# ---- spi_frame_decoder_flat ----
File: config.mk
export PLATFORM = sky130hd
export DESIGN_NAME = spi_frame_decoder_flat
export DESIGN_NICKNAME = d
export VERILOG_FILES = /design/src/rtl/spi_frame_decoder_pkg.sv /design/src/rtl/spi_frame_decoder_if.sv /design/src/rtl/spi_frame_decoder_timeout.sv /design/src/rtl/spi_frame_decoder.sv /design/src/flat_wrapper.sv
export SDC_FILE = /design/constraint.sdc
export NUM_CORES = 1
export LEC_CHECK = 0
export CAP_MARGIN = 20
export CORE_ASPECT_RATIO = 0.6
export CORE_MARGIN = 8
export CORE_UTILIZATION = 48
export DETAILED_ROUTE_END_ITERATION = 8
export PLACE_DENSITY = 0.74
export SKIP_CTS_REPAIR_TIMING = 1
export SYNTH_ARGS = -nofsm -noshare
export SYNTH_HDL_FRONTEND = slang
export SYNTH_SLANG_ARGS = --single-unit
File: constraint.sdc
create_clock -name clk -period 2.45 [get_ports clk]
set_input_delay 0.6125 -clock clk [delete_from_list [all_inputs] [get_ports clk]]
set_output_delay 0.6125 -clock clk [all_outputs]
set_load 0.05 [all_outputs]
File: src/rtl/spi_frame_decoder_pkg.sv
// Shared constants and types for the SPI frame decoder: command codes,
// field widths and the decoder state encoding.
package spi_frame_decoder_pkg;

   localparam logic [7:0] CMD_WRITE = 8'h01;
   localparam logic [7:0] CMD_START = 8'h02;
   localparam logic [7:0] CMD_READ  = 8'h03;

   localparam int MAX_LEN_DEF     = 64;
   localparam int TIMEOUT_CYC_DEF = 4096;

   localparam int TILE_W = 3;
   localparam int OP_W   = 3;
   localparam int OFF_W  = 6;
   localparam int LEN_W  = 7;

   typedef enum logic [2:0] {IDLE, HDR_TILE, HDR_ARG, PAYLOAD, DRAIN} dec_state_t;

   function automatic logic cmd_known(input logic [7:0] c);
      return (c == CMD_WRITE) || (c == CMD_START) || (c == CMD_READ);
   endfunction

endpackage

File: src/rtl/spi_frame_decoder_if.sv
// Byte-stream input and decoded-action output bundle of the frame decoder.
// master = byte source / action consumer, slave = the decoder itself.
interface spi_frame_decoder_if;

   logic [7:0]                              rx_byte;
   logic                                    rx_valid;
   logic                                    cs_n;
   logic [7:0]                              cmd;
   logic [spi_frame_decoder_pkg::TILE_W-1:0] tile_i;
   logic [spi_frame_decoder_pkg::TILE_W-1:0] tile_j;
   logic [spi_frame_decoder_pkg::OP_W-1:0]   op_code;
   logic [7:0]                              data_in;
   logic [spi_frame_decoder_pkg::OFF_W-1:0]  offset;
   logic                                    valid;
   logic                                    start_pulse;
   logic                                    rd_req;
   logic                                    frame_err;
   logic                                    busy;

   modport master (
      output rx_byte, rx_valid, cs_n,
      input  cmd, tile_i, tile_j, op_code, data_in, offset,
             valid, start_pulse, rd_req, frame_err, busy
   );

   modport slave (
      input  rx_byte, rx_valid, cs_n,
      output cmd, tile_i, tile_j, op_code, data_in, offset,
             valid, start_pulse, rd_req, frame_err, busy
   );

endinterface

File: src/rtl/spi_frame_decoder_timeout.sv
// Inter-byte stall counter: clears on demand, counts while enabled and
// holds at the expiry value so it can never wrap back into range.
module spi_frame_decoder_timeout #(
   parameter int TIMEOUT_CYC = 4096
) (
   input  logic clk,
   input  logic rst_n,
   input  logic clear_i,
   input  logic count_en_i,
   output logic expire_o
);

   localparam int CNT_W = $clog2(TIMEOUT_CYC);

   logic [CNT_W-1:0] cnt_q;
   logic [CNT_W-1:0] cnt_d;

   assign expire_o = (cnt_q == CNT_W'(TIMEOUT_CYC - 1));

   always_comb begin
      cnt_d = cnt_q;
      if (clear_i) begin
         cnt_d = '0;
      end else if (count_en_i && !expire_o) begin
         cnt_d = cnt_q + 1'b1;
      end
   end

   always_ff @(posedge clk or negedge rst_n) begin
      if (!rst_n) begin
         cnt_q <= '0;
      end else begin
         cnt_q <= cnt_d;
      end
   end

endmodule

File: src/rtl/spi_frame_decoder.sv
// Parses the received SPI byte stream into SRAM write bursts, tile start
// pulses and readback requests; bad or abandoned frames raise frame_err.
module spi_frame_decoder
   import spi_frame_decoder_pkg::*;
#(
   parameter int MAX_LEN     = MAX_LEN_DEF,
   parameter int TIMEOUT_CYC = TIMEOUT_CYC_DEF
) (
   input  logic                clk,
   input  logic                rst_n,
   spi_frame_decoder_if.slave  bus
);

   dec_state_t              state_q;
   logic [7:0]              cmd_q;
   logic [TILE_W-1:0]       tile_i_q;
   logic [TILE_W-1:0]       tile_j_q;
   logic [OP_W-1:0]         op_q;
   logic [7:0]              data_q;
   logic [OFF_W-1:0]        off_q;
   logic [OFF_W-1:0]        idx_q;
   logic [LEN_W-1:0]        len_q;
   logic                    valid_q;
   logic                    start_q;
   logic                    rd_q;
   logic                    err_q;
   logic                    in_frame;
   logic                    tmo_expire;
   logic                    last_byte;

   assign in_frame  = (state_q == HDR_TILE) || (state_q == HDR_ARG) || (state_q == PAYLOAD);
   assign last_byte = ({1'b0, idx_q} == (len_q - 1'b1));

   spi_frame_decoder_timeout #(
      .TIMEOUT_CYC (TIMEOUT_CYC)
   ) u_timeout (
      .clk        (clk),
      .rst_n      (rst_n),
      .clear_i    (bus.rx_valid || !in_frame),
      .count_en_i (in_frame),
      .expire_o   (tmo_expire)
   );

   always_ff @(posedge clk or negedge rst_n) begin
      if (!rst_n) begin
         state_q  <= IDLE;
         cmd_q    <= '0;
         tile_i_q <= '0;
         tile_j_q <= '0;
         op_q     <= '0;
         data_q   <= '0;
         off_q    <= '0;
         idx_q    <= '0;
         len_q    <= '0;
         valid_q  <= 1'b0;
         start_q  <= 1'b0;
         rd_q     <= 1'b0;
         err_q    <= 1'b0;
      end else begin
         valid_q <= 1'b0;
         start_q <= 1'b0;
         rd_q    <= 1'b0;
         err_q   <= 1'b0;
         case (state_q)
            IDLE: begin
               if (bus.rx_valid && !bus.cs_n) begin
                  cmd_q <= bus.rx_byte;
                  if (cmd_known(bus.rx_byte)) begin
                     state_q <= HDR_TILE;
                  end else begin
                     err_q   <= 1'b1;
                     state_q <= DRAIN;
                  end
               end
            end
            HDR_TILE, HDR_ARG, PAYLOAD: begin
               // A deasserted chip select aborts the frame even if a byte arrives with it.
               if (bus.cs_n) begin
                  err_q   <= 1'b1;
                  state_q <= IDLE;
               end else if (bus.rx_valid) begin
                  if (state_q == HDR_TILE) begin
                     if (bus.rx_byte[7:6] != 2'b00) begin
                        err_q   <= 1'b1;
                        state_q <= DRAIN;
                     end else begin
                        tile_i_q <= bus.rx_byte[5:3];
                        tile_j_q <= bus.rx_byte[2:0];
                        if (cmd_q == CMD_READ) begin
                           rd_q    <= 1'b1;
                           state_q <= IDLE;
                        end else begin
                           state_q <= HDR_ARG;
                        end
                     end
                  end else if (state_q == HDR_ARG) begin
                     if (cmd_q == CMD_WRITE) begin
                        if ((bus.rx_byte == 8'd0) || (bus.rx_byte > 8'(MAX_LEN))) begin
                           err_q   <= 1'b1;
                           state_q <= DRAIN;
                        end else begin
                           len_q   <= bus.rx_byte[LEN_W-1:0];
                           idx_q   <= '0;
                           state_q <= PAYLOAD;
                        end
                     end else begin
                        op_q    <= bus.rx_byte[OP_W-1:0];
                        start_q <= 1'b1;
                        state_q <= IDLE;
                     end
                  end else begin
                     data_q  <= bus.rx_byte;
                     off_q   <= idx_q;
                     valid_q <= 1'b1;
                     // Index stays put on the final byte, so it never wraps.
                     if (last_byte) begin
                        state_q <= IDLE;
                     end else begin
                        idx_q <= idx_q + 1'b1;
                     end
                  end
               end else if (tmo_expire) begin
                  err_q   <= 1'b1;
                  state_q <= DRAIN;
               end
            end
            DRAIN: begin
               if (bus.cs_n) begin
                  state_q <= IDLE;
               end
            end
            default: state_q <= IDLE;
         endcase
      end
   end

   assign bus.cmd         = cmd_q;
   assign bus.tile_i      = tile_i_q;
   assign bus.tile_j      = tile_j_q;
   assign bus.op_code     = op_q;
   assign bus.data_in     = data_q;
   assign bus.offset      = off_q;
   assign bus.valid       = valid_q;
   assign bus.start_pulse = start_q;
   assign bus.rd_req      = rd_q;
   assign bus.frame_err   = err_q;
   assign bus.busy        = (state_q != IDLE);

endmodule

File: src/flat_wrapper.sv
// flat-port wrapper written by rule: the top's interface ports become plain ports
module spi_frame_decoder_flat import spi_frame_decoder_pkg::*;
#(
   parameter int MAX_LEN     = MAX_LEN_DEF,
   parameter int TIMEOUT_CYC = TIMEOUT_CYC_DEF
)
  (clk, rst_n, bus_rx_byte, bus_rx_valid, bus_cs_n, bus_cmd, bus_tile_i, bus_tile_j, bus_op_code, bus_data_in, bus_offset, bus_valid, bus_start_pulse, bus_rd_req, bus_frame_err, bus_busy);
  spi_frame_decoder_if bus_i ();
  input  logic clk;
  input  logic rst_n;
  input wire logic [$bits(bus_i.rx_byte)-1:0] bus_rx_byte;
  input wire logic [$bits(bus_i.rx_valid)-1:0] bus_rx_valid;
  input wire logic [$bits(bus_i.cs_n)-1:0] bus_cs_n;
  output wire logic [$bits(bus_i.cmd)-1:0] bus_cmd;
  output wire logic [$bits(bus_i.tile_i)-1:0] bus_tile_i;
  output wire logic [$bits(bus_i.tile_j)-1:0] bus_tile_j;
  output wire logic [$bits(bus_i.op_code)-1:0] bus_op_code;
  output wire logic [$bits(bus_i.data_in)-1:0] bus_data_in;
  output wire logic [$bits(bus_i.offset)-1:0] bus_offset;
  output wire logic [$bits(bus_i.valid)-1:0] bus_valid;
  output wire logic [$bits(bus_i.start_pulse)-1:0] bus_start_pulse;
  output wire logic [$bits(bus_i.rd_req)-1:0] bus_rd_req;
  output wire logic [$bits(bus_i.frame_err)-1:0] bus_frame_err;
  output wire logic [$bits(bus_i.busy)-1:0] bus_busy;
  assign bus_i.rx_byte = bus_rx_byte;
  assign bus_i.rx_valid = bus_rx_valid;
  assign bus_i.cs_n = bus_cs_n;
  assign bus_cmd = bus_i.cmd;
  assign bus_tile_i = bus_i.tile_i;
  assign bus_tile_j = bus_i.tile_j;
  assign bus_op_code = bus_i.op_code;
  assign bus_data_in = bus_i.data_in;
  assign bus_offset = bus_i.offset;
  assign bus_valid = bus_i.valid;
  assign bus_start_pulse = bus_i.start_pulse;
  assign bus_rd_req = bus_i.rd_req;
  assign bus_frame_err = bus_i.frame_err;
  assign bus_busy = bus_i.busy;
  spi_frame_decoder #(.MAX_LEN(MAX_LEN), .TIMEOUT_CYC(TIMEOUT_CYC)) u_core (.clk(clk), .rst_n(rst_n), .bus(bus_i));
endmodule
# ---- mem_bus_arbiter_flat ----
--- src/rtl/mem_bus_arbiter_if.sv ---
// mem_bus_arbiter_if: bundle of requester handshake, status and memory-port signals.
// Latency: none, pure wiring.
// Backpressure: n/a; the arbiter holds requesters off by withholding ack.
// Ports (signals): req/lock/we[1:0], addr0/addr1, wdata0/wdata1 from requesters;
//   ack/rdata/owner/busy back to requesters; mem_addr/mem_wdata/mem_we/mem_enable
//   to memory and mem_rdata from it; stall0/stall1 wait-cycle counters.
interface mem_bus_arbiter_if;
  logic [1:0]  req;
  logic [1:0]  lock;
  logic [1:0]  we;
  logic [15:0] addr0;
  logic [15:0] addr1;
  logic [7:0]  wdata0;
  logic [7:0]  wdata1;
  logic [1:0]  ack;
  logic [7:0]  rdata;
  logic        owner;
  logic        busy;
  logic [15:0] mem_addr;
  logic [7:0]  mem_wdata;
  logic        mem_we;
  logic        mem_enable;
  logic [7:0]  mem_rdata;
  logic [15:0] stall0;
  logic [15:0] stall1;

  // Arbiter side.
  modport slave (
    input  req, lock, we, addr0, addr1, wdata0, wdata1, mem_rdata,
    output ack, rdata, owner, busy, mem_addr, mem_wdata, mem_we, mem_enable,
           stall0, stall1
  );

  // Requester/memory side.
  modport master (
    output req, lock, we, addr0, addr1, wdata0, wdata1, mem_rdata,
    input  ack, rdata, owner, busy, mem_addr, mem_wdata, mem_we, mem_enable,
           stall0, stall1
  );
endinterface

--- src/rtl/mem_bus_arbiter.sv ---
// mem_bus_arbiter: shares one 8-bit/16-bit-address memory port between CPU (port 0) and DMA (port 1).
// Latency: grant-to-ack LATENCY+1 cycles; back-to-back one transaction per LATENCY+2 cycles.
// Backpressure: requesters hold req/operands until their one-cycle ack; losers wait in IDLE arbitration.
// Ports: clk, rst_n (async active-low); bus (mem_bus_arbiter_if.slave) carries requester
//   req/lock/we/addr/wdata, ack/rdata/owner/busy, memory mem_* signals and stall0/stall1.
// Optional: define ARB_STALL_COUNT_EN to build saturating per-port wait-cycle counters.
module mem_bus_arbiter #(
  parameter int LATENCY  = 2,  // enable cycles per access, 1..7
  parameter int MAX_LOCK = 4   // consecutive contended locked re-grants, 1..15
) (
  input  logic             clk,
  input  logic             rst_n,
  mem_bus_arbiter_if.slave bus
);

  typedef enum logic [1:0] {IDLE = 2'd0, ACCESS = 2'd1, DONE = 2'd2} state_t;

  state_t      state_q, state_d;
  logic [2:0]  cnt_q, cnt_d;
  logic [15:0] addr_q, addr_d;
  logic [7:0]  wdata_q, wdata_d;
  logic        we_q, we_d;
  logic        lock_q, lock_d;     // lock of the last granted transaction
  logic        owner_q, owner_d;
  logic        rr_q, rr_d;         // port that wins the next unlocked tie
  logic [3:0]  lock_run_q, lock_run_d;
  logic [7:0]  rdata_q, rdata_d;

  logic grant, winner, contended, keep_lock, busy;

  assign busy = (state_q != IDLE);

  // Arbitration. The lock only holds the bus against a live contender and
  // only while the run stays below MAX_LOCK, so the other port cannot starve.
  always_comb begin
    contended = (bus.req == 2'b11);
    keep_lock = contended && lock_q && bus.req[owner_q] &&
                (lock_run_q < 4'(MAX_LOCK));
    grant     = (state_q == IDLE) && (bus.req != 2'b00);
    if (!contended)     winner = bus.req[1];
    else if (keep_lock) winner = owner_q;
    else                winner = rr_q;
  end

  always_comb begin
    state_d    = state_q;
    cnt_d      = cnt_q;
    addr_d     = addr_q;
    wdata_d    = wdata_q;
    we_d       = we_q;
    lock_d     = lock_q;
    owner_d    = owner_q;
    rr_d       = rr_q;
    lock_run_d = lock_run_q;
    rdata_d    = rdata_q;
    case (state_q)
      IDLE: begin
        if (grant) begin
          owner_d = winner;
          rr_d    = ~winner;
          lock_d  = bus.lock[winner];
          we_d    = bus.we[winner];
          addr_d  = winner ? bus.addr1  : bus.addr0;
          wdata_d = winner ? bus.wdata1 : bus.wdata0;
          // Run counts only contended re-grants; an uncontended locked owner keeps its count.
          if (winner != owner_q || !bus.lock[winner] || (contended && !keep_lock))
            lock_run_d = 4'd0;
          else if (keep_lock)
            lock_run_d = lock_run_q + 4'd1;
          cnt_d   = 3'd0;
          state_d = ACCESS;
        end
      end
      ACCESS: begin
        cnt_d = cnt_q + 3'd1;
        if (cnt_q == 3'(LATENCY - 1)) begin
          if (!we_q) rdata_d = bus.mem_rdata;
          state_d = DONE;
        end
      end
      DONE:    state_d = IDLE;
      default: state_d = IDLE;
    endcase
  end

  always_ff @(posedge clk or negedge rst_n) begin
    if (!rst_n) begin
      state_q    <= IDLE;
      cnt_q      <= 3'd0;
      addr_q     <= 16'd0;
      wdata_q    <= 8'd0;
      we_q       <= 1'b0;
      lock_q     <= 1'b0;
      owner_q    <= 1'b0;
      rr_q       <= 1'b0;
      lock_run_q <= 4'd0;
      rdata_q    <= 8'd0;
    end else begin
      state_q    <= state_d;
      cnt_q      <= cnt_d;
      addr_q     <= addr_d;
      wdata_q    <= wdata_d;
      we_q       <= we_d;
      lock_q     <= lock_d;
      owner_q    <= owner_d;
      rr_q       <= rr_d;
      lock_run_q <= lock_run_d;
      rdata_q    <= rdata_d;
    end
  end

  // Memory controls decode from state so they drop the instant reset asserts.
  assign bus.mem_enable = (state_q == ACCESS);
  assign bus.mem_we     = we_q && (state_q == ACCESS);
  assign bus.mem_addr   = addr_q;
  assign bus.mem_wdata  = wdata_q;
  assign bus.ack        = (state_q == DONE) ? (owner_q ? 2'b10 : 2'b01) : 2'b00;
  assign bus.rdata      = rdata_q;
  assign bus.owner      = owner_q;
  assign bus.busy       = busy;

`ifdef ARB_STALL_COUNT_EN
  logic [1:0]  stall_wait;
  logic [15:0] stall0_q, stall1_q;

  // A port waits when it requests but neither owns the bus nor is being granted.
  always_comb begin
    stall_wait[0] = bus.req[0] && !(busy && !owner_q) && !(grant && !winner);
    stall_wait[1] = bus.req[1] && !(busy &&  owner_q) && !(grant &&  winner);
  end

  always_ff @(posedge clk or negedge rst_n) begin
    if (!rst_n) begin
      stall0_q <= 16'd0;
      stall1_q <= 16'd0;
    end else begin
      if (stall_wait[0] && stall0_q != 16'hFFFF) stall0_q <= stall0_q + 16'd1;
      if (stall_wait[1] && stall1_q != 16'hFFFF) stall1_q <= stall1_q + 16'd1;
    end
  end

  assign bus.stall0 = stall0_q;
  assign bus.stall1 = stall1_q;
`else
  assign bus.stall0 = 16'd0;
  assign bus.stall1 = 16'd0;
`endif

endmodule

--- src/flat_wrapper.sv ---
// flat-port wrapper written by rule: the top's interface ports become plain ports
module mem_bus_arbiter_flat 
#(
  parameter int LATENCY  = 2,                                   
  parameter int MAX_LOCK = 4                                                   
)
  (clk, rst_n, bus_req, bus_lock, bus_we, bus_addr0, bus_addr1, bus_wdata0, bus_wdata1, bus_mem_rdata, bus_ack, bus_rdata, bus_owner, bus_busy, bus_mem_addr, bus_mem_wdata, bus_mem_we, bus_mem_enable, bus_stall0, bus_stall1);
  mem_bus_arbiter_if bus_i ();
  input  logic clk;
  input  logic rst_n;
  input wire logic [$bits(bus_i.req)-1:0] bus_req;
  input wire logic [$bits(bus_i.lock)-1:0] bus_lock;
  input wire logic [$bits(bus_i.we)-1:0] bus_we;
  input wire logic [$bits(bus_i.addr0)-1:0] bus_addr0;
  input wire logic [$bits(bus_i.addr1)-1:0] bus_addr1;
  input wire logic [$bits(bus_i.wdata0)-1:0] bus_wdata0;
  input wire logic [$bits(bus_i.wdata1)-1:0] bus_wdata1;
  input wire logic [$bits(bus_i.mem_rdata)-1:0] bus_mem_rdata;
  output wire logic [$bits(bus_i.ack)-1:0] bus_ack;
  output wire logic [$bits(bus_i.rdata)-1:0] bus_rdata;
  output wire logic [$bits(bus_i.owner)-1:0] bus_owner;
  output wire logic [$bits(bus_i.busy)-1:0] bus_busy;
  output wire logic [$bits(bus_i.mem_addr)-1:0] bus_mem_addr;
  output wire logic [$bits(bus_i.mem_wdata)-1:0] bus_mem_wdata;
  output wire logic [$bits(bus_i.mem_we)-1:0] bus_mem_we;
  output wire logic [$bits(bus_i.mem_enable)-1:0] bus_mem_enable;
  output wire logic [$bits(bus_i.stall0)-1:0] bus_stall0;
  output wire logic [$bits(bus_i.stall1)-1:0] bus_stall1;
  assign bus_i.req = bus_req;
  assign bus_i.lock = bus_lock;
  assign bus_i.we = bus_we;
  assign bus_i.addr0 = bus_addr0;
  assign bus_i.addr1 = bus_addr1;
  assign bus_i.wdata0 = bus_wdata0;
  assign bus_i.wdata1 = bus_wdata1;
  assign bus_i.mem_rdata = bus_mem_rdata;
  assign bus_ack = bus_i.ack;
  assign bus_rdata = bus_i.rdata;
  assign bus_owner = bus_i.owner;
  assign bus_busy = bus_i.busy;
  assign bus_mem_addr = bus_i.mem_addr;
  assign bus_mem_wdata = bus_i.mem_wdata;
  assign bus_mem_we = bus_i.mem_we;
  assign bus_mem_enable = bus_i.mem_enable;
  assign bus_stall0 = bus_i.stall0;
  assign bus_stall1 = bus_i.stall1;
  mem_bus_arbiter #(.LATENCY(LATENCY), .MAX_LOCK(MAX_LOCK)) u_core (.clk(clk), .rst_n(rst_n), .bus(bus_i));
endmodule
--- config.mk ---
export PLATFORM = sky130hd
export DESIGN_NAME = mem_bus_arbiter_flat
export DESIGN_NICKNAME = d
export VERILOG_FILES = /design/src/rtl/mem_bus_arbiter_if.sv /design/src/rtl/mem_bus_arbiter.sv /design/src/flat_wrapper.sv
export SDC_FILE = /design/constraint.sdc
export NUM_CORES = 1
export LEC_CHECK = 0
export CAP_MARGIN = 20
export CORE_UTILIZATION = 34
export DETAILED_ROUTE_END_ITERATION = 7
export PLACE_DENSITY = 0.76
export SETUP_SLACK_MARGIN = 0.05
export SYNTH_ARGS = -nofsm -noshare
export SYNTH_HDL_FRONTEND = slang
export SYNTH_SLANG_ARGS = --single-unit
--- constraint.sdc ---
create_clock -name clk -period 1.9 [get_ports clk]
set_clock_uncertainty 0.1 [all_clocks]
set_input_delay 0.38 -clock clk [delete_from_list [all_inputs] [get_ports clk]]
set_output_delay 0.38 -clock clk [all_outputs]
set_load 0.005 [all_outputs]

==> screenshots <==
Pin placement.
picture 1
(4 px per um) Pins as bars across the die edge, other pins in gray.
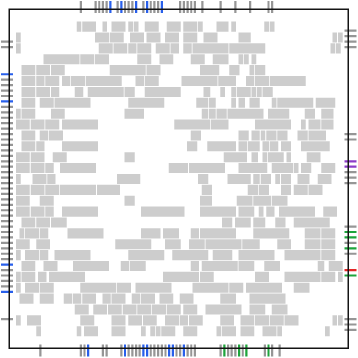
picture 2
(3 px per um) Pins as bars across the die edge, other pins in gray.
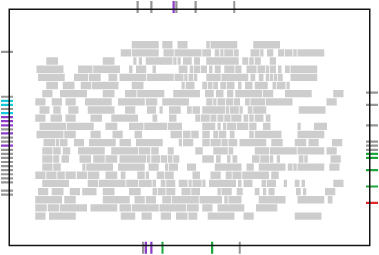
Of these, most pins: picture 1
spi_frame_decoder_flat is picture 2.
mem_bus_arbiter_flat is picture 1.

spi_frame_decoder_flat/final_clocks.png
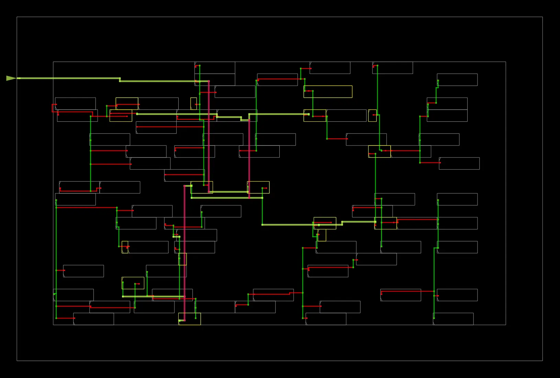
Clk power: 883 uW
final-layout clock buffer total: 12

==> impl_metrics.toml, spi_frame_decoder_flat <==
# implementation run metrics
[final_timing]
tightest_slew_ns = 0.668

[power]
comb_power_mw = 1.25
switching_power_mw = 1.33

[critical_path]
critPathTopFamily = "AND-OR/OR-AND gates"
crit_fanout = 6
criticalPathCategory = "reg -> reg"
crit_buf_inv = 1

[die]
fp_util = 0.502
chipArea_sq_um = 9360

[clock_network]
htree_levels = 3
cts_tree = "done"

[synthesis]
yosysTopAreaCell = "dfrtp_1"
ys_sh_simple = 0.178
numSynthFlops = 63

[layout]
antennaDiodeCount = 0
nets = 362

[outcome]
status = "finished, final reports clean"

[placement]
numPortBuffers = 47
placed_area_sq_um = 3810
## spi_frame_decoder_flat: sequential cells by signal (all words and copies together), names as in the netlist
signal / count
u_core.bus.cmd: 8
u_core.bus.tile_j: 3
u_core.u_timeout.cnt_q: 12
u_core.idx_q: 6
u_core.bus.data_in: 8
u_core.bus.start_pulse: 1
u_core.bus.offset: 6
u_core.bus.op_code: 3
u_core.bus.valid: 1
u_core.bus.tile_i: 3
u_core.bus.rd_req: 1
u_core.state_q: 3
u_core.bus.frame_err: 1
u_core.len_q: 7
## spi_frame_decoder_flat: layout make-up
class                   count  area share
flip-flops and latches     63       0.392
multi-input cells         191       0.361
repair buffers             69       0.161
clock buffers              12      0.0361
well taps                  84      0.0262
inverters                  13      0.0121
clock inverters             4      0.0112
## spi_frame_decoder_flat: per-layer routing
metal | track usage | up-vias
met4 | 0.0446 | 0
li1 | - | 1141
met3 | 0.0843 | 7
met5 | 0 | -
met1 | 0.226 | 1119
met2 | 0.214 | 73
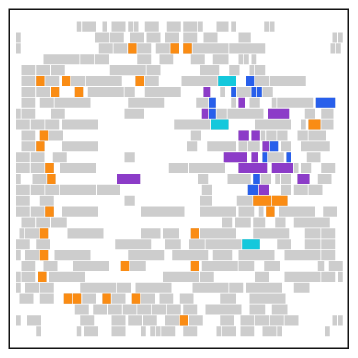
mem_bus_arbiter_flat/gate_families.png
(4 px per um)
legend:
  adder and majority cells:
    color: cyan
    cells: 3
  AND and OR gates:
    color: orange
    cells: 28
    where: all over the die
  NAND gates:
    color: blue
    cells: 12
  inverting AOI/OAI gates:
    color: purple
    cells: 14
    where: right middle

==> impl_metrics.toml, mem_bus_arbiter_flat <==
# implementation run metrics
[outcome]
status = "finished, violations left"
violations = "design-rule violations"

[final_timing]
fin_tns_setup_ns = 0
slew_headroom = 0.575
drv_slew = 0

[detailed_routing]
drt_drc_violations_left = 6
route.met3.wl_um = 375
ant_nets = 0

[critical_path]
worst_r2r_startpoint = "u_core.lock_run_q[3]"
timing.rr.end = "u_core.bus.mem_addr[15]"

[synthesis]
ys_types = 34

[grt]
grt_use_met2 = 0.280

[clock_network]
cts.sinks = 45

[layout]
finalNonFillerCells = 402
lay_top_count = "clkdlybuf4s50_1"

[die]
io_pins = 134
core_sq_um = 6460

[placement]
numPortBuffers = 101
[mem_bus_arbiter_flat: cell type report]
type	count	area share
inverter	7	0.00793
multi-input combinational	140	0.289
clock inverter	3	0.0127
timing repair buffer	125	0.334
clock buffer	5	0.0190
tap	77	0.0265
sequential	45	0.310
[mem_bus_arbiter_flat: how the worst max path moves through the flow]
| stage | end | slack, ns |
|---|---|---|
| floorplan | u_core.bus.mem_addr[10] | 0.09 |
| global placement | u_core.bus.mem_wdata[7] | -0.37 |
| global route | u_core.bus.mem_wdata[7] | -0.08 |
| detailed placement | u_core.bus.mem_addr[8] | -0.37 |
| finish | u_core.bus.mem_addr[15] | 0.01 |
| CTS | u_core.bus.mem_addr[5] | -0.04 |
[mem_bus_arbiter_flat: stage by stage]
step	setup WS (ns)	utilization
after floorplan	0.0930	-
after global placement	-0.375	0.525
after detailed placement	-0.372	0.525
after CTS	-0.0374	0.560
after global routing	-0.0767	0.562
final	0.0102	0.562
[mem_bus_arbiter_flat: where the power goes]
group	internal (mW)	switching, mW	leakage (nW)
logic	1.72	1.11	1.01
clock network	0.394	0.333	0.0543
registers	1.41	0.248	0.559

# ---- icache_fill ----
icache_fill/pins.png
(4 px per um) Pins as bars across the die edge, other pins in gray.
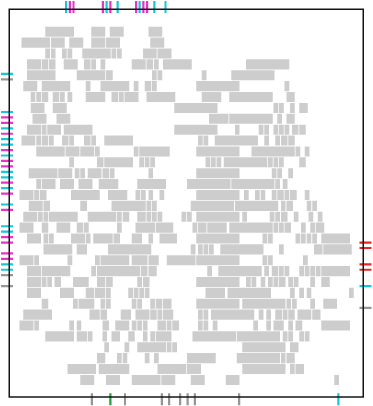

<file path="src/rtl/icache_fill_pkg.sv">
// Shared definitions for the instruction-cache line-fill path: fill states and
// the nibble/line-address geometry derived from the cache line length.
package icache_fill_pkg;

  localparam int LINE_LENGTH_DFLT = 4;
  localparam int PA_DFLT          = 22;

  function automatic int nnib_of(input int line_length);
    return line_length * 2;
  endfunction

  function automatic int nib_w_of(input int line_length);
    return $clog2(line_length * 2);
  endfunction

  // Line address width, also used by the cache tag path.
  function automatic int line_addr_w(input int pa, input int line_length);
    return pa - $clog2(line_length);
  endfunction

  localparam int NNIB        = nnib_of(LINE_LENGTH_DFLT);
  localparam int NIB_W       = nib_w_of(LINE_LENGTH_DFLT);
  localparam int LINE_ADDR_W = line_addr_w(PA_DFLT, LINE_LENGTH_DFLT);

  typedef enum logic [2:0] {
    IDLE,
    REQ,
    COLLECT,
    WRITE,
    DRAIN
  } fill_state_t;

endpackage

</file>
<file path="src/rtl/icache_fill_nibble_line_buf.sv">
// NNIB x 4-bit line register file: one synchronous write port, one
// asynchronous read port. Holds data only, so it carries no reset.
module nibble_line_buf #(
  parameter int NNIB  = 8,
  parameter int NIB_W = 3
) (
  input  logic             clk,
  input  logic             we,
  input  logic [NIB_W-1:0] waddr,
  input  logic [3:0]       wdata,
  input  logic [NIB_W-1:0] raddr,
  output logic [3:0]       rdata
);

  logic [3:0] line_q [NNIB];

  always_ff @(posedge clk) begin
    if (we) line_q[waddr] <= wdata;
  end

  assign rdata = line_q[raddr];

endmodule

</file>
<file path="src/rtl/icache_fill.sv">
// Instruction-cache line fill: fetches a line nibble by nibble from a stallable
// memory port, then replays it to the cache as one gap-free strobe burst.
module icache_fill
  import icache_fill_pkg::*;
#(
  parameter int LINE_LENGTH = LINE_LENGTH_DFLT,
  parameter int PA          = PA_DFLT
) (
  input  logic                                     clk,
  input  logic                                     reset,
  input  logic                                     pull,
  input  logic [line_addr_w(PA, LINE_LENGTH)-1:0]  tag,
  input  logic                                     flush_all,
  output logic                                     busy,
  output logic                                     mem_req,
  output logic [PA-1:0]                            mem_addr,
  input  logic                                     mem_gnt,
  input  logic                                     mem_rvalid,
  input  logic [3:0]                               mem_rdata,
  output logic [3:0]                               dread,
  output logic                                     wstrobe_d
);

  localparam int NN    = nnib_of(LINE_LENGTH);
  localparam int NW    = nib_w_of(LINE_LENGTH);
  localparam int OFF_W = $clog2(LINE_LENGTH);
  localparam logic [NW-1:0] LAST = NW'(NN - 1);

  fill_state_t   state, state_next;
  logic [NW-1:0] cnt, cnt_next;
  logic          guard, guard_next;
  logic          abort, abort_next;
  logic [PA-1:0] addr_next;
  logic          buf_we;
  logic [3:0]    buf_rdata;

  nibble_line_buf #(
    .NNIB  (NN),
    .NIB_W (NW)
  ) u_line_buf (
    .clk   (clk),
    .we    (buf_we),
    .waddr (cnt),
    .wdata (mem_rdata),
    .raddr (cnt),
    .rdata (buf_rdata)
  );

  always_ff @(posedge clk) begin
    if (reset) begin
      state    <= IDLE;
      cnt      <= '0;
      guard    <= 1'b0;
      abort    <= 1'b0;
      mem_addr <= '0;
    end else begin
      state    <= state_next;
      cnt      <= cnt_next;
      guard    <= guard_next;
      abort    <= abort_next;
      mem_addr <= addr_next;
    end
  end

  always_comb begin
    state_next = state;
    cnt_next   = cnt;
    guard_next = 1'b0;
    abort_next = 1'b0;
    addr_next  = mem_addr;
    busy       = 1'b0;
    mem_req    = 1'b0;
    wstrobe_d  = 1'b0;
    dread      = 4'h0;
    buf_we     = 1'b0;
    unique case (state)
      IDLE: begin
        // guard covers the cycle the cache needs to see its own hit
        if (pull && !flush_all && !guard) begin
          addr_next  = {tag, {OFF_W{1'b0}}};
          cnt_next   = '0;
          state_next = REQ;
        end
      end
      REQ: begin
        busy    = 1'b1;
        mem_req = 1'b1;
        // a request already on the bus cannot be withdrawn; remember the cancel
        abort_next = abort | flush_all;
        if (mem_gnt) begin
          cnt_next   = '0;
          state_next = (abort || flush_all) ? DRAIN : COLLECT;
        end
      end
      COLLECT: begin
        busy = 1'b1;
        if (mem_rvalid) begin
          buf_we   = 1'b1;
          cnt_next = cnt + NW'(1);
          if (cnt == LAST)    state_next = flush_all ? IDLE : WRITE;
          else if (flush_all) state_next = DRAIN;
        end else if (flush_all) begin
          state_next = DRAIN;
        end
      end
      WRITE: begin
        busy      = 1'b1;
        wstrobe_d = 1'b1;
        dread     = buf_rdata;
        cnt_next  = cnt + NW'(1);
        if (flush_all) begin
          state_next = IDLE;
        end else if (cnt == LAST) begin
          state_next = IDLE;
          guard_next = 1'b1;
        end
      end
      DRAIN: begin
        if (mem_rvalid) begin
          cnt_next = cnt + NW'(1);
          if (cnt == LAST) state_next = IDLE;
        end
      end
      default: state_next = IDLE;
    endcase
  end

endmodule

</file>
<file path="config.mk">
export PLATFORM = sky130hd
export DESIGN_NAME = icache_fill
export DESIGN_NICKNAME = d
export VERILOG_FILES = /design/src/rtl/icache_fill_pkg.sv /design/src/rtl/icache_fill_nibble_line_buf.sv /design/src/rtl/icache_fill.sv
export SDC_FILE = /design/constraint.sdc
export NUM_CORES = 1
export LEC_CHECK = 0
export ABC_AREA = 1
export CAP_MARGIN = 20
export CORE_ASPECT_RATIO = 1.1
export CORE_MARGIN = 2
export CORE_UTILIZATION = 36
export CTS_CLUSTER_DIAMETER = 30
export DETAILED_ROUTE_END_ITERATION = 12
export HOLD_SLACK_MARGIN = 0.05
export PLACE_DENSITY = 0.57
export SLEW_MARGIN = 20
export SYNTH_ARGS = -nofsm -noshare
export SYNTH_HDL_FRONTEND = slang
export SYNTH_HIERARCHICAL = 1
export SYNTH_SLANG_ARGS = --single-unit
</file>
<file path="constraint.sdc">
create_clock -name clk -period 1.9 [get_ports clk]
set_input_delay 0.285 -clock clk [delete_from_list [all_inputs] [get_ports clk]]
set_output_delay 0.285 -clock clk [all_outputs]
set_load 0.05 [all_outputs]
</file>
# ---- ram_burst_tracker ----
--- src/rtl/ram_burst_tracker.sv ---
// ram_burst_tracker
//   Rebuilds synchronous RAM burst transactions from the strobe-qualified
//   samples produced by ram_sampler. Each data word becomes one record
//   {addr, data, byte lanes, direction, index}. Records are queued in a small
//   FIFO and drained toward the trace packetizer over a valid/ready handshake.
//   Optional feature macro: RAM_BURST_NFILTER_EN makes read records take their
//   data from the negedge-sampled bus (nfilter_d). Writes always use filter_d.
module ram_burst_tracker #(
   parameter int unsigned LATENCY   = 4,
   parameter int unsigned FIFO_LOG2 = 3,
   parameter int unsigned IDX_W     = 8
) (
   input  logic             mclk,
   input  logic             reset_n,
   input  logic [22:0]      filter_a,
   input  logic [15:0]      filter_d,
   input  logic [15:0]      nfilter_d,
   input  logic [1:0]       filter_ublb,
   input  logic             filter_read,
   input  logic             filter_write,
   input  logic             filter_addr_latch,
   input  logic             filter_strobe,
   output logic             out_valid,
   input  logic             out_ready,
   output logic [22:0]      out_addr,
   output logic [15:0]      out_data,
   output logic [1:0]       out_ublb,
   output logic             out_write,
   output logic [IDX_W-1:0] out_idx,
   output logic             overflow
);

   localparam int unsigned      DEPTH    = 1 << FIFO_LOG2;
   localparam int unsigned      CNT_W    = FIFO_LOG2 + 1;
   localparam logic [3:0]       LAT_LOAD = 4'(LATENCY - 1);
   localparam logic [IDX_W-1:0] IDX_MAX  = '1;

   typedef enum logic [1:0] {S_IDLE, S_WAIT, S_BURST} state_t;

   typedef struct packed {
      logic [22:0]      addr;
      logic [15:0]      data;
      logic [1:0]       ublb;
      logic             write;
      logic [IDX_W-1:0] idx;
   } rec_t;

   // Burst tracking state
   state_t           state, state_nx;
   logic [22:0]      base, base_nx;
   logic [3:0]       lat_cnt, lat_nx;
   logic [IDX_W-1:0] idx, idx_nx, idx_inc;
   logic             push;
   logic             any_rw;
   logic [15:0]      rec_data;
   rec_t             rec;

   // FIFO state
   rec_t                 mem [DEPTH];
   logic [FIFO_LOG2-1:0] wr_ptr, rd_ptr, rd_last;
   logic [CNT_W-1:0]     count;
   logic                 full, pop, accept;
   rec_t                 head;

   assign any_rw  = filter_read | filter_write;
   assign idx_inc = (idx == IDX_MAX) ? idx : idx + 1'b1;

`ifdef RAM_BURST_NFILTER_EN
   // Reads (write low) carry data driven on the falling edge.
   assign rec_data = filter_write ? filter_d : nfilter_d;
`else
   logic unused_nfilter;
   assign unused_nfilter = ^nfilter_d;
   assign rec_data       = filter_d;
`endif

   // Assemble the record for the current strobe; read&&write counts as write.
   always_comb begin
      rec       = '0;
      rec.addr  = base + 23'(idx);
      rec.data  = rec_data;
      rec.ublb  = filter_ublb;
      rec.write = filter_write;
      rec.idx   = idx;
   end

   // Burst FSM state register with asynchronous reset.
   always_ff @(posedge mclk or negedge reset_n) begin
      if (!reset_n) begin
         state   <= S_IDLE;
         base    <= '0;
         lat_cnt <= '0;
         idx     <= '0;
      end else begin
         state   <= state_nx;
         base    <= base_nx;
         lat_cnt <= lat_nx;
         idx     <= idx_nx;
      end
   end

   // Next-state logic; only strobe cycles advance the tracker.
   // The WAIT strobe that finds lat_cnt at zero is itself the first data word,
   // so exactly LATENCY strobes separate the ADV strobe from the first record.
   always_comb begin
      state_nx = state;
      base_nx  = base;
      lat_nx   = lat_cnt;
      idx_nx   = idx;
      push     = 1'b0;
      if (filter_strobe) begin
         case (state)
            S_IDLE: begin
               if (filter_addr_latch) begin
                  state_nx = S_WAIT;
                  base_nx  = filter_a;
                  lat_nx   = LAT_LOAD;
                  idx_nx   = '0;
               end
            end
            S_WAIT: begin
               if (filter_addr_latch) begin
                  base_nx = filter_a;
                  lat_nx  = LAT_LOAD;
                  idx_nx  = '0;
               end else if (!any_rw) begin
                  state_nx = S_IDLE;
               end else if (lat_cnt == '0) begin
                  push     = 1'b1;
                  idx_nx   = idx_inc;
                  state_nx = S_BURST;
               end else begin
                  lat_nx = lat_cnt - 4'd1;
               end
            end
            S_BURST: begin
               if (filter_addr_latch) begin
                  state_nx = S_WAIT;
                  base_nx  = filter_a;
                  lat_nx   = LAT_LOAD;
                  idx_nx   = '0;
               end else if (any_rw) begin
                  push   = 1'b1;
                  idx_nx = idx_inc;
               end else begin
                  state_nx = S_IDLE;
               end
            end
            default: state_nx = S_IDLE;
         endcase
      end
   end

   assign full      = (count == CNT_W'(DEPTH));
   assign out_valid = (count != '0);
   assign pop       = out_valid & out_ready;
   assign accept    = push & (~full | pop);
   assign rd_last   = rd_ptr - 1'b1;

   // Slots are never cleared on pop, so the slot behind rd_ptr still holds the
   // last popped record and provides the hold value while the FIFO is empty.
   assign head      = out_valid ? mem[rd_ptr] : mem[rd_last];
   assign out_addr  = head.addr;
   assign out_data  = head.data;
   assign out_ublb  = head.ublb;
   assign out_write = head.write;
   assign out_idx   = head.idx;

   // Record FIFO storage, pointers, occupancy and sticky overflow flag.
   always_ff @(posedge mclk or negedge reset_n) begin
      if (!reset_n) begin
         mem      <= '{default: '0};
         wr_ptr   <= '0;
         rd_ptr   <= '0;
         count    <= '0;
         overflow <= 1'b0;
      end else begin
         if (accept) begin
            mem[wr_ptr] <= rec;
            wr_ptr      <= wr_ptr + 1'b1;
         end
         if (pop) begin
            rd_ptr <= rd_ptr + 1'b1;
         end
         case ({accept, pop})
            2'b10:   count <= count + 1'b1;
            2'b01:   count <= count - 1'b1;
            default: count <= count;
         endcase
         if (push && !accept) begin
            overflow <= 1'b1;
         end
      end
   end

endmodule

--- config.mk ---
export PLATFORM = sky130hd
export DESIGN_NAME = ram_burst_tracker
export DESIGN_NICKNAME = d
export VERILOG_FILES = /design/src/rtl/ram_burst_tracker.sv
export SDC_FILE = /design/constraint.sdc
export NUM_CORES = 1
export LEC_CHECK = 0
export CAP_MARGIN = 20
export CORE_ASPECT_RATIO = 0.75
export CORE_MARGIN = 4
export CORE_UTILIZATION = 60
export DETAILED_ROUTE_END_ITERATION = 7
export MAX_ROUTING_LAYER = met4
export PLACE_DENSITY = 0.8
export SYNTH_ARGS = -nofsm -noshare
export SYNTH_HDL_FRONTEND = slang
export SYNTH_SLANG_ARGS = --single-unit
--- constraint.sdc ---
create_clock -name mclk -period 7.8 [get_ports mclk]
set_input_delay 0.78 -clock mclk [delete_from_list [all_inputs] [get_ports mclk]]
set_output_delay 0.78 -clock mclk [all_outputs]
set_load 0.005 [all_outputs]
# ---- fetch_unit ----
<file path="config.mk">
export PLATFORM = sky130hd
export DESIGN_NAME = fetch_unit
export DESIGN_NICKNAME = d
export VERILOG_FILES = /design/src/rtl/fetch_pkg.sv /design/src/rtl/fetch_squash_ctr.sv /design/src/rtl/fetch_unit.sv
export SDC_FILE = /design/constraint.sdc
export NUM_CORES = 1
export LEC_CHECK = 0
export CORE_UTILIZATION = 43
export CTS_CLUSTER_DIAMETER = 60
export DETAILED_ROUTE_END_ITERATION = 16
export PLACE_DENSITY = 0.81
export SETUP_SLACK_MARGIN = 0.2
export SLEW_MARGIN = 40
export SYNTH_ARGS = -nofsm -noshare
export SYNTH_HDL_FRONTEND = slang
export SYNTH_HIERARCHICAL = 1
export SYNTH_SLANG_ARGS = --single-unit
</file>
<file path="constraint.sdc">
create_clock -name clk -period 3.1 [get_ports clk]
set_input_delay 0.465 -clock clk [delete_from_list [all_inputs] [get_ports clk]]
set_output_delay 0.465 -clock clk [all_outputs]
set_load 0.1 [all_outputs]
</file>
<file path="src/rtl/fetch_pkg.sv">
// Shared definitions for the myMIPS fetch stage: FSM encoding, null instruction,
// default PC width and the control-transfer opcodes decode also uses.
package fetch_pkg;

    typedef enum logic [1:0] {
        ST_BOOT   = 2'd0,
        ST_RUN    = 2'd1,
        ST_SQUASH = 2'd2
    } fetch_state_t;

    localparam logic [15:0] NOP_INSTR    = 16'h0000;
    localparam int          PC_W_DEFAULT = 12;

    localparam logic [3:0] OP_BEQ = 4'h4;
    localparam logic [3:0] OP_J   = 4'h8;
    localparam logic [3:0] OP_JAL = 4'h9;

    // Width able to hold 0..slots, never narrower than one bit.
    function automatic int ctr_width(input int slots);
        return (slots < 1) ? 1 : $clog2(slots + 1);
    endfunction

endpackage

</file>
<file path="src/rtl/fetch_squash_ctr.sv">
// Loadable down-counter tracking the remaining squashed fetch slots after a redirect.
// Holds when i_dec is low and stops at zero.
module fetch_squash_ctr
    import fetch_pkg::*;
#(
    parameter int SQUASH_SLOTS = 3,
    localparam int CW = ctr_width(SQUASH_SLOTS)
) (
    input  logic          clk,
    input  logic          rst,
    input  logic          i_load,
    input  logic          i_dec,
    output logic [CW-1:0] o_count,
    output logic          o_done
);

    logic [CW-1:0] r_count;

    always_ff @(posedge clk) begin
        if (!rst) begin
            r_count <= '0;
        end else if (i_load) begin
            r_count <= CW'(SQUASH_SLOTS);
        end else if (i_dec && (r_count != '0)) begin
            r_count <= r_count - CW'(1);
        end
    end

    assign o_count = r_count;
    assign o_done  = (r_count == '0);

endmodule

</file>
<file path="src/rtl/fetch_unit.sv">
// Instruction-fetch stage: owns the PC, drives the synchronous ROM and blanks slots
// after redirects. Optional perf counters are enabled with FETCH_PERF_CNT_EN.
module fetch_unit
    import fetch_pkg::*;
#(
    parameter int              PC_W         = PC_W_DEFAULT,
    parameter logic [PC_W-1:0] RESET_PC     = '0,
    parameter int              SQUASH_SLOTS = 3
) (
    input  logic            clk,
    input  logic            rst,
    output logic            rom_rd,
    output logic [PC_W-1:0] rom_addr,
    input  logic [15:0]     rom_data,
    output logic [15:0]     instr,
    output logic [PC_W-1:0] instr_pc,
    output logic [PC_W-1:0] pc_plus1,
    output logic            instr_valid,
    input  logic            stall,
    input  logic            redirect_valid,
    input  logic [PC_W-1:0] redirect_pc
`ifdef FETCH_PERF_CNT_EN
    , output logic [31:0]   fetch_cnt
    , output logic [31:0]   squash_cnt
`endif
);

    localparam int              CW     = ctr_width(SQUASH_SLOTS);
    localparam logic [PC_W-1:0] PC_ONE = PC_W'(1);

    fetch_state_t    r_state;
    fetch_state_t    w_state_nxt;
    logic [PC_W-1:0] r_pc;
    logic [PC_W-1:0] r_instr_pc;
    logic            r_rd_q;
    logic            w_running;
    logic            w_redir;
    logic            w_advance;
    logic            w_squash;
    logic            w_dec;
    logic [CW-1:0]   w_cnt;
    logic            w_done;

    assign w_running = (r_state != ST_BOOT);
    assign w_redir   = w_running && redirect_valid;
    assign w_advance = w_running && !redirect_valid && !stall;
    assign w_squash  = (r_state == ST_SQUASH);
    assign w_dec     = w_squash && w_advance;

    fetch_squash_ctr #(
        .SQUASH_SLOTS(SQUASH_SLOTS)
    ) u_squash_ctr (
        .clk    (clk),
        .rst    (rst),
        .i_load (w_redir),
        .i_dec  (w_dec),
        .o_count(w_cnt),
        .o_done (w_done)
    );

    always_comb begin
        w_state_nxt = r_state;
        rom_rd      = w_running;
        rom_addr    = r_pc;
        if (w_redir) begin
            rom_addr = redirect_pc;
        end else if (w_running && stall) begin
            // Re-read the word on instr so it stays stable through the stall.
            rom_addr = r_instr_pc;
        end
        if (w_redir) begin
            w_state_nxt = (SQUASH_SLOTS == 0) ? ST_RUN : ST_SQUASH;
        end else begin
            case (r_state)
                ST_BOOT:   w_state_nxt = ST_RUN;
                ST_RUN:    w_state_nxt = ST_RUN;
                ST_SQUASH: begin
                    if (w_done || (w_dec && (w_cnt == CW'(1)))) begin
                        w_state_nxt = ST_RUN;
                    end
                end
                default:   w_state_nxt = ST_BOOT;
            endcase
        end
    end

    always_ff @(posedge clk) begin
        if (!rst) begin
            r_state    <= ST_BOOT;
            r_pc       <= RESET_PC;
            r_instr_pc <= RESET_PC;
            r_rd_q     <= 1'b0;
        end else begin
            r_state <= w_state_nxt;
            r_rd_q  <= rom_rd;
            if (w_redir || w_advance) begin
                r_pc       <= rom_addr + PC_ONE;
                r_instr_pc <= rom_addr;
            end
        end
    end

    // ROM data is gated combinationally; no extra register on the fetch path.
    assign instr       = (w_squash || !r_rd_q) ? NOP_INSTR : rom_data;
    assign instr_valid = r_rd_q && !w_squash;
    assign instr_pc    = r_instr_pc;
    assign pc_plus1    = r_instr_pc + PC_ONE;

`ifdef FETCH_PERF_CNT_EN
    logic [31:0] r_fetch_cnt;
    logic [31:0] r_squash_cnt;

    always_ff @(posedge clk) begin
        if (!rst) begin
            r_fetch_cnt  <= '0;
            r_squash_cnt <= '0;
        end else begin
            if (instr_valid && !stall && (r_fetch_cnt != '1)) begin
                r_fetch_cnt <= r_fetch_cnt + 32'd1;
            end
            if (w_squash && !stall && (r_squash_cnt != '1)) begin
                r_squash_cnt <= r_squash_cnt + 32'd1;
            end
        end
    end

    assign fetch_cnt  = r_fetch_cnt;
    assign squash_cnt = r_squash_cnt;
`endif

endmodule

</file>
fetch_unit/met4.png
(6 px per um)
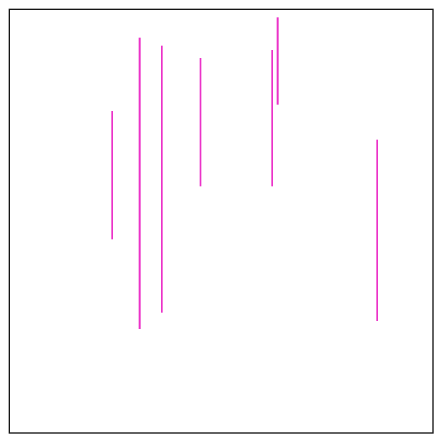
longest straight run: 48.3 um
wire length on this layer: 201 um
nets with wire on the layer: 7
share of all routed wire: 3.2%
via count: 2,204
WL final: 6.28 mm

==> impl_metrics.toml, fetch_unit <==
# implementation run metrics
[synthesis]
postSynthSeqShare = 0.289
ys_area_sq_um = 2010
syn-cell-area_sq_um = 2010
synth-async-reset-ratio = 0

[job]
maxCapViolations = 0

[power]
p_leak_nw = 1.45
p_int_uw = 933

[layout]
area.combinational_sq_um = 1430
lay_top_count = "nand2_1"
seq_cells = 29
dominant_cells = "logic gates"
seq_area_sq_um = 592
finish.utilization = 0.770

[clock_network]
cts_resized = 0

[final_timing]
hold_violations = 0
max_freq_ghz = 0.370
finClkSkew_ns = 0.00467
fin_tns_setup_ns = 0
slew_headroom = 0.508

[placement]
gp_congestion = 0.855
dp_cells = 392

[hold_path]
holdCritPathClass = "reg -> reg"

[critical_path]
cp-startpoint = "stall"
worst_r2r_startpoint = "r_state[1]"

[die]
die_h_um = 70.4

[detailed_routing]
ant_nets = 0
drt_drc_violations_left = 0

[grt]
grt_pass1_wl_mm = 10.5
antenna_found_initial = 0

[outcome]
status = "finished, final reports clean"
[fetch_unit: power by group through the flow]
stage	Sequential (mW)	Combinational (mW)	Clock, mW
floorplan	0.540	0.610	0
global placement	0.468	0.996	0
detailed placement	0.470	1.00	0
CTS	0.462	1.01	0.355
global route	0.469	1.05	0.371
finish	0.463	1.01	0.347
[fetch_unit: metal layers]
layer | vias up | GRT usage | routed length [um]
li1 | 1071 | - | -
met1 | 1001 | 0.326 | 2560
met2 | 116 | 0.439 | 2960
met3 | 16 | 0.0722 | 556
met4 | 0 | 0.140 | 201
met5 | - | 0 | 0
[fetch_unit: critical path, cell delays in order]
cell             delay [ns]
clkdlybuf4s50_1        0.49
buf_4                  0.20
nor2b_1                0.13
o211ai_1               0.34
o21a_1                 0.39
buf_12                 0.22
[fetch_unit: flip-flops by register name (all words and copies together), names as in the netlist]
name,count
instr_pc,12
r_pc,12
r_state,2
u_squash_ctr/o_count,2
r_rd_q,1
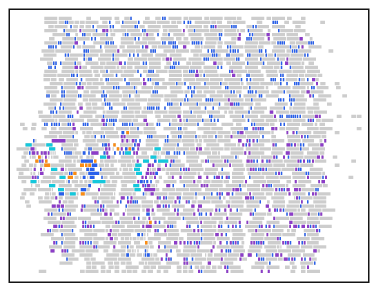
ram_burst_tracker/gate_families.png
(1.5 px per um)
legend:
  inverting AOI/OAI gates:
    color: purple
    cells: 331
  adder and majority cells:
    color: cyan
    cells: 21
  NAND gates:
    color: blue
    cells: 627
    where: all over the die
  AND and OR gates:
    color: orange
    cells: 17
    where: left middle
Final Non-Filler Cells: 2,685
commonest non-fill, non-tap cell in the layout: nand2_1
combinational fraction of the cell area: 0.448

==> impl_metrics.toml, ram_burst_tracker <==
# implementation run metrics
[outcome]
status = "finished, final reports clean"

[layout]
seq_area_sq_um = 11200
num-multi-input-gates = 1485
layout-drive-gt1-share = 0.214
syn_to_final_growth_pct = 12.0
area.combinational_sq_um = 12000

[power]
clk-power_mw = 2.34
ir_drop_mv = 0.277
seq-power_mw = 2.91
switching_power_mw = 2.84

[critical_path]
worst_r2r_startpoint = "idx[0]"
r2r_setup_slack_ns = 4.34
end_kind = "output pin"
crit_path_top_delay_cell = "dfrtp_4"

[final_timing]
grt_setup_unrepaired = "no"
tightest_slew_ns = 1.11
setup_violations = 0

[synthesis]
yosys_warnings = 0
ys_sh_simple = 0.132
ys_sh_aoi = 0.0827
ys_sh_xor = 0.0110
ys.flop_type = "dfrtp_1"
enable_flop_cells = 0

[detailed_routing]
first_iter_violations = 1868

[clock_network]
cts_made_buffers = 46

[die]
core_sq_um = 39500
die_width_um = 239

[grt]
grt_usage = 0.304
## ram_burst_tracker: layout by cell type, fill, tap and decap left out, drive strengths merged, types with 11 or more instances in the layout
master and n:
clkdlybuf4s50 98, xnor2 19, xor2 11, mux2i 50
mux4 200, nand2 603, nor2b 54, a211oi 53
nor2 19, ha 20, dfrtp 448, a21oi 62
buf 28, mux2 114, inv 23, clkbuf 67
o21ai 199
## ram_burst_tracker: cells in the mapped netlist, drive strengths merged (2+ instances only)
cell type  instances
nand2            603
dfrtp            448
mux4             200
o21ai            199
mux2             114
clkbuf            90
buf               67
a21oi             62
nor2b             54
a211oi            53
mux2i             50
inv               22
ha                20
nor2              19
xnor2             19
xor2              11
nor3              10
nand2b             8
nand3              6
nand4              6
and3               5
nor4               4
o211ai             4
o31ai              4
or2                3
or4                3
a31oi              2
nand3b             2
nor3b              2
o21bai             2
or3                2
## ram_burst_tracker: sequential cells by signal, summed over array words and instances, names as in the netlist
register and flops:
base 23, count 4, idx 8, lat_cnt 4, mem 400, overflow 1, rd_ptr 3, state 2
wr_ptr 3
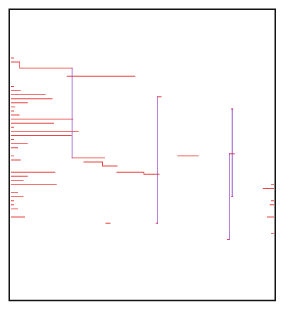
icache_fill/metal_stack.png
(3 px per um) Only two layers are drawn.
legend:
  met4:
    color: purple
    wire_length: 130 um
  met3:
    color: red
    wire_length: 284 um
via count: 2,204
All-Layer GR Usage: 0.149
WL/cell: 11.3 um

## Picture notes: icache_fill/pins.png
legend:
  tag:
    color: magenta
    pins: 20
    direction: input
    edge: 13 left, 7 top
  mem_addr:
    color: cyan
    pins: 22
    direction: output
    edge: 14 left, 6 top, 1 right, 1 bottom
  dread:
    color: red
    pins: 4
    direction: output
    edge: right
  flush_all:
    color: green
    pins: 1
    direction: input
    edge: bottom
all pins by edge: 30 left, 13 top, 10 bottom, 6 right
die width: 88.1 um
Die Ht: 96.6 um
# port buffers: 56

==> impl_metrics.toml, icache_fill <==
# implementation run metrics
[final_timing]
fin_crit_ns = 1.80
finClkSkew_ns = 0.00800

[layout]
layout-drive-gt1-share = 0.139
buffers = 62

[outcome]
status = "finished, final reports clean"

[die]
fp_util = 0.373

[synthesis]
synthTopCellsByCount = "74 x nand2_1, 70 x nor2_1, 52 x inv_1"
syn_inst = 345
ys_area_sq_um = 2800
adder_share = 0.00892

[hold_path]
holdCritPathClass = "reg -> reg"

[detailed_routing]
route.met3.wl_um = 284

[grt]
grt_max_degree = 25
first_global_vias = 2146

[power]
power_frac_clock = 0.332

[clock_network]
htree_levels = 3
icache_fill: critical path, stage by stage (launching register included):
cell,delay (ns)
dfxtp_4,0.37
buf_12,0.15
nand2_1,0.09
nand3_2,0.09
nand2_1,0.07
nand2_1,0.04
nand2_1,0.07
inv_1,0.04
nor2_2,0.12
buf_12,0.15
icache_fill: stage by stage:
step                worst slack, ns  utilization
global route               0.000796        0.504
global placement             0.0510        0.468
CTS                          0.0321        0.500
floorplan                   -0.0512            -
finish                       0.0965        0.504
detailed placement          -0.0215        0.468
icache_fill: sequential cells by signal, indices dropped and copies added, names as in the netlist:
register / cells
abort: 1
state: 3
cnt: 3
u_line_buf/line_q: 32
guard: 1
mem_addr: 20
icache_fill: final timing paths:
check               startpoint                      end  slack, ns  cells past startpoint
hold / removal    mem_addr[18]             mem_addr[18]       0.51                      2
setup reg to reg      state[2]  u_line_buf/line_q[5][3]       0.23                      5
setup / recovery        cnt[0]                 dread[2]        0.1                      9
hold reg to reg   mem_addr[18]             mem_addr[18]       0.51                      2
icache_fill: repair_timing:
item                       CTS  global route
buffers inserted             0             1
pin swaps                    0             7
setup endpoints to repair    4             4
resized                      5             6

==> layout pictures side by side <==
The clock network.
(a)
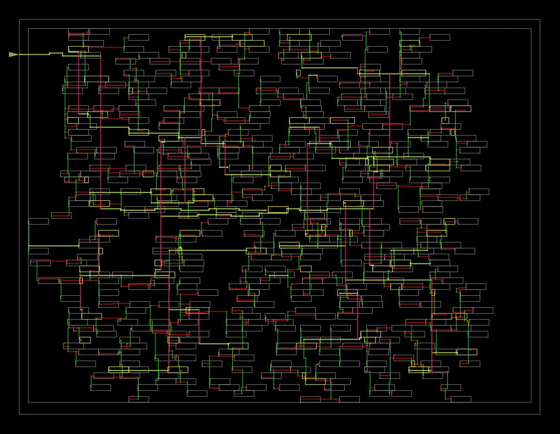
(b)
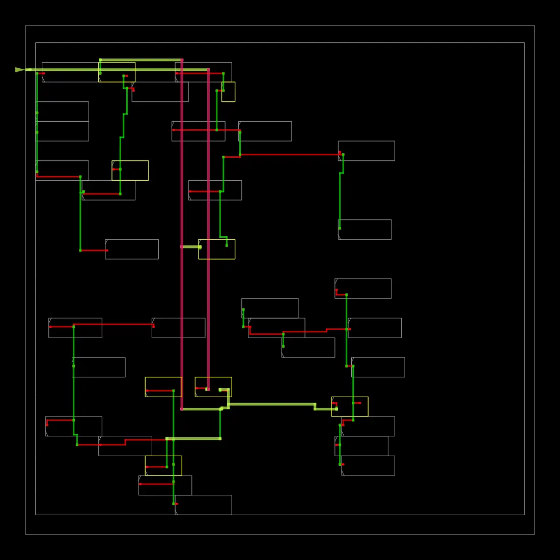
(c)
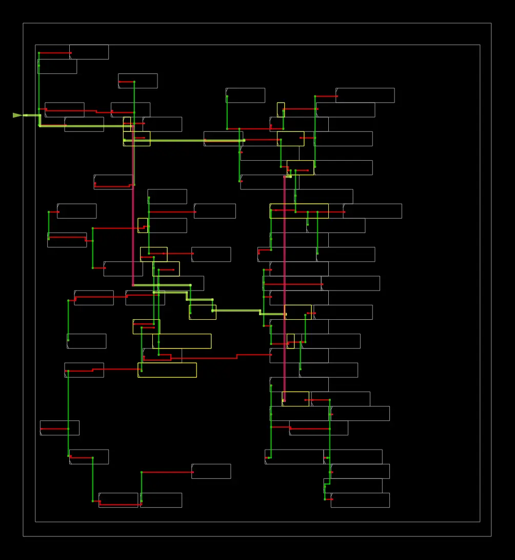
ram_burst_tracker: (a)
icache_fill: (c)
fetch_unit: (b)
Of these, fewest sequential cells: (b)
Of these, most clock buffers: (a)


# ---- mem_port_arbiter_flat ----
[src/rtl/mem_port_arbiter_if.sv]
// mem_port_arbiter_if: requester, memory and status signals of the shared memory port.
// slave  = the arbiter itself; master = the core/memory environment around it.
interface mem_port_arbiter_if #(
  parameter int unsigned ADDR_W = 32,
  parameter int unsigned DATA_W = 32
);
  localparam int unsigned BE_W = DATA_W / 8;

  // Fetch requester
  logic              i_req;
  logic [ADDR_W-1:0] i_addr;
  logic [DATA_W-1:0] i_rdata;
  logic              i_ack;

  // Load/store requester
  logic              d_req;
  logic              d_we;
  logic [ADDR_W-1:0] d_addr;
  logic [DATA_W-1:0] d_wdata;
  logic [BE_W-1:0]   d_be;
  logic [DATA_W-1:0] d_rdata;
  logic              d_ack;

  // Memory port
  logic              m_req;
  logic              m_we;
  logic [ADDR_W-1:0] m_addr;
  logic [DATA_W-1:0] m_wdata;
  logic [BE_W-1:0]   m_be;
  logic [DATA_W-1:0] m_rdata;
  logic              m_ack;

  // Status towards the control unit
  logic              stall;
  logic              bus_error;

  modport slave (
    input  i_req, i_addr,
    output i_rdata, i_ack,
    input  d_req, d_we, d_addr, d_wdata, d_be,
    output d_rdata, d_ack,
    output m_req, m_we, m_addr, m_wdata, m_be,
    input  m_rdata, m_ack,
    output stall, bus_error
  );

  modport master (
    output i_req, i_addr,
    input  i_rdata, i_ack,
    output d_req, d_we, d_addr, d_wdata, d_be,
    input  d_rdata, d_ack,
    input  m_req, m_we, m_addr, m_wdata, m_be,
    output m_rdata, m_ack,
    input  stall, bus_error
  );
endinterface

[src/rtl/mem_port_arbiter.sv]
// mem_port_arbiter: round-robin sharing of one memory port between fetch and load/store.
// Optional feature: define MEM_ARB_TIMEOUT_EN to abort accesses that exceed TIMEOUT
// BUSY cycles (DONE with zero data and bus_error). Default build waits forever.
module mem_port_arbiter #(
  parameter int unsigned ADDR_W  = 32,
  parameter int unsigned DATA_W  = 32,
  parameter int unsigned TIMEOUT = 255
) (
  input  logic                 clk,
  input  logic                 rst,
  mem_port_arbiter_if.slave    bus
);

  localparam int unsigned BE_W = DATA_W / 8;

  typedef enum logic [2:0] {
    IDLE   = 3'd0,
    BUSY_I = 3'd1,
    BUSY_D = 3'd2,
    DONE_I = 3'd3,
    DONE_D = 3'd4
  } state_e;

  typedef enum logic {
    GRANT_I = 1'b0,
    GRANT_D = 1'b1
  } grant_e;

  // TIMEOUT-1 is the terminal count, so zero is meaningless
  if (TIMEOUT == 0) begin : g_bad_timeout
    $error("mem_port_arbiter: TIMEOUT must be nonzero");
  end

  state_e            state_q, state_d;
  grant_e            last_grant_q, last_grant_d;
  logic [ADDR_W-1:0] addr_q, addr_d;
  logic              we_q, we_d;
  logic [DATA_W-1:0] wdata_q, wdata_d;
  logic [BE_W-1:0]   be_q, be_d;
  logic [DATA_W-1:0] i_rdata_q, i_rdata_d;
  logic [DATA_W-1:0] d_rdata_q, d_rdata_d;
  logic              pick_i, pick_d;

`ifdef MEM_ARB_TIMEOUT_EN
  localparam int unsigned CNT_W = ($clog2(TIMEOUT + 1) > 8) ? $clog2(TIMEOUT + 1) : 8;
  logic [CNT_W-1:0] cnt_q, cnt_d;
  logic             err_q, err_d;
`endif

  // Fetch wins when it is alone or when data was granted last
  assign pick_i = bus.i_req & (~bus.d_req | (last_grant_q == GRANT_D));
  assign pick_d = bus.d_req & ~pick_i;

  // Next-state and datapath capture
  always_comb begin
    state_d      = state_q;
    last_grant_d = last_grant_q;
    addr_d       = addr_q;
    we_d         = we_q;
    wdata_d      = wdata_q;
    be_d         = be_q;
    i_rdata_d    = i_rdata_q;
    d_rdata_d    = d_rdata_q;
`ifdef MEM_ARB_TIMEOUT_EN
    cnt_d        = cnt_q;
    err_d        = 1'b0;
`endif
    case (state_q)
      IDLE: begin
        if (pick_i) begin
          state_d      = BUSY_I;
          last_grant_d = GRANT_I;
          addr_d       = bus.i_addr;
          we_d         = 1'b0;
          wdata_d      = '0;
          be_d         = '1;
`ifdef MEM_ARB_TIMEOUT_EN
          cnt_d        = '0;
`endif
        end else if (pick_d) begin
          state_d      = BUSY_D;
          last_grant_d = GRANT_D;
          addr_d       = bus.d_addr;
          we_d         = bus.d_we;
          wdata_d      = bus.d_wdata;
          be_d         = bus.d_be;
`ifdef MEM_ARB_TIMEOUT_EN
          cnt_d        = '0;
`endif
        end
      end
      BUSY_I, BUSY_D: begin
        if (bus.m_ack) begin
          if (state_q == BUSY_I) begin
            i_rdata_d = bus.m_rdata;
            state_d   = DONE_I;
          end else begin
            d_rdata_d = bus.m_rdata;
            state_d   = DONE_D;
          end
`ifdef MEM_ARB_TIMEOUT_EN
        end else if (cnt_q == CNT_W'(TIMEOUT - 1)) begin
          err_d = 1'b1;
          if (state_q == BUSY_I) begin
            i_rdata_d = '0;
            state_d   = DONE_I;
          end else begin
            d_rdata_d = '0;
            state_d   = DONE_D;
          end
        end else begin
          cnt_d = cnt_q + CNT_W'(1);
`endif
        end
      end
      DONE_I, DONE_D: state_d = IDLE;
      default:        state_d = IDLE;
    endcase
  end

  // State and datapath registers; reset abandons any access in flight
  always_ff @(posedge clk) begin
    if (rst) begin
      state_q      <= IDLE;
      last_grant_q <= GRANT_D;
      addr_q       <= '0;
      we_q         <= 1'b0;
      wdata_q      <= '0;
      be_q         <= '0;
      i_rdata_q    <= '0;
      d_rdata_q    <= '0;
`ifdef MEM_ARB_TIMEOUT_EN
      cnt_q        <= '0;
      err_q        <= 1'b0;
`endif
    end else begin
      state_q      <= state_d;
      last_grant_q <= last_grant_d;
      addr_q       <= addr_d;
      we_q         <= we_d;
      wdata_q      <= wdata_d;
      be_q         <= be_d;
      i_rdata_q    <= i_rdata_d;
      d_rdata_q    <= d_rdata_d;
`ifdef MEM_ARB_TIMEOUT_EN
      cnt_q        <= cnt_d;
      err_q        <= err_d;
`endif
    end
  end

  // Outputs: registers or direct state decodes, except the combinational stall
  assign bus.m_req   = (state_q == BUSY_I) | (state_q == BUSY_D);
  assign bus.m_we    = we_q;
  assign bus.m_addr  = addr_q;
  assign bus.m_wdata = wdata_q;
  assign bus.m_be    = be_q;
  assign bus.i_ack   = (state_q == DONE_I);
  assign bus.d_ack   = (state_q == DONE_D);
  assign bus.i_rdata = i_rdata_q;
  assign bus.d_rdata = d_rdata_q;
  assign bus.stall   = (bus.i_req & ~bus.i_ack) | (bus.d_req & ~bus.d_ack);
`ifdef MEM_ARB_TIMEOUT_EN
  assign bus.bus_error = err_q;
`else
  assign bus.bus_error = 1'b0;
`endif

endmodule
[src/flat_wrapper.sv]
// flat-port wrapper written by rule: the top's interface ports become plain ports
module mem_port_arbiter_flat 
#(
  parameter int unsigned ADDR_W  = 32,
  parameter int unsigned DATA_W  = 32,
  parameter int unsigned TIMEOUT = 255
)
  (clk, rst, bus_i_req, bus_i_addr, bus_i_rdata, bus_i_ack, bus_d_req, bus_d_we, bus_d_addr, bus_d_wdata, bus_d_be, bus_d_rdata, bus_d_ack, bus_m_req, bus_m_we, bus_m_addr, bus_m_wdata, bus_m_be, bus_m_rdata, bus_m_ack, bus_stall, bus_bus_error);
  mem_port_arbiter_if #(.ADDR_W(ADDR_W), .DATA_W(DATA_W)) bus_i ();
  input  logic clk;
  input  logic rst;
  input wire logic [$bits(bus_i.i_req)-1:0] bus_i_req;
  input wire logic [$bits(bus_i.i_addr)-1:0] bus_i_addr;
  output wire logic [$bits(bus_i.i_rdata)-1:0] bus_i_rdata;
  output wire logic [$bits(bus_i.i_ack)-1:0] bus_i_ack;
  input wire logic [$bits(bus_i.d_req)-1:0] bus_d_req;
  input wire logic [$bits(bus_i.d_we)-1:0] bus_d_we;
  input wire logic [$bits(bus_i.d_addr)-1:0] bus_d_addr;
  input wire logic [$bits(bus_i.d_wdata)-1:0] bus_d_wdata;
  input wire logic [$bits(bus_i.d_be)-1:0] bus_d_be;
  output wire logic [$bits(bus_i.d_rdata)-1:0] bus_d_rdata;
  output wire logic [$bits(bus_i.d_ack)-1:0] bus_d_ack;
  output wire logic [$bits(bus_i.m_req)-1:0] bus_m_req;
  output wire logic [$bits(bus_i.m_we)-1:0] bus_m_we;
  output wire logic [$bits(bus_i.m_addr)-1:0] bus_m_addr;
  output wire logic [$bits(bus_i.m_wdata)-1:0] bus_m_wdata;
  output wire logic [$bits(bus_i.m_be)-1:0] bus_m_be;
  input wire logic [$bits(bus_i.m_rdata)-1:0] bus_m_rdata;
  input wire logic [$bits(bus_i.m_ack)-1:0] bus_m_ack;
  output wire logic [$bits(bus_i.stall)-1:0] bus_stall;
  output wire logic [$bits(bus_i.bus_error)-1:0] bus_bus_error;
  assign bus_i.i_req = bus_i_req;
  assign bus_i.i_addr = bus_i_addr;
  assign bus_i_rdata = bus_i.i_rdata;
  assign bus_i_ack = bus_i.i_ack;
  assign bus_i.d_req = bus_d_req;
  assign bus_i.d_we = bus_d_we;
  assign bus_i.d_addr = bus_d_addr;
  assign bus_i.d_wdata = bus_d_wdata;
  assign bus_i.d_be = bus_d_be;
  assign bus_d_rdata = bus_i.d_rdata;
  assign bus_d_ack = bus_i.d_ack;
  assign bus_m_req = bus_i.m_req;
  assign bus_m_we = bus_i.m_we;
  assign bus_m_addr = bus_i.m_addr;
  assign bus_m_wdata = bus_i.m_wdata;
  assign bus_m_be = bus_i.m_be;
  assign bus_i.m_rdata = bus_m_rdata;
  assign bus_i.m_ack = bus_m_ack;
  assign bus_stall = bus_i.stall;
  assign bus_bus_error = bus_i.bus_error;
  mem_port_arbiter #(.ADDR_W(ADDR_W), .DATA_W(DATA_W), .TIMEOUT(TIMEOUT)) u_core (.clk(clk), .rst(rst), .bus(bus_i));
endmodule
[config.mk]
export PLATFORM = sky130hd
export DESIGN_NAME = mem_port_arbiter_flat
export DESIGN_NICKNAME = d
export VERILOG_FILES = /design/src/rtl/mem_port_arbiter_if.sv /design/src/rtl/mem_port_arbiter.sv /design/src/flat_wrapper.sv
export SDC_FILE = /design/constraint.sdc
export NUM_CORES = 1
export LEC_CHECK = 0
export CAP_MARGIN = 30
export CORE_MARGIN = 2
export CORE_UTILIZATION = 35
export CTS_CLUSTER_SIZE = 28
export DETAILED_ROUTE_END_ITERATION = 10
export DONT_BUFFER_PORTS = 1
export GPL_TIMING_DRIVEN = 0
export PLACE_DENSITY = 0.52
export RECOVER_POWER = 25
export REMOVE_ABC_BUFFERS = 1
export SLEW_MARGIN = 40
export SYNTH_ARGS = -nofsm -noshare
export SYNTH_HDL_FRONTEND = slang
export SYNTH_SLANG_ARGS = --single-unit
[constraint.sdc]
create_clock -name clk -period 4.4 [get_ports clk]
set_input_delay 0.88 -clock clk [delete_from_list [all_inputs] [get_ports clk]]
set_output_delay 0.88 -clock clk [all_outputs]
set_load 0.02 [all_outputs]
# ---- hazard_ctrl ----
--- config.mk ---
export PLATFORM = sky130hd
export DESIGN_NAME = hazard_ctrl
export DESIGN_NICKNAME = d
export VERILOG_FILES = /design/src/rtl/hazard_pkg.sv /design/src/rtl/sat_counter.sv /design/src/rtl/hazard_ctrl.sv
export SDC_FILE = /design/constraint.sdc
export NUM_CORES = 1
export LEC_CHECK = 0
export CORE_ASPECT_RATIO = 1.25
export CORE_MARGIN = 5
export CORE_UTILIZATION = 30
export CTS_CLUSTER_SIZE = 40
export DETAILED_ROUTE_END_ITERATION = 16
export RECOVER_POWER = 25
export SYNTH_ARGS = -nofsm -noshare
export SYNTH_HDL_FRONTEND = slang
export SYNTH_SLANG_ARGS = --single-unit
--- constraint.sdc ---
create_clock -name clk -period 3.4 [get_ports clk]
set_clock_uncertainty 0.1 [all_clocks]
set_input_delay 0.68 -clock clk [delete_from_list [all_inputs] [get_ports clk]]
set_output_delay 0.68 -clock clk [all_outputs]
set_load 0.05 [all_outputs]
--- src/rtl/hazard_pkg.sv ---
// Shared types and constants for the pipeline hazard controller.
package hazard_pkg;

    // Controller state: normal flow, or waiting on data memory.
    typedef enum logic {
        RUN     = 1'b0,
        MEMWAIT = 1'b1
    } hazard_state_t;

    // Default register-index and performance-counter widths.
    localparam int HZ_REG_AW = 5;
    localparam int HZ_CNT_W  = 32;

    // x0 is hardwired to zero, so a load targeting it never creates a hazard.
    localparam int X0_IDX = 0;

    // Width of the memory-wait counter; MAX_WAIT is limited to 1..255.
    localparam int WAIT_W = 8;

endpackage

--- src/rtl/sat_counter.sv ---
// Saturating up-counter: counts enabled edges and holds at all-ones.
module sat_counter #(
    parameter int W = 32
) (
    input  logic         clk,
    input  logic         reset,
    input  logic         inc,
    output logic [W-1:0] q
);

    logic [W-1:0] r_q;

    // Count on inc, stopping at all-ones instead of wrapping.
    always_ff @(posedge clk) begin
        if (reset) begin
            r_q <= '0;
        end else if (inc && (r_q != {W{1'b1}})) begin
            r_q <= r_q + {{(W-1){1'b0}}, 1'b1};
        end
    end

    assign q = r_q;

endmodule

--- src/rtl/hazard_ctrl.sv ---
// Hazard controller for the 5-stage RV32 pipeline: load-use bubbles,
// taken-branch squash, and whole-pipeline freeze on pending data memory,
// with saturating performance counters and a memory-wait watchdog.
//
// Handshake: data memory is busy in any cycle with mem_req_MEM=1 and
// mem_ack_MEM=0 (freeze). A cycle with mem_ack_MEM=1 completes the request
// and is handled by the normal (non-frozen) rules in that same cycle.
module hazard_ctrl
    import hazard_pkg::*;
#(
    parameter int REG_AW   = HZ_REG_AW,
    parameter int MAX_WAIT = 15,
    parameter int CNT_W    = HZ_CNT_W
) (
    input  logic              clk,
    input  logic              reset,
    input  logic [REG_AW-1:0] rs1_ID,
    input  logic [REG_AW-1:0] rs2_ID,
    input  logic              use_rs1_ID,
    input  logic              use_rs2_ID,
    input  logic [REG_AW-1:0] rd_EX,
    input  logic              memread_EX,
    input  logic              branch_taken_EX,
    input  logic              mem_req_MEM,
    input  logic              mem_ack_MEM,
    output logic              stall_IF,
    output logic              stall_IFID,
    output logic              flush_IFID,
    output logic              flush_IDEX,
    output logic              stall_IDEX,
    output logic              stall_EXMEM,
    output logic              timeout,
    output logic [CNT_W-1:0]  stall_cnt,
    output logic [CNT_W-1:0]  flush_cnt,
    output hazard_state_t     dbg_state
);

    localparam logic [WAIT_W-1:0] MAX_WAIT_V = WAIT_W'(MAX_WAIT);
    localparam logic [REG_AW-1:0] X0         = REG_AW'(X0_IDX);

    hazard_state_t     r_state;
    hazard_state_t     w_state_next;
    logic [WAIT_W-1:0] r_wait_cnt;
    logic [WAIT_W-1:0] w_wait_next;
    logic              r_timeout;
    logic              w_timeout_next;
    logic              w_freeze;
    logic              w_lu;
    logic              w_branch_fire;

    // Hazard conditions decoded from the current stage contents.
    assign w_freeze = mem_req_MEM & ~mem_ack_MEM;
    assign w_lu     = memread_EX & (rd_EX != X0) &
                      ((use_rs1_ID & (rs1_ID == rd_EX)) |
                       (use_rs2_ID & (rs2_ID == rd_EX)));

    // Next-state and prioritised stall/flush decode: freeze > branch > load-use.
    always_comb begin
        w_state_next   = r_state;
        w_wait_next    = r_wait_cnt;
        w_timeout_next = r_timeout;
        w_branch_fire  = 1'b0;
        stall_IF       = 1'b0;
        stall_IFID     = 1'b0;
        flush_IFID     = 1'b0;
        flush_IDEX     = 1'b0;
        stall_IDEX     = 1'b0;
        stall_EXMEM    = 1'b0;
        if (reset) begin
            w_state_next = RUN;
            w_wait_next  = '0;
        end else if (w_freeze) begin
            // Hold every stage; branch or load-use re-evaluates after the freeze.
            stall_IF    = 1'b1;
            stall_IFID  = 1'b1;
            stall_IDEX  = 1'b1;
            stall_EXMEM = 1'b1;
            if (r_state == RUN) begin
                w_state_next = MEMWAIT;
                w_wait_next  = {{(WAIT_W-1){1'b0}}, 1'b1};
            end else if (r_wait_cnt >= MAX_WAIT_V) begin
                w_wait_next = MAX_WAIT_V;
            end else begin
                w_wait_next = r_wait_cnt + {{(WAIT_W-1){1'b0}}, 1'b1};
            end
            if (w_wait_next == MAX_WAIT_V) begin
                w_timeout_next = 1'b1;
            end
        end else begin
            w_state_next = RUN;
            w_wait_next  = '0;
            if (branch_taken_EX) begin
                // The ID instruction is squashed, so a load-use on it is moot.
                flush_IFID    = 1'b1;
                flush_IDEX    = 1'b1;
                w_branch_fire = 1'b1;
            end else if (w_lu) begin
                stall_IF   = 1'b1;
                stall_IFID = 1'b1;
                flush_IDEX = 1'b1;
            end
        end
    end

    // State, wait counter and sticky watchdog flag.
    always_ff @(posedge clk) begin
        if (reset) begin
            r_state    <= RUN;
            r_wait_cnt <= '0;
            r_timeout  <= 1'b0;
        end else begin
            r_state    <= w_state_next;
            r_wait_cnt <= w_wait_next;
            r_timeout  <= w_timeout_next;
        end
    end

    sat_counter #(.W(CNT_W)) u_stall_cnt (
        .clk   (clk),
        .reset (reset),
        .inc   (stall_IF),
        .q     (stall_cnt)
    );

    sat_counter #(.W(CNT_W)) u_flush_cnt (
        .clk   (clk),
        .reset (reset),
        .inc   (w_branch_fire),
        .q     (flush_cnt)
    );

    assign timeout   = r_timeout;
    assign dbg_state = r_state;

endmodule

# ---- fsm_seq_ctrl ----
`src/rtl/fsm_seq_pkg.sv`:
```
// Shared definitions for the table-driven sequencer: controller states,
// default widths and the table-entry layout.
// Optional feature macro: PARITY_EN adds the ERR controller state.
package fsm_seq_pkg;

    localparam int STATE_W_DEF = 3;
    localparam int IN_W_DEF    = 2;
    localparam int OUT_W_DEF   = 3;
    localparam int CNT_W_DEF   = 8;
    localparam int ADDR_W_DEF  = IN_W_DEF + STATE_W_DEF;
    localparam int ENTRY_W_DEF = STATE_W_DEF + OUT_W_DEF;

    // Controller states; ERR exists only when table parity is built in.
    typedef enum logic [1:0] {
        IDLE = 2'd0,
        RUN  = 2'd1,
        DONE = 2'd2
`ifdef PARITY_EN
        ,
        ERR  = 2'd3
`endif
    } ctrl_t;

    // One table entry: next sequenced state in the upper bits, output below.
    typedef struct packed {
        logic [STATE_W_DEF-1:0] nxt;
        logic [OUT_W_DEF-1:0]   out;
    } entry_t;

endpackage

```
`src/rtl/fsm_seq_table.sv`:
```
// Transition/output table of the sequencer: one synchronous write port,
// one combinational read port. Contents have no reset.
// Optional feature macro: PARITY_EN stores an even-parity bit per entry
// and flags a mismatch on the read port.
module fsm_seq_table
    import fsm_seq_pkg::*;
#(
    parameter int AW = ADDR_W_DEF,
    parameter int DW = ENTRY_W_DEF
) (
    input  logic          clk,
    input  logic          we,
    input  logic [AW-1:0] waddr,
    input  logic [DW-1:0] wdata,
`ifdef PARITY_EN
    input  logic          perr_inj,
    output logic          rperr,
`endif
    input  logic [AW-1:0] raddr,
    output logic [DW-1:0] rdata
);

    localparam int DEPTH = 1 << AW;

    logic [DW-1:0] mem_r [DEPTH];

    // Store the written entry; the table deliberately survives reset.
    always_ff @(posedge clk) begin
        if (we) begin
            mem_r[waddr] <= wdata;
        end
    end

    assign rdata = mem_r[raddr];

`ifdef PARITY_EN
    // Even parity: the stored bit makes the total count of ones even.
    function automatic logic parity_even(input logic [DW-1:0] d);
        return ^d;
    endfunction

    logic par_r [DEPTH];

    // Parity bit written alongside the entry, optionally corrupted on request.
    always_ff @(posedge clk) begin
        if (we) begin
            par_r[waddr] <= parity_even(wdata) ^ perr_inj;
        end
    end

    assign rperr = (par_r[raddr] != parity_even(rdata));
`endif

endmodule

```
`src/rtl/fsm_seq_ctrl.sv`:
```
// Table-driven sequencer controller. In IDLE the table can be loaded; a
// start launches a run that walks table[{a, state}] once per clock until
// the halt state, the step limit or a stop ends it.
// Optional feature macro: PARITY_EN adds table parity, the cfg_perr_inj
// input, the err output and the sticky ERR controller state.
module fsm_seq_ctrl
    import fsm_seq_pkg::*;
#(
    parameter int STATE_W = STATE_W_DEF,
    parameter int IN_W    = IN_W_DEF,
    parameter int OUT_W   = OUT_W_DEF,
    parameter int CNT_W   = CNT_W_DEF
) (
    input  logic                    clk,
    input  logic                    res,
    input  logic                    cfg_we,
    input  logic [IN_W+STATE_W-1:0] cfg_addr,
    input  logic [STATE_W+OUT_W-1:0] cfg_data,
    input  logic                    start,
    input  logic                    stop,
    input  logic [CNT_W-1:0]        step_limit,
    input  logic [STATE_W-1:0]      halt_state,
    input  logic [IN_W-1:0]         a,
`ifdef PARITY_EN
    input  logic                    cfg_perr_inj,
    output logic                    err,
`endif
    output logic [OUT_W-1:0]        saida,
    output logic [STATE_W-1:0]      state,
    output logic                    busy,
    output logic                    done,
    output logic [CNT_W-1:0]        steps
);

    localparam int ADDR_W  = IN_W + STATE_W;
    localparam int ENTRY_W = STATE_W + OUT_W;

    ctrl_t              ctrl_r,  ctrl_nx_s;
    logic [STATE_W-1:0] state_r, state_nx_s;
    logic [OUT_W-1:0]   saida_r, saida_nx_s;
    logic [CNT_W-1:0]   steps_r, steps_nx_s;
    logic               busy_r,  busy_nx_s;
    logic               done_r,  done_nx_s;

    logic               tbl_we_s;
    logic [ADDR_W-1:0]  rd_addr_s;
    logic [ENTRY_W-1:0] rd_entry_s;
    logic [STATE_W-1:0] rd_next_s;
    logic [OUT_W-1:0]   rd_out_s;
    logic [CNT_W-1:0]   steps_inc_s;
    logic               limit_hit_s;
    logic               halt_hit_s;
    logic               run_end_s;

`ifdef PARITY_EN
    logic               err_r, err_nx_s;
    logic               rd_perr_s;
`endif

    fsm_seq_table #(
        .AW (ADDR_W),
        .DW (ENTRY_W)
    ) u_table (
        .clk      (clk),
        .we       (tbl_we_s),
        .waddr    (cfg_addr),
        .wdata    (cfg_data),
`ifdef PARITY_EN
        .perr_inj (cfg_perr_inj),
        .rperr    (rd_perr_s),
`endif
        .raddr    (rd_addr_s),
        .rdata    (rd_entry_s)
    );

    assign rd_addr_s = {a, state_r};
    assign rd_next_s = rd_entry_s[ENTRY_W-1:OUT_W];
    assign rd_out_s  = rd_entry_s[OUT_W-1:0];

    // Step counter sticks at all-ones instead of wrapping.
    assign steps_inc_s = (steps_r == {CNT_W{1'b1}}) ? steps_r
                                                    : steps_r + {{(CNT_W-1){1'b0}}, 1'b1};

    // Compared one bit wider so the +1 can never wrap into a false match.
    assign limit_hit_s = (step_limit != {CNT_W{1'b0}}) &&
                         (({1'b0, steps_r} + {{CNT_W{1'b0}}, 1'b1}) == {1'b0, step_limit});
    assign halt_hit_s  = (rd_next_s == halt_state);
    assign run_end_s   = halt_hit_s || limit_hit_s || stop;

    // Next controller state and next values of every registered output.
    always_comb begin
        ctrl_nx_s  = ctrl_r;
        state_nx_s = state_r;
        saida_nx_s = saida_r;
        steps_nx_s = steps_r;
        busy_nx_s  = 1'b0;
        done_nx_s  = 1'b0;
        tbl_we_s   = 1'b0;
`ifdef PARITY_EN
        err_nx_s   = err_r;
`endif
        case (ctrl_r)
            IDLE: begin
                tbl_we_s = cfg_we;
                if (start) begin
                    ctrl_nx_s  = RUN;
                    state_nx_s = {STATE_W{1'b0}};
                    saida_nx_s = {OUT_W{1'b0}};
                    steps_nx_s = {CNT_W{1'b0}};
                    busy_nx_s  = 1'b1;
                end else begin
                    ctrl_nx_s  = IDLE;
                end
            end
            RUN: begin
`ifdef PARITY_EN
                if (rd_perr_s) begin
                    // Corrupted entry: freeze the datapath and latch the error.
                    ctrl_nx_s = ERR;
                    err_nx_s  = 1'b1;
                end else
`endif
                begin
                    // The final step is applied even when the run ends here.
                    state_nx_s = rd_next_s;
                    saida_nx_s = rd_out_s;
                    steps_nx_s = steps_inc_s;
                    if (run_end_s) begin
                        ctrl_nx_s = DONE;
                        done_nx_s = 1'b1;
                    end else begin
                        ctrl_nx_s = RUN;
                        busy_nx_s = 1'b1;
                    end
                end
            end
            DONE: begin
                ctrl_nx_s = IDLE;
            end
`ifdef PARITY_EN
            ERR: begin
                ctrl_nx_s = ERR;
                err_nx_s  = 1'b1;
            end
`endif
            default: begin
                ctrl_nx_s = IDLE;
            end
        endcase
    end

    // Controller and output registers; synchronous active-low reset.
    always_ff @(posedge clk) begin
        if (!res) begin
            ctrl_r  <= IDLE;
            state_r <= {STATE_W{1'b0}};
            saida_r <= {OUT_W{1'b0}};
            steps_r <= {CNT_W{1'b0}};
            busy_r  <= 1'b0;
            done_r  <= 1'b0;
`ifdef PARITY_EN
            err_r   <= 1'b0;
`endif
        end else begin
            ctrl_r  <= ctrl_nx_s;
            state_r <= state_nx_s;
            saida_r <= saida_nx_s;
            steps_r <= steps_nx_s;
            busy_r  <= busy_nx_s;
            done_r  <= done_nx_s;
`ifdef PARITY_EN
            err_r   <= err_nx_s;
`endif
        end
    end

    assign saida = saida_r;
    assign state = state_r;
    assign busy  = busy_r;
    assign done  = done_r;
    assign steps = steps_r;
`ifdef PARITY_EN
    assign err   = err_r;
`endif

endmodule

```
`config.mk`:
```
export PLATFORM = sky130hd
export DESIGN_NAME = fsm_seq_ctrl
export DESIGN_NICKNAME = d
export VERILOG_FILES = /design/src/rtl/fsm_seq_pkg.sv /design/src/rtl/fsm_seq_table.sv /design/src/rtl/fsm_seq_ctrl.sv
export SDC_FILE = /design/constraint.sdc
export NUM_CORES = 1
export LEC_CHECK = 0
export ABC_AREA = 1
export CORE_MARGIN = 10
export CORE_UTILIZATION = 30
export DETAILED_ROUTE_END_ITERATION = 8
export HOLD_SLACK_MARGIN = 0.15
export SYNTH_ARGS = -nofsm -noshare
export SYNTH_HDL_FRONTEND = slang
export SYNTH_SLANG_ARGS = --single-unit
```
`constraint.sdc`:
```
create_clock -name clk -period 2.25 [get_ports clk]
set_input_delay 0.45 -clock clk [delete_from_list [all_inputs] [get_ports clk]]
set_output_delay 0.45 -clock clk [all_outputs]
set_load 0.02 [all_outputs]
```
# ---- alu_arbiter ----
## src/rtl/alu_arbiter.sv

```systemverilog
// Two-requester round-robin front end for a shared clocked ALU: grants one
// operation at a time, waits the ALU latency, and returns a tagged response.
module alu_arbiter #(
   parameter int WIDTH       = 32,
   parameter int ALU_LATENCY = 1
) (
   input  logic             clock,
   input  logic             reset_n,
   input  logic             req0_valid,
   output logic             req0_ready,
   input  logic [WIDTH-1:0] req0_operand1,
   input  logic [WIDTH-1:0] req0_operand2,
   input  logic [3:0]       req0_opcode,
   input  logic             req1_valid,
   output logic             req1_ready,
   input  logic [WIDTH-1:0] req1_operand1,
   input  logic [WIDTH-1:0] req1_operand2,
   input  logic [3:0]       req1_opcode,
   output logic [WIDTH-1:0] alu_operand1,
   output logic [WIDTH-1:0] alu_operand2,
   output logic [3:0]       alu_opcode,
   input  logic [WIDTH-1:0] alu_result,
   output logic             resp_valid,
   input  logic             resp_ready,
   output logic             resp_id,
   output logic [WIDTH-1:0] resp_result,
   output logic             resp_error
);

   typedef enum logic [1:0] {
      IDLE = 2'd0,
      EXEC = 2'd1,
      RESP = 2'd2
   } state_t;

   localparam logic [2:0] CNT_LOAD = 3'(ALU_LATENCY);

   state_t           state;
   state_t           state_next;
   logic [2:0]       cnt;
   logic             last_grant;
   logic             grant_id;
   logic             accept;
   logic             sel_legal;
   logic [3:0]       sel_opcode;
   logic [WIDTH-1:0] sel_operand1;
   logic [WIDTH-1:0] sel_operand2;

   function automatic logic opcode_legal(input logic [3:0] op);
      case (op)
         4'b0000, 4'b0001, 4'b0100, 4'b0101,
         4'b0110, 4'b0111, 4'b1000: opcode_legal = 1'b1;
         default:                   opcode_legal = 1'b0;
      endcase
   endfunction

   // A lone requester always wins; on a tie the one not served last wins.
   assign grant_id     = req1_valid & (~req0_valid | ~last_grant);
   assign accept       = (state == IDLE) & (req0_valid | req1_valid);
   assign req0_ready   = accept & ~grant_id;
   assign req1_ready   = accept & grant_id;
   assign sel_opcode   = grant_id ? req1_opcode   : req0_opcode;
   assign sel_operand1 = grant_id ? req1_operand1 : req0_operand1;
   assign sel_operand2 = grant_id ? req1_operand2 : req0_operand2;
   assign sel_legal    = opcode_legal(sel_opcode);
   assign resp_valid   = (state == RESP);

   // NOTE: state and datapath registers use non-blocking assignments so every
   // flop samples the pre-edge values regardless of process ordering.
   always_ff @(posedge clock or negedge reset_n) begin
      if (!reset_n) begin
         state <= IDLE;
      end else begin
         state <= state_next;
      end
   end

   // NOTE: next_state gets a default before the case so no path leaves it
   // unassigned, which would otherwise infer a latch.
   always_comb begin
      state_next = state;
      case (state)
         IDLE: begin
            if (accept) begin
               state_next = sel_legal ? EXEC : RESP;
            end
         end
         EXEC: begin
            if (cnt == 3'd0) begin
               state_next = RESP;
            end
         end
         RESP: begin
            if (resp_ready) begin
               state_next = IDLE;
            end
         end
         default: state_next = IDLE;
      endcase
   end

   always_ff @(posedge clock or negedge reset_n) begin
      if (!reset_n) begin
         alu_operand1 <= '0;
         alu_operand2 <= '0;
         alu_opcode   <= 4'b0000;
         resp_id      <= 1'b0;
         resp_result  <= '0;
         resp_error   <= 1'b0;
         cnt          <= 3'd0;
         last_grant   <= 1'b1;
      end else begin
         case (state)
            IDLE: begin
               if (accept) begin
                  resp_id <= grant_id;
                  if (sel_legal) begin
                     alu_operand1 <= sel_operand1;
                     alu_operand2 <= sel_operand2;
                     alu_opcode   <= sel_opcode;
                     last_grant   <= grant_id;
                     cnt          <= CNT_LOAD;
                  end else begin
                     // Rejected ops never touch the ALU or the fairness pointer.
                     resp_error  <= 1'b1;
                     resp_result <= '0;
                  end
               end
            end
            EXEC: begin
               if (cnt != 3'd0) begin
                  cnt <= cnt - 3'd1;
               end else begin
                  resp_result <= alu_result;
                  resp_error  <= 1'b0;
               end
            end
            default: ;
         endcase
      end
   end

endmodule

```

## config.mk

```make
export PLATFORM = sky130hd
export DESIGN_NAME = alu_arbiter
export DESIGN_NICKNAME = d
export VERILOG_FILES = /design/src/rtl/alu_arbiter.sv
export SDC_FILE = /design/constraint.sdc
export NUM_CORES = 1
export LEC_CHECK = 0
export CORE_MARGIN = 1
export CORE_UTILIZATION = 42
export DETAILED_ROUTE_END_ITERATION = 10
export GPL_TIMING_DRIVEN = 1
export PLACE_DENSITY = 0.9
export SLEW_MARGIN = 20
export SYNTH_ARGS = -nofsm -noshare
export SYNTH_HDL_FRONTEND = slang
export SYNTH_SLANG_ARGS = --single-unit
export TNS_END_PERCENT = 20
```

## constraint.sdc

```tcl
create_clock -name clock -period 4.9 [get_ports clock]
set_input_delay 0.98 -clock clock [delete_from_list [all_inputs] [get_ports clock]]
set_output_delay 0.98 -clock clock [all_outputs]
set_load 0.005 [all_outputs]
```


## Gallery

Pin placement.
panel A
(2 px per um) Pins as bars across the die edge, other pins in gray.
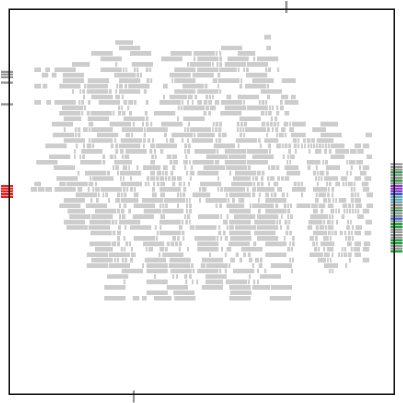
panel B
(3 px per um) Pins as bars across the die edge, other pins in gray.
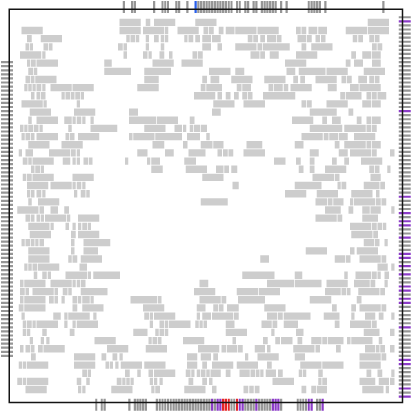
panel C
(3 px per um) Pins as bars across the die edge, other pins in gray.
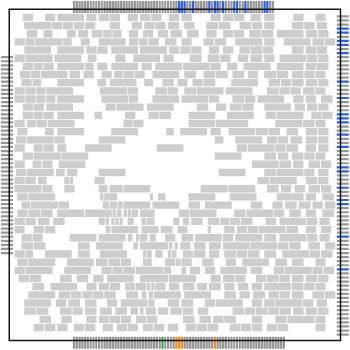
panel D
(3 px per um) Pins as bars across the die edge, other pins in gray.
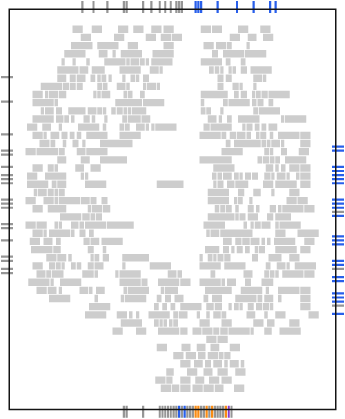
The one with the fewest pins is panel A.
The one with the smallest die is panel C.
- panel B = mem_port_arbiter_flat
- panel C = alu_arbiter
- panel A = fsm_seq_ctrl
- panel D = hazard_ctrl

alu_arbiter/met4.png
(3 px per um)
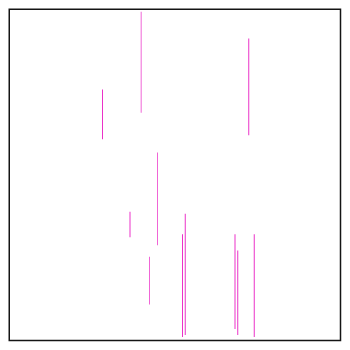
wire length on this layer: 303 um
main direction: vertical
nets with wire on the layer: 11

==> impl_metrics.toml, alu_arbiter <==
# implementation run metrics
[detailed_routing]
ant_nets = 0
m1WireLength_mm = 4.81
first_pass_iters = 4
route.met3.wl_mm = 1.14

[die]
core_sq_um = 11400
placementRows = 39
chipArea_sq_um = 12100

[final_timing]
grt_setup_unrepaired = "no"
fin_ws_ns = 1.21
finClkSkew_ns = 0.0142
drv_slew = 0

[power]
p_leak_nw = 3.34
power_frac_comb = 0.474
comb_power_mw = 2.08

[grt]
grt_usage = 0.216
grt_use_met2 = 0.392

[layout]
seq_area_sq_um = 2700
nets = 791

[synthesis]
yosys_warnings = 0
synth.net_count = 521

[critical_path]
cp_slowest_stage_delay_ns = 0.52

[outcome]
status = "finished, final reports clean"
-- alu_arbiter: worst max-delay path by stage --
stage                      end        from  cells past startpoint  slack (ns)
floorplan           req1_ready  req1_valid                      4        2.20
global placement    req1_ready  req0_valid                      5        1.26
detailed placement  req1_ready  req0_valid                      5        1.22
CTS                 req1_ready  req0_valid                      5        1.22
global route        req1_ready  req0_valid                      5        1.13
finish              req1_ready  req0_valid                      5        1.21
-- alu_arbiter: cell usage after synthesis --
cell type / instances
o32ai_1: 1
a22o_1: 32
buf_4: 6
clkbuf_1: 15
or3_1: 2
nand2b_1: 4
o21ai_0: 4
mux2_2: 130
o22ai_1: 1
nor2b_1: 2
nand2_1: 9
dfrtp_1: 107
nor2_1: 3
a21bo_2: 1
o21a_1: 1
a21o_1: 1
a21boi_0: 1
dfstp_2: 1
a21oi_1: 5
o311ai_1: 1
nor3_4: 1
mux2_1: 5
buf_2: 2
inv_1: 6
nor3_1: 2
nand3_1: 1
ha_1: 2
-- alu_arbiter: state kept, by name (all words and copies together) (netlist names), 2 cells and up --
| register | flops |
|---|---|
| alu_operand1 | 32 |
| cnt | 3 |
| state | 2 |
| alu_opcode | 4 |
| resp_result | 32 |
| alu_operand2 | 32 |
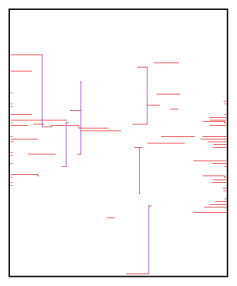
hazard_ctrl/metal_stack.png
(2 px per um) Only two layers are drawn.
legend:
  met4:
    color: purple
    wire_length: 180 um
  met3:
    color: red
    wire_length: 474 um

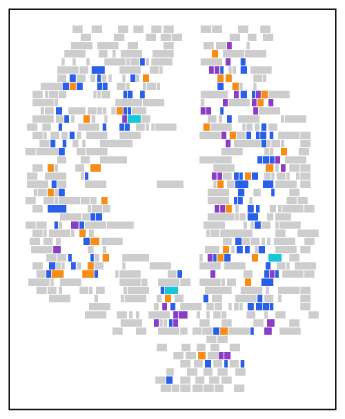
hazard_ctrl/gate_families.png
(3 px per um)
legend:
  inverting AOI/OAI gates:
    color: purple
    cells: 35
  adder and majority cells:
    color: cyan
    cells: 3
  AND and OR gates:
    color: orange
    cells: 34
  NAND gates:
    color: blue
    cells: 95

==> impl_metrics.toml, hazard_ctrl <==
# implementation run metrics
[outcome]
status = "finished, final reports clean"

[synthesis]
synthTopCellsByCount = "74 x dfxtp_1, 70 x nor2_1, 35 x xnor2_1"
numSynthFlops = 74
area_leaders = "dfxtp_1 41%, xnor2_1 8.5%, nor2_1 7.2%"
avgSynthCellArea_sq_um = 8.39

[die]
io_pins = 95
core_sq_um = 12000

[layout]
layout_top_cells = "74 x dfxtp_1, 70 x nor2_1, 68 x clkdlybuf4s50_1"
finish.utilization = 0.425
inverters = 11
nets = 558
comb_share = 0.393
buffers = 102

[power]
p_sw_frac = 0.203
ir_drop_mv = 0.194
p_leak_nw = 1.75
maxPowerGroup = "the clock network"
p_per_area_nw_per_um2 = 415

[clock_network]
htree_levels = 3

[critical_path]
required_ns = 2.62
arrival_ns = 2.48

[placement]
dp_cells = 685

[final_timing]
grt_setup_unrepaired = "no"

[hold_path]
holdCritPathClass = "reg -> reg"

[detailed_routing]
via_per_inst = 4.84
[hazard_ctrl: critical path, cell delays in order]
cell,delay [ns]
clkdlybuf4s50_1,0.47
or4_1,0.54
o21ai_1,0.17
nor3_1,0.06
a21o_1,0.33
buf_12,0.22
[hazard_ctrl: registers in the layout, summed over array words and instances, names as in the netlist]
| register | count |
|---|---|
| dbg_state | 1 |
| u_stall_cnt.q | 32 |
| timeout | 1 |
| r_wait_cnt | 8 |
| u_flush_cnt.q | 32 |
[hazard_ctrl: per-layer routing]
layer	vias to the layer above	share of wire	routed length [um]	GRT usage
li1	1705	-	-	-
met1	1596	0.41	3860	0.150
met2	75	0.51	4790	0.231
met3	15	0.051	474	0.0312
met4	0	0.019	179	0.0646
met5	-	0	0	0
[hazard_ctrl: path summary, 6_finish.rpt]
kind / startpoint / endpoint / cells after the start
min reg2reg: timeout / timeout / 2
min: timeout / timeout / 2
max: rd_EX[1] / stall_IFID / 6
max reg2reg: u_stall_cnt.q[0] / u_stall_cnt.q[18] / 8
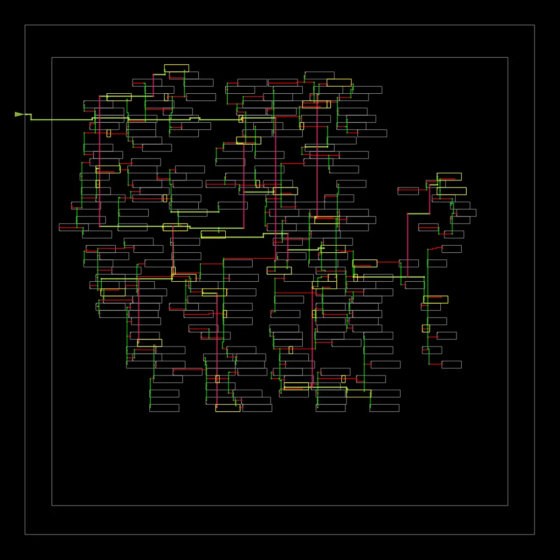
fsm_seq_ctrl/final_clocks.png
clock sinks: 209
Final Skew: 0.0192 ns
Latency at later pin: 0.51 ns
final-layout clock buffer total: 31
cts bufs inserted: 23

==> impl_metrics.toml, fsm_seq_ctrl <==
# implementation run metrics
[outcome]
status = "finished, final reports clean"

[placement]
placed_area_sq_um = 10100
dpl.hpwl_mm = 14.9

[critical_path]
crit_fanout = 7
crit_buf_inv = 1
crit_end = "steps[0]"
arrival_ns = 1.62
end_kind = "output pin"
r2r_setup_slack_ns = 0.31

[detailed_routing]
first_pass_iters = 5
wl_mm = 22.4

[layout]
antennaDiodeCount = 0
layout-drive-gt1-share = 0.121
final_area_sq_um = 10800

[power]
power_frac_comb = 0.091
comb_power_uw = 769
p_seq_frac = 0.507
p_total_mw = 8.48
ir_drop_mv = 0.382
switching_power_mw = 1.94

[final_timing]
tightest_slew_ns = 0.437
fin_crit_sh = 0.920

[synthesis]
numSynthFlops = 209
syn-cell-area_sq_um = 8850
synth-async-reset-ratio = 0

[clock_network]
cts_tree = "done"
cts_resized = 1

[grt]
grt_usage = 0.118

[hold_path]
min_path_cells = 2
## fsm_seq_ctrl: state kept, by name (all words and copies together), names as in the netlist
register	count
state	3
steps	8
u_table.mem_r	192
saida	3
ctrl_r	2
done	1
## fsm_seq_ctrl: metal layers
layer | vias to the layer above | wire length (um) | global-route usage
li1 | 2990 | - | -
met4 | 0 | 412 | 0.0282
met5 | - | 0 | 0
met1 | 3025 | 10200 | 0.162
met3 | 31 | 1680 | 0.0219
met2 | 208 | 10200 | 0.190
## fsm_seq_ctrl: layout make-up
type / count / area (sq um) / area share
flip-flops and latches: 209 / 6110 / 0.568
well taps: 384 / 480 / 0.0446
multi-input cells: 500 / 2310 / 0.214
repair buffers: 113 / 1030 / 0.0959
clock buffers: 31 / 606 / 0.0563
inverters: 40 / 158 / 0.0146
clock inverters: 10 / 72.6 / 0.00674
## fsm_seq_ctrl: kinds of logic after synthesis
logic type / count (synthesis) / synth area share
buffers and inverters: 78 / 0.0491
and+or+nand+nor: 381 / 0.182
adders and majority gates: 1 / 0.00141
xor gates and xnor gates: 1 / 0.000990
AOI/OAI and AO/OA: 117 / 0.0761
DFF: 209 / 0.690
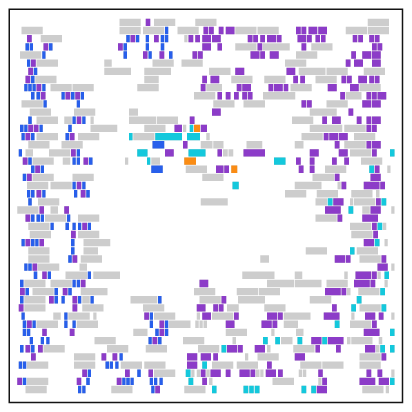
mem_port_arbiter_flat/gate_families.png
(3 px per um)
legend:
  inverting AOI/OAI gates:
    color: purple
    cells: 244
    where: all over the die
  NAND gates:
    color: blue
    cells: 130
  AND and OR gates:
    color: orange
    cells: 3
  NOR gates:
    color: cyan
    cells: 41
combinational fraction of the cell area: 0.377
commonest non-fill, non-tap cell in the layout: dfxtp_1
Final Non-Filler Cells: 863

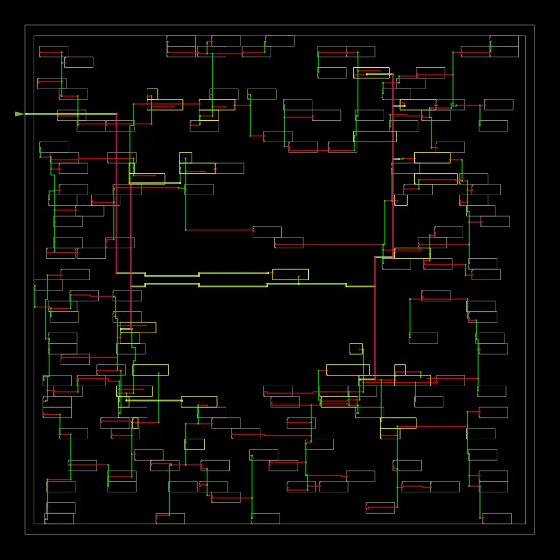
mem_port_arbiter_flat/final_clocks.png
Final Skew: 0.00561 ns
number of sequential cells: 137

==> impl_metrics.toml, mem_port_arbiter_flat <==
# implementation run metrics
[die]
core_sq_um = 15800

[placement]
placed_area_sq_um = 5790
numPortBuffers = 0
pre_cts_ws_ns = 1.62

[synthesis]
ys_types = 32
yosys.cell_count.top_type = "dfxtp_1"
avgSynthCellArea_sq_um = 8.36
yosysTopAreaCell = "dfxtp_1"

[final_timing]
fin_crit_sh = 0.630
fin_tns_setup_ns = 0
fin_ws_ns = 1.63

[clock_network]
cts-root-buf = "clkbuf_16"
path_clk_slew_ns = 0.06

[outcome]
violations = "max-capacitance violations"
status = "finished, violations left"

[layout]
finish.utilization = 0.404

[job]
maxCapViolations = 1

[critical_path]
crit_buf_inv = 1
worst_r2r_startpoint = "u_core.state_q[1]"
worst_setup_path_start_kind = "input pin"

[power]
p_int_mw = 2.46
-- mem_port_arbiter_flat: cell families (layout without fill, tap and decap cells) --
group,after synthesis,in the layout
AOI/OAI and AO/OA,245,245
and+or+nand+nor,174,174
DFF,137,137
buffers and inverters,113,89
other,1,1
xor gates and xnor gates,1,1
-- mem_port_arbiter_flat: worst reg2reg max path, stage by stage (launching register included) --
cell and delay [ns]:
dfxtp_1 0.45, nand4bb_1 1.30, nand2_1 0.40, a21oi_1 0.11
-- mem_port_arbiter_flat: sequential cells by signal, indices dropped and copies added, names as in the netlist --
signal               count
u_core.bus.m_we          1
u_core.bus.d_rdata      32
u_core.bus.m_be          4
u_core.state_q           3
u_core.last_grant_q      1
u_core.bus.m_wdata      32
u_core.bus.i_rdata      32
u_core.bus.m_addr       32
-- mem_port_arbiter_flat: cell type report --
cell class	instances	area, sq um
multi-input combinational	421	2400
inverter	40	153
fill	1628	9410
tap	216	270
clock inverter	9	139
sequential	137	2740
timing repair buffer	17	174
clock buffer	23	488
-- mem_port_arbiter_flat: metal layers --
layer  vias up  track usage
met5         -            0
met4         0       0.0713
met3        24       0.0977
met2       222        0.295
met1      2235        0.195
li1       2299            -

# ---- uart_autobaud_ctrl ----
===== src/rtl/uart_autobaud_ctrl_pkg.sv =====
// Shared UART definitions: auto-baud FSM encoding and the count/divisor widths
// used by the auto-baud controller.
package uart_autobaud_ctrl_pkg;

  localparam int CNT_W  = 17;
  localparam int BAUD_W = 13;
  localparam int FRAC_W = 3;

  localparam logic [CNT_W-1:0] CNT_MAX = 17'h1FFFF;

  typedef enum logic [2:0] {
    ST_IDLE       = 3'd0,
    ST_WAIT_IDLE  = 3'd1,
    ST_WAIT_START = 3'd2,
    ST_MEASURE    = 3'd3,
    ST_CALC       = 3'd4
  } ab_state_e;

  // A measured low time of N clocks is one bit at 16x oversampling, so the
  // integer divisor is N/16 - 1 and the fraction is the remaining eighths.
  function automatic logic [BAUD_W-1:0] calc_baud(input logic [CNT_W-1:0] n);
    calc_baud = n[CNT_W-1:4] - 13'd1;
  endfunction

  function automatic logic [FRAC_W-1:0] calc_frac(input logic [CNT_W-1:0] n);
    calc_frac = n[3:1];
  endfunction

endpackage


===== src/rtl/uart_rx_sync.sv =====
// Two-flop synchronizer for the asynchronous rx line; resets to the idle (high) level.
module uart_rx_sync (
  input  logic clk,
  input  logic reset_n,
  input  logic rx,
  output logic rx_s
);

  logic [1:0] sync_q;
  logic [1:0] sync_d;

  always_comb begin
    sync_d = {sync_q[0], rx};
  end

  always_ff @(posedge clk or negedge reset_n) begin
    if (!reset_n) begin
      sync_q <= 2'b11;
    end else begin
      sync_q <= sync_d;
    end
  end

  assign rx_s = sync_q[1];

endmodule


===== src/rtl/uart_autobaud_ctrl.sv =====
// Auto-baud controller: after an idle period, times the start-bit low pulse on rx
// and converts it to a 16x baud divisor (integer + eighths).
module uart_autobaud_ctrl
  import uart_autobaud_ctrl_pkg::*;
#(
  parameter logic [BAUD_W-1:0] DEFAULT_BAUD_VAL = 13'd1,
  parameter int                IDLE_CYCLES      = 64,
  parameter int                MIN_COUNT        = 32
) (
  input  logic              clk,
  input  logic              reset_n,
  input  logic              rx,
  input  logic              arm,
  input  logic              abort,
  output logic [BAUD_W-1:0] baud_val,
  output logic [FRAC_W-1:0] baud_val_fraction,
  output logic              cfg_valid,
  output logic              locked,
  output logic              busy,
  output logic              timeout_err
);

  localparam int IDLE_W = $clog2(IDLE_CYCLES + 1);

  logic rx_s;

  ab_state_e         state_q, state_d;
  logic [IDLE_W-1:0] idle_cnt_q, idle_cnt_d;
  logic [CNT_W-1:0]  n_q, n_d;
  logic [BAUD_W-1:0] baud_val_q, baud_val_d;
  logic [FRAC_W-1:0] frac_q, frac_d;
  logic              cfg_valid_q, cfg_valid_d;
  logic              locked_q, locked_d;
  logic              busy_q, busy_d;
  logic              timeout_err_q, timeout_err_d;
  logic [IDLE_W-1:0] idle_inc;

  uart_rx_sync u_rx_sync (
    .clk     (clk),
    .reset_n (reset_n),
    .rx      (rx),
    .rx_s    (rx_s)
  );

  assign idle_inc = idle_cnt_q + IDLE_W'(1);

  // Priority: abort, then arm (restart), then the measurement FSM itself.
  always_comb begin
    state_d       = state_q;
    idle_cnt_d    = idle_cnt_q;
    n_d           = n_q;
    baud_val_d    = baud_val_q;
    frac_d        = frac_q;
    cfg_valid_d   = 1'b0;
    locked_d      = locked_q;
    timeout_err_d = timeout_err_q;

    if (abort) begin
      state_d = ST_IDLE;
    end else if (arm) begin
      state_d       = ST_WAIT_IDLE;
      idle_cnt_d    = {IDLE_W{1'b0}};
      n_d           = {CNT_W{1'b0}};
      timeout_err_d = 1'b0;
    end else begin
      case (state_q)
        ST_IDLE: begin
          state_d = ST_IDLE;
        end
        ST_WAIT_IDLE: begin
          if (rx_s) begin
            idle_cnt_d = idle_inc;
            if (idle_inc == IDLE_W'(IDLE_CYCLES)) begin
              state_d = ST_WAIT_START;
            end else begin
              state_d = ST_WAIT_IDLE;
            end
          end else begin
            idle_cnt_d = {IDLE_W{1'b0}};
          end
        end
        ST_WAIT_START: begin
          if (!rx_s) begin
            n_d     = 17'd1;
            state_d = ST_MEASURE;
          end else begin
            state_d = ST_WAIT_START;
          end
        end
        ST_MEASURE: begin
          if (rx_s) begin
            state_d = ST_CALC;
          end else if (n_q == CNT_MAX) begin
            timeout_err_d = 1'b1;
            state_d       = ST_IDLE;
          end else begin
            n_d = n_q + 17'd1;
          end
        end
        ST_CALC: begin
          // Too short to be a start bit: treat as a glitch and wait for idle again.
          if (n_q < CNT_W'(MIN_COUNT)) begin
            idle_cnt_d = {IDLE_W{1'b0}};
            state_d    = ST_WAIT_IDLE;
          end else begin
            baud_val_d  = calc_baud(n_q);
            frac_d      = calc_frac(n_q);
            cfg_valid_d = 1'b1;
            locked_d    = 1'b1;
            state_d     = ST_IDLE;
          end
        end
        default: begin
          state_d = ST_IDLE;
        end
      endcase
    end

    busy_d = (state_d != ST_IDLE);
  end

  always_ff @(posedge clk or negedge reset_n) begin
    if (!reset_n) begin
      state_q       <= ST_IDLE;
      idle_cnt_q    <= {IDLE_W{1'b0}};
      n_q           <= {CNT_W{1'b0}};
      baud_val_q    <= DEFAULT_BAUD_VAL;
      frac_q        <= {FRAC_W{1'b0}};
      cfg_valid_q   <= 1'b0;
      locked_q      <= 1'b0;
      busy_q        <= 1'b0;
      timeout_err_q <= 1'b0;
    end else begin
      state_q       <= state_d;
      idle_cnt_q    <= idle_cnt_d;
      n_q           <= n_d;
      baud_val_q    <= baud_val_d;
      frac_q        <= frac_d;
      cfg_valid_q   <= cfg_valid_d;
      locked_q      <= locked_d;
      busy_q        <= busy_d;
      timeout_err_q <= timeout_err_d;
    end
  end

  assign baud_val          = baud_val_q;
  assign baud_val_fraction = frac_q;
  assign cfg_valid         = cfg_valid_q;
  assign locked            = locked_q;
  assign busy              = busy_q;
  assign timeout_err       = timeout_err_q;

endmodule

===== config.mk =====
export PLATFORM = sky130hd
export DESIGN_NAME = uart_autobaud_ctrl
export DESIGN_NICKNAME = d
export VERILOG_FILES = /design/src/rtl/uart_autobaud_ctrl_pkg.sv /design/src/rtl/uart_rx_sync.sv /design/src/rtl/uart_autobaud_ctrl.sv
export SDC_FILE = /design/constraint.sdc
export NUM_CORES = 1
export LEC_CHECK = 0
export CAP_MARGIN = 10
export CORE_UTILIZATION = 40
export DETAILED_ROUTE_END_ITERATION = 12
export PLACE_DENSITY_LB_ADDON = 0.3
export SYNTH_ARGS = -nofsm -noshare
export SYNTH_HDL_FRONTEND = slang
export SYNTH_SLANG_ARGS = --single-unit
export TNS_END_PERCENT = 30

===== constraint.sdc =====
create_clock -name clk -period 4.8 [get_ports clk]
set_input_delay 0.96 -clock clk [delete_from_list [all_inputs] [get_ports clk]]
set_output_delay 0.96 -clock clk [all_outputs]
set_load 0.01 [all_outputs]

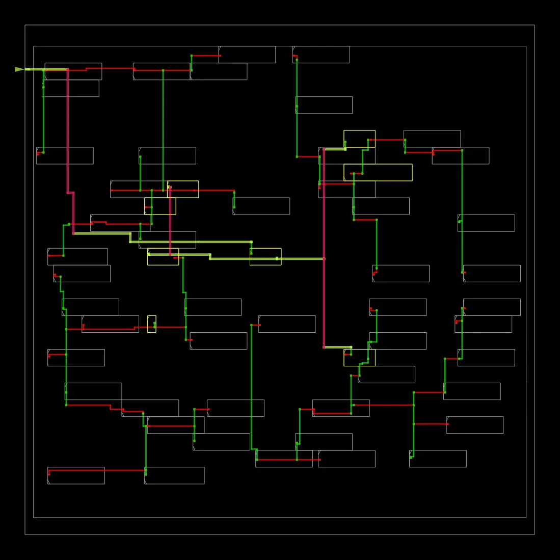
uart_autobaud_ctrl/final_clocks.png
number of sequential cells: 49
clock sinks: 49
Latency at later pin: 0.30 ns
Final Skew: 0.00657 ns
cts bufs inserted: 5

==> impl_metrics.toml <==
# implementation run metrics
[detailed_routing]
route.met2.wl_mm = 2.33
first_iter_violations = 185

[layout]
layout_top_cells = "46 x dfrtp_1, 31 x nor2_1, 27 x o21ai_0"
area.combinational_sq_um = 1240
clkbuf_count = 7
buffers = 27

[clock_network]
cts-root-buf = "clkbuf_8"
ctsHoldBuffers = 0
path_clk_slew_ns = 0.09

[synthesis]
yosys.cell_count.top_type = "dfrtp_1"
postSynthSeqShare = 0.477
yosys_warnings = 0
avgSynthCellArea_sq_um = 9.12

[hold_path]
min_path_cells = 0

[die]
num_tap_cells = 75

[critical_path]
worst_r2r_startpoint = "n_q[1]"
required_ns = 4.99
worst_setup_path_start_kind = "flop"

[power]
p_seq_frac = 0.548
power_frac_comb = 0.064

[grt]
grtUsageMet1 = 0.248
grt_pass1_wl_mm = 8.88

[outcome]
status = "finished, final reports clean"

[job]
warning_count = 27
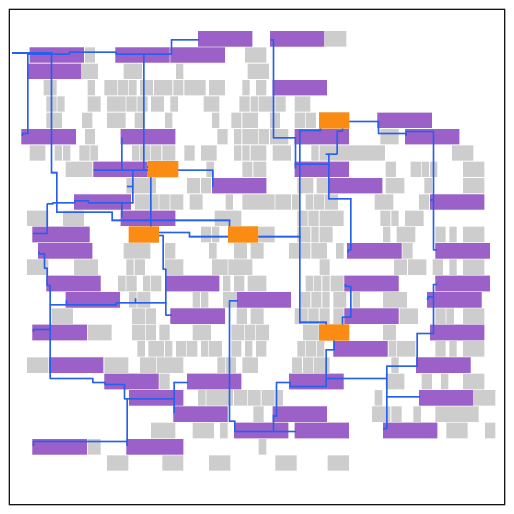
uart_autobaud_ctrl/clock_map.png
(6 px per um)
legend:
  clock wires:
    color: blue
    length: 615 um
  cells driving clock nets:
    color: orange
    count: 5
  flip-flops:
    color: purple
    count: 49
flops lie: all over the die

through the flow:
step / util / power (mW) / cells / area [sq um] / setup slack [ns]
finish: 0.492 / 0.784 / 375 / 2980 / 1.97
CTS: 0.489 / 0.796 / 374 / 2960 / 1.98
global route: 0.492 / 0.821 / 375 / 2980 / 1.54
detailed placement: 0.469 / 0.487 / 366 / 2850 / 1.82
global placement: 0.469 / 0.486 / 366 / 2850 / 1.92
floorplan: - / 0.460 / 283 / 2580 / 2.25
sequential cells by signal (all words and copies together) (netlist names):
register           cells
baud_val              13
busy                   1
n_q                   17
state_q                3
cfg_valid              1
baud_val_fraction      3
idle_cnt_q             7
u_rx_sync.sync_q       2
locked                 1
timeout_err            1
power by group through the flow:
stage / Combinational (mW) / Sequential (mW) / Clock (mW)
5_1_grt: 0.0582 / 0.432 / 0.331
3_3_place_gp: 0.0482 / 0.438 / 0
2_1_floorplan: 0.0206 / 0.439 / 0
6_report: 0.0501 / 0.430 / 0.304
3_5_place_dp: 0.0490 / 0.438 / 0
4_1_cts: 0.0492 / 0.430 / 0.316


## Gallery

Pin placement.
Plate I
(4 px per um) Pins as bars across the die edge, other pins in gray.
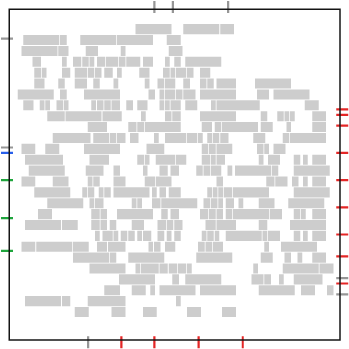
Plate II
(1.5 px per um) Pins as bars across the die edge, other pins in gray.
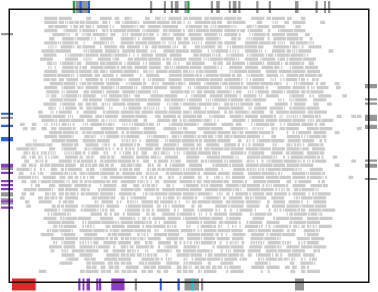
Plate III
(6 px per um) Pins as bars across the die edge, other pins in gray.
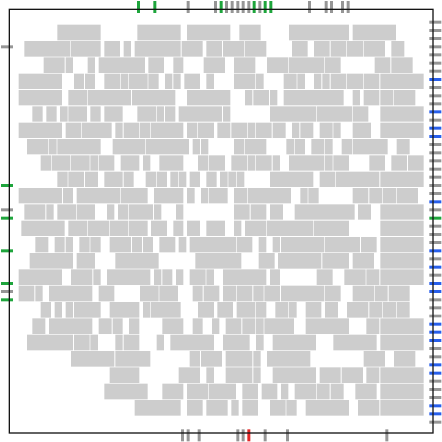
The one with the largest die is Plate II.
The one with the most pins is Plate II.
- fetch_unit = Plate III
- ram_burst_tracker = Plate II
- uart_autobaud_ctrl = Plate I


==> layout pictures side by side <==
The clock network.
image #1
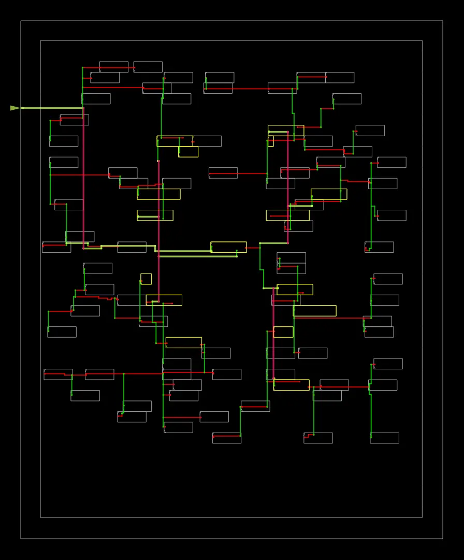
image #2
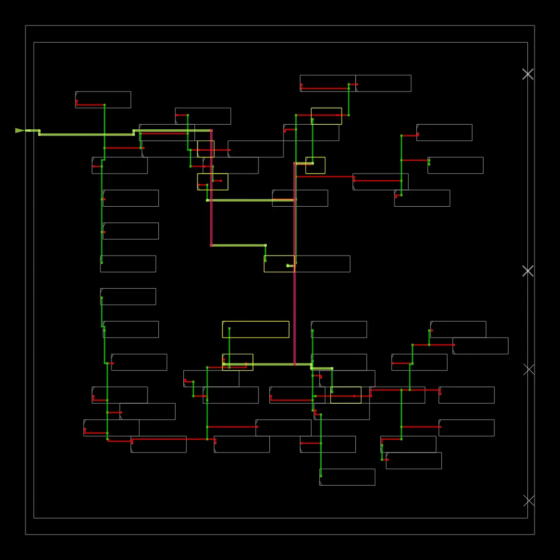
image #3
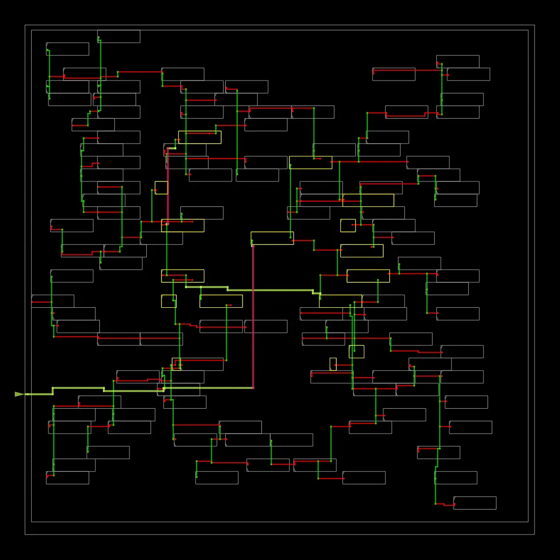
Image #3 is alu_arbiter.
Image #1 is hazard_ctrl.
Image #2 is mem_bus_arbiter_flat.
- most sequential cells: image #3
- fewest clock buffers: image #2

Power is estimated from default activity; no workload was simulated.
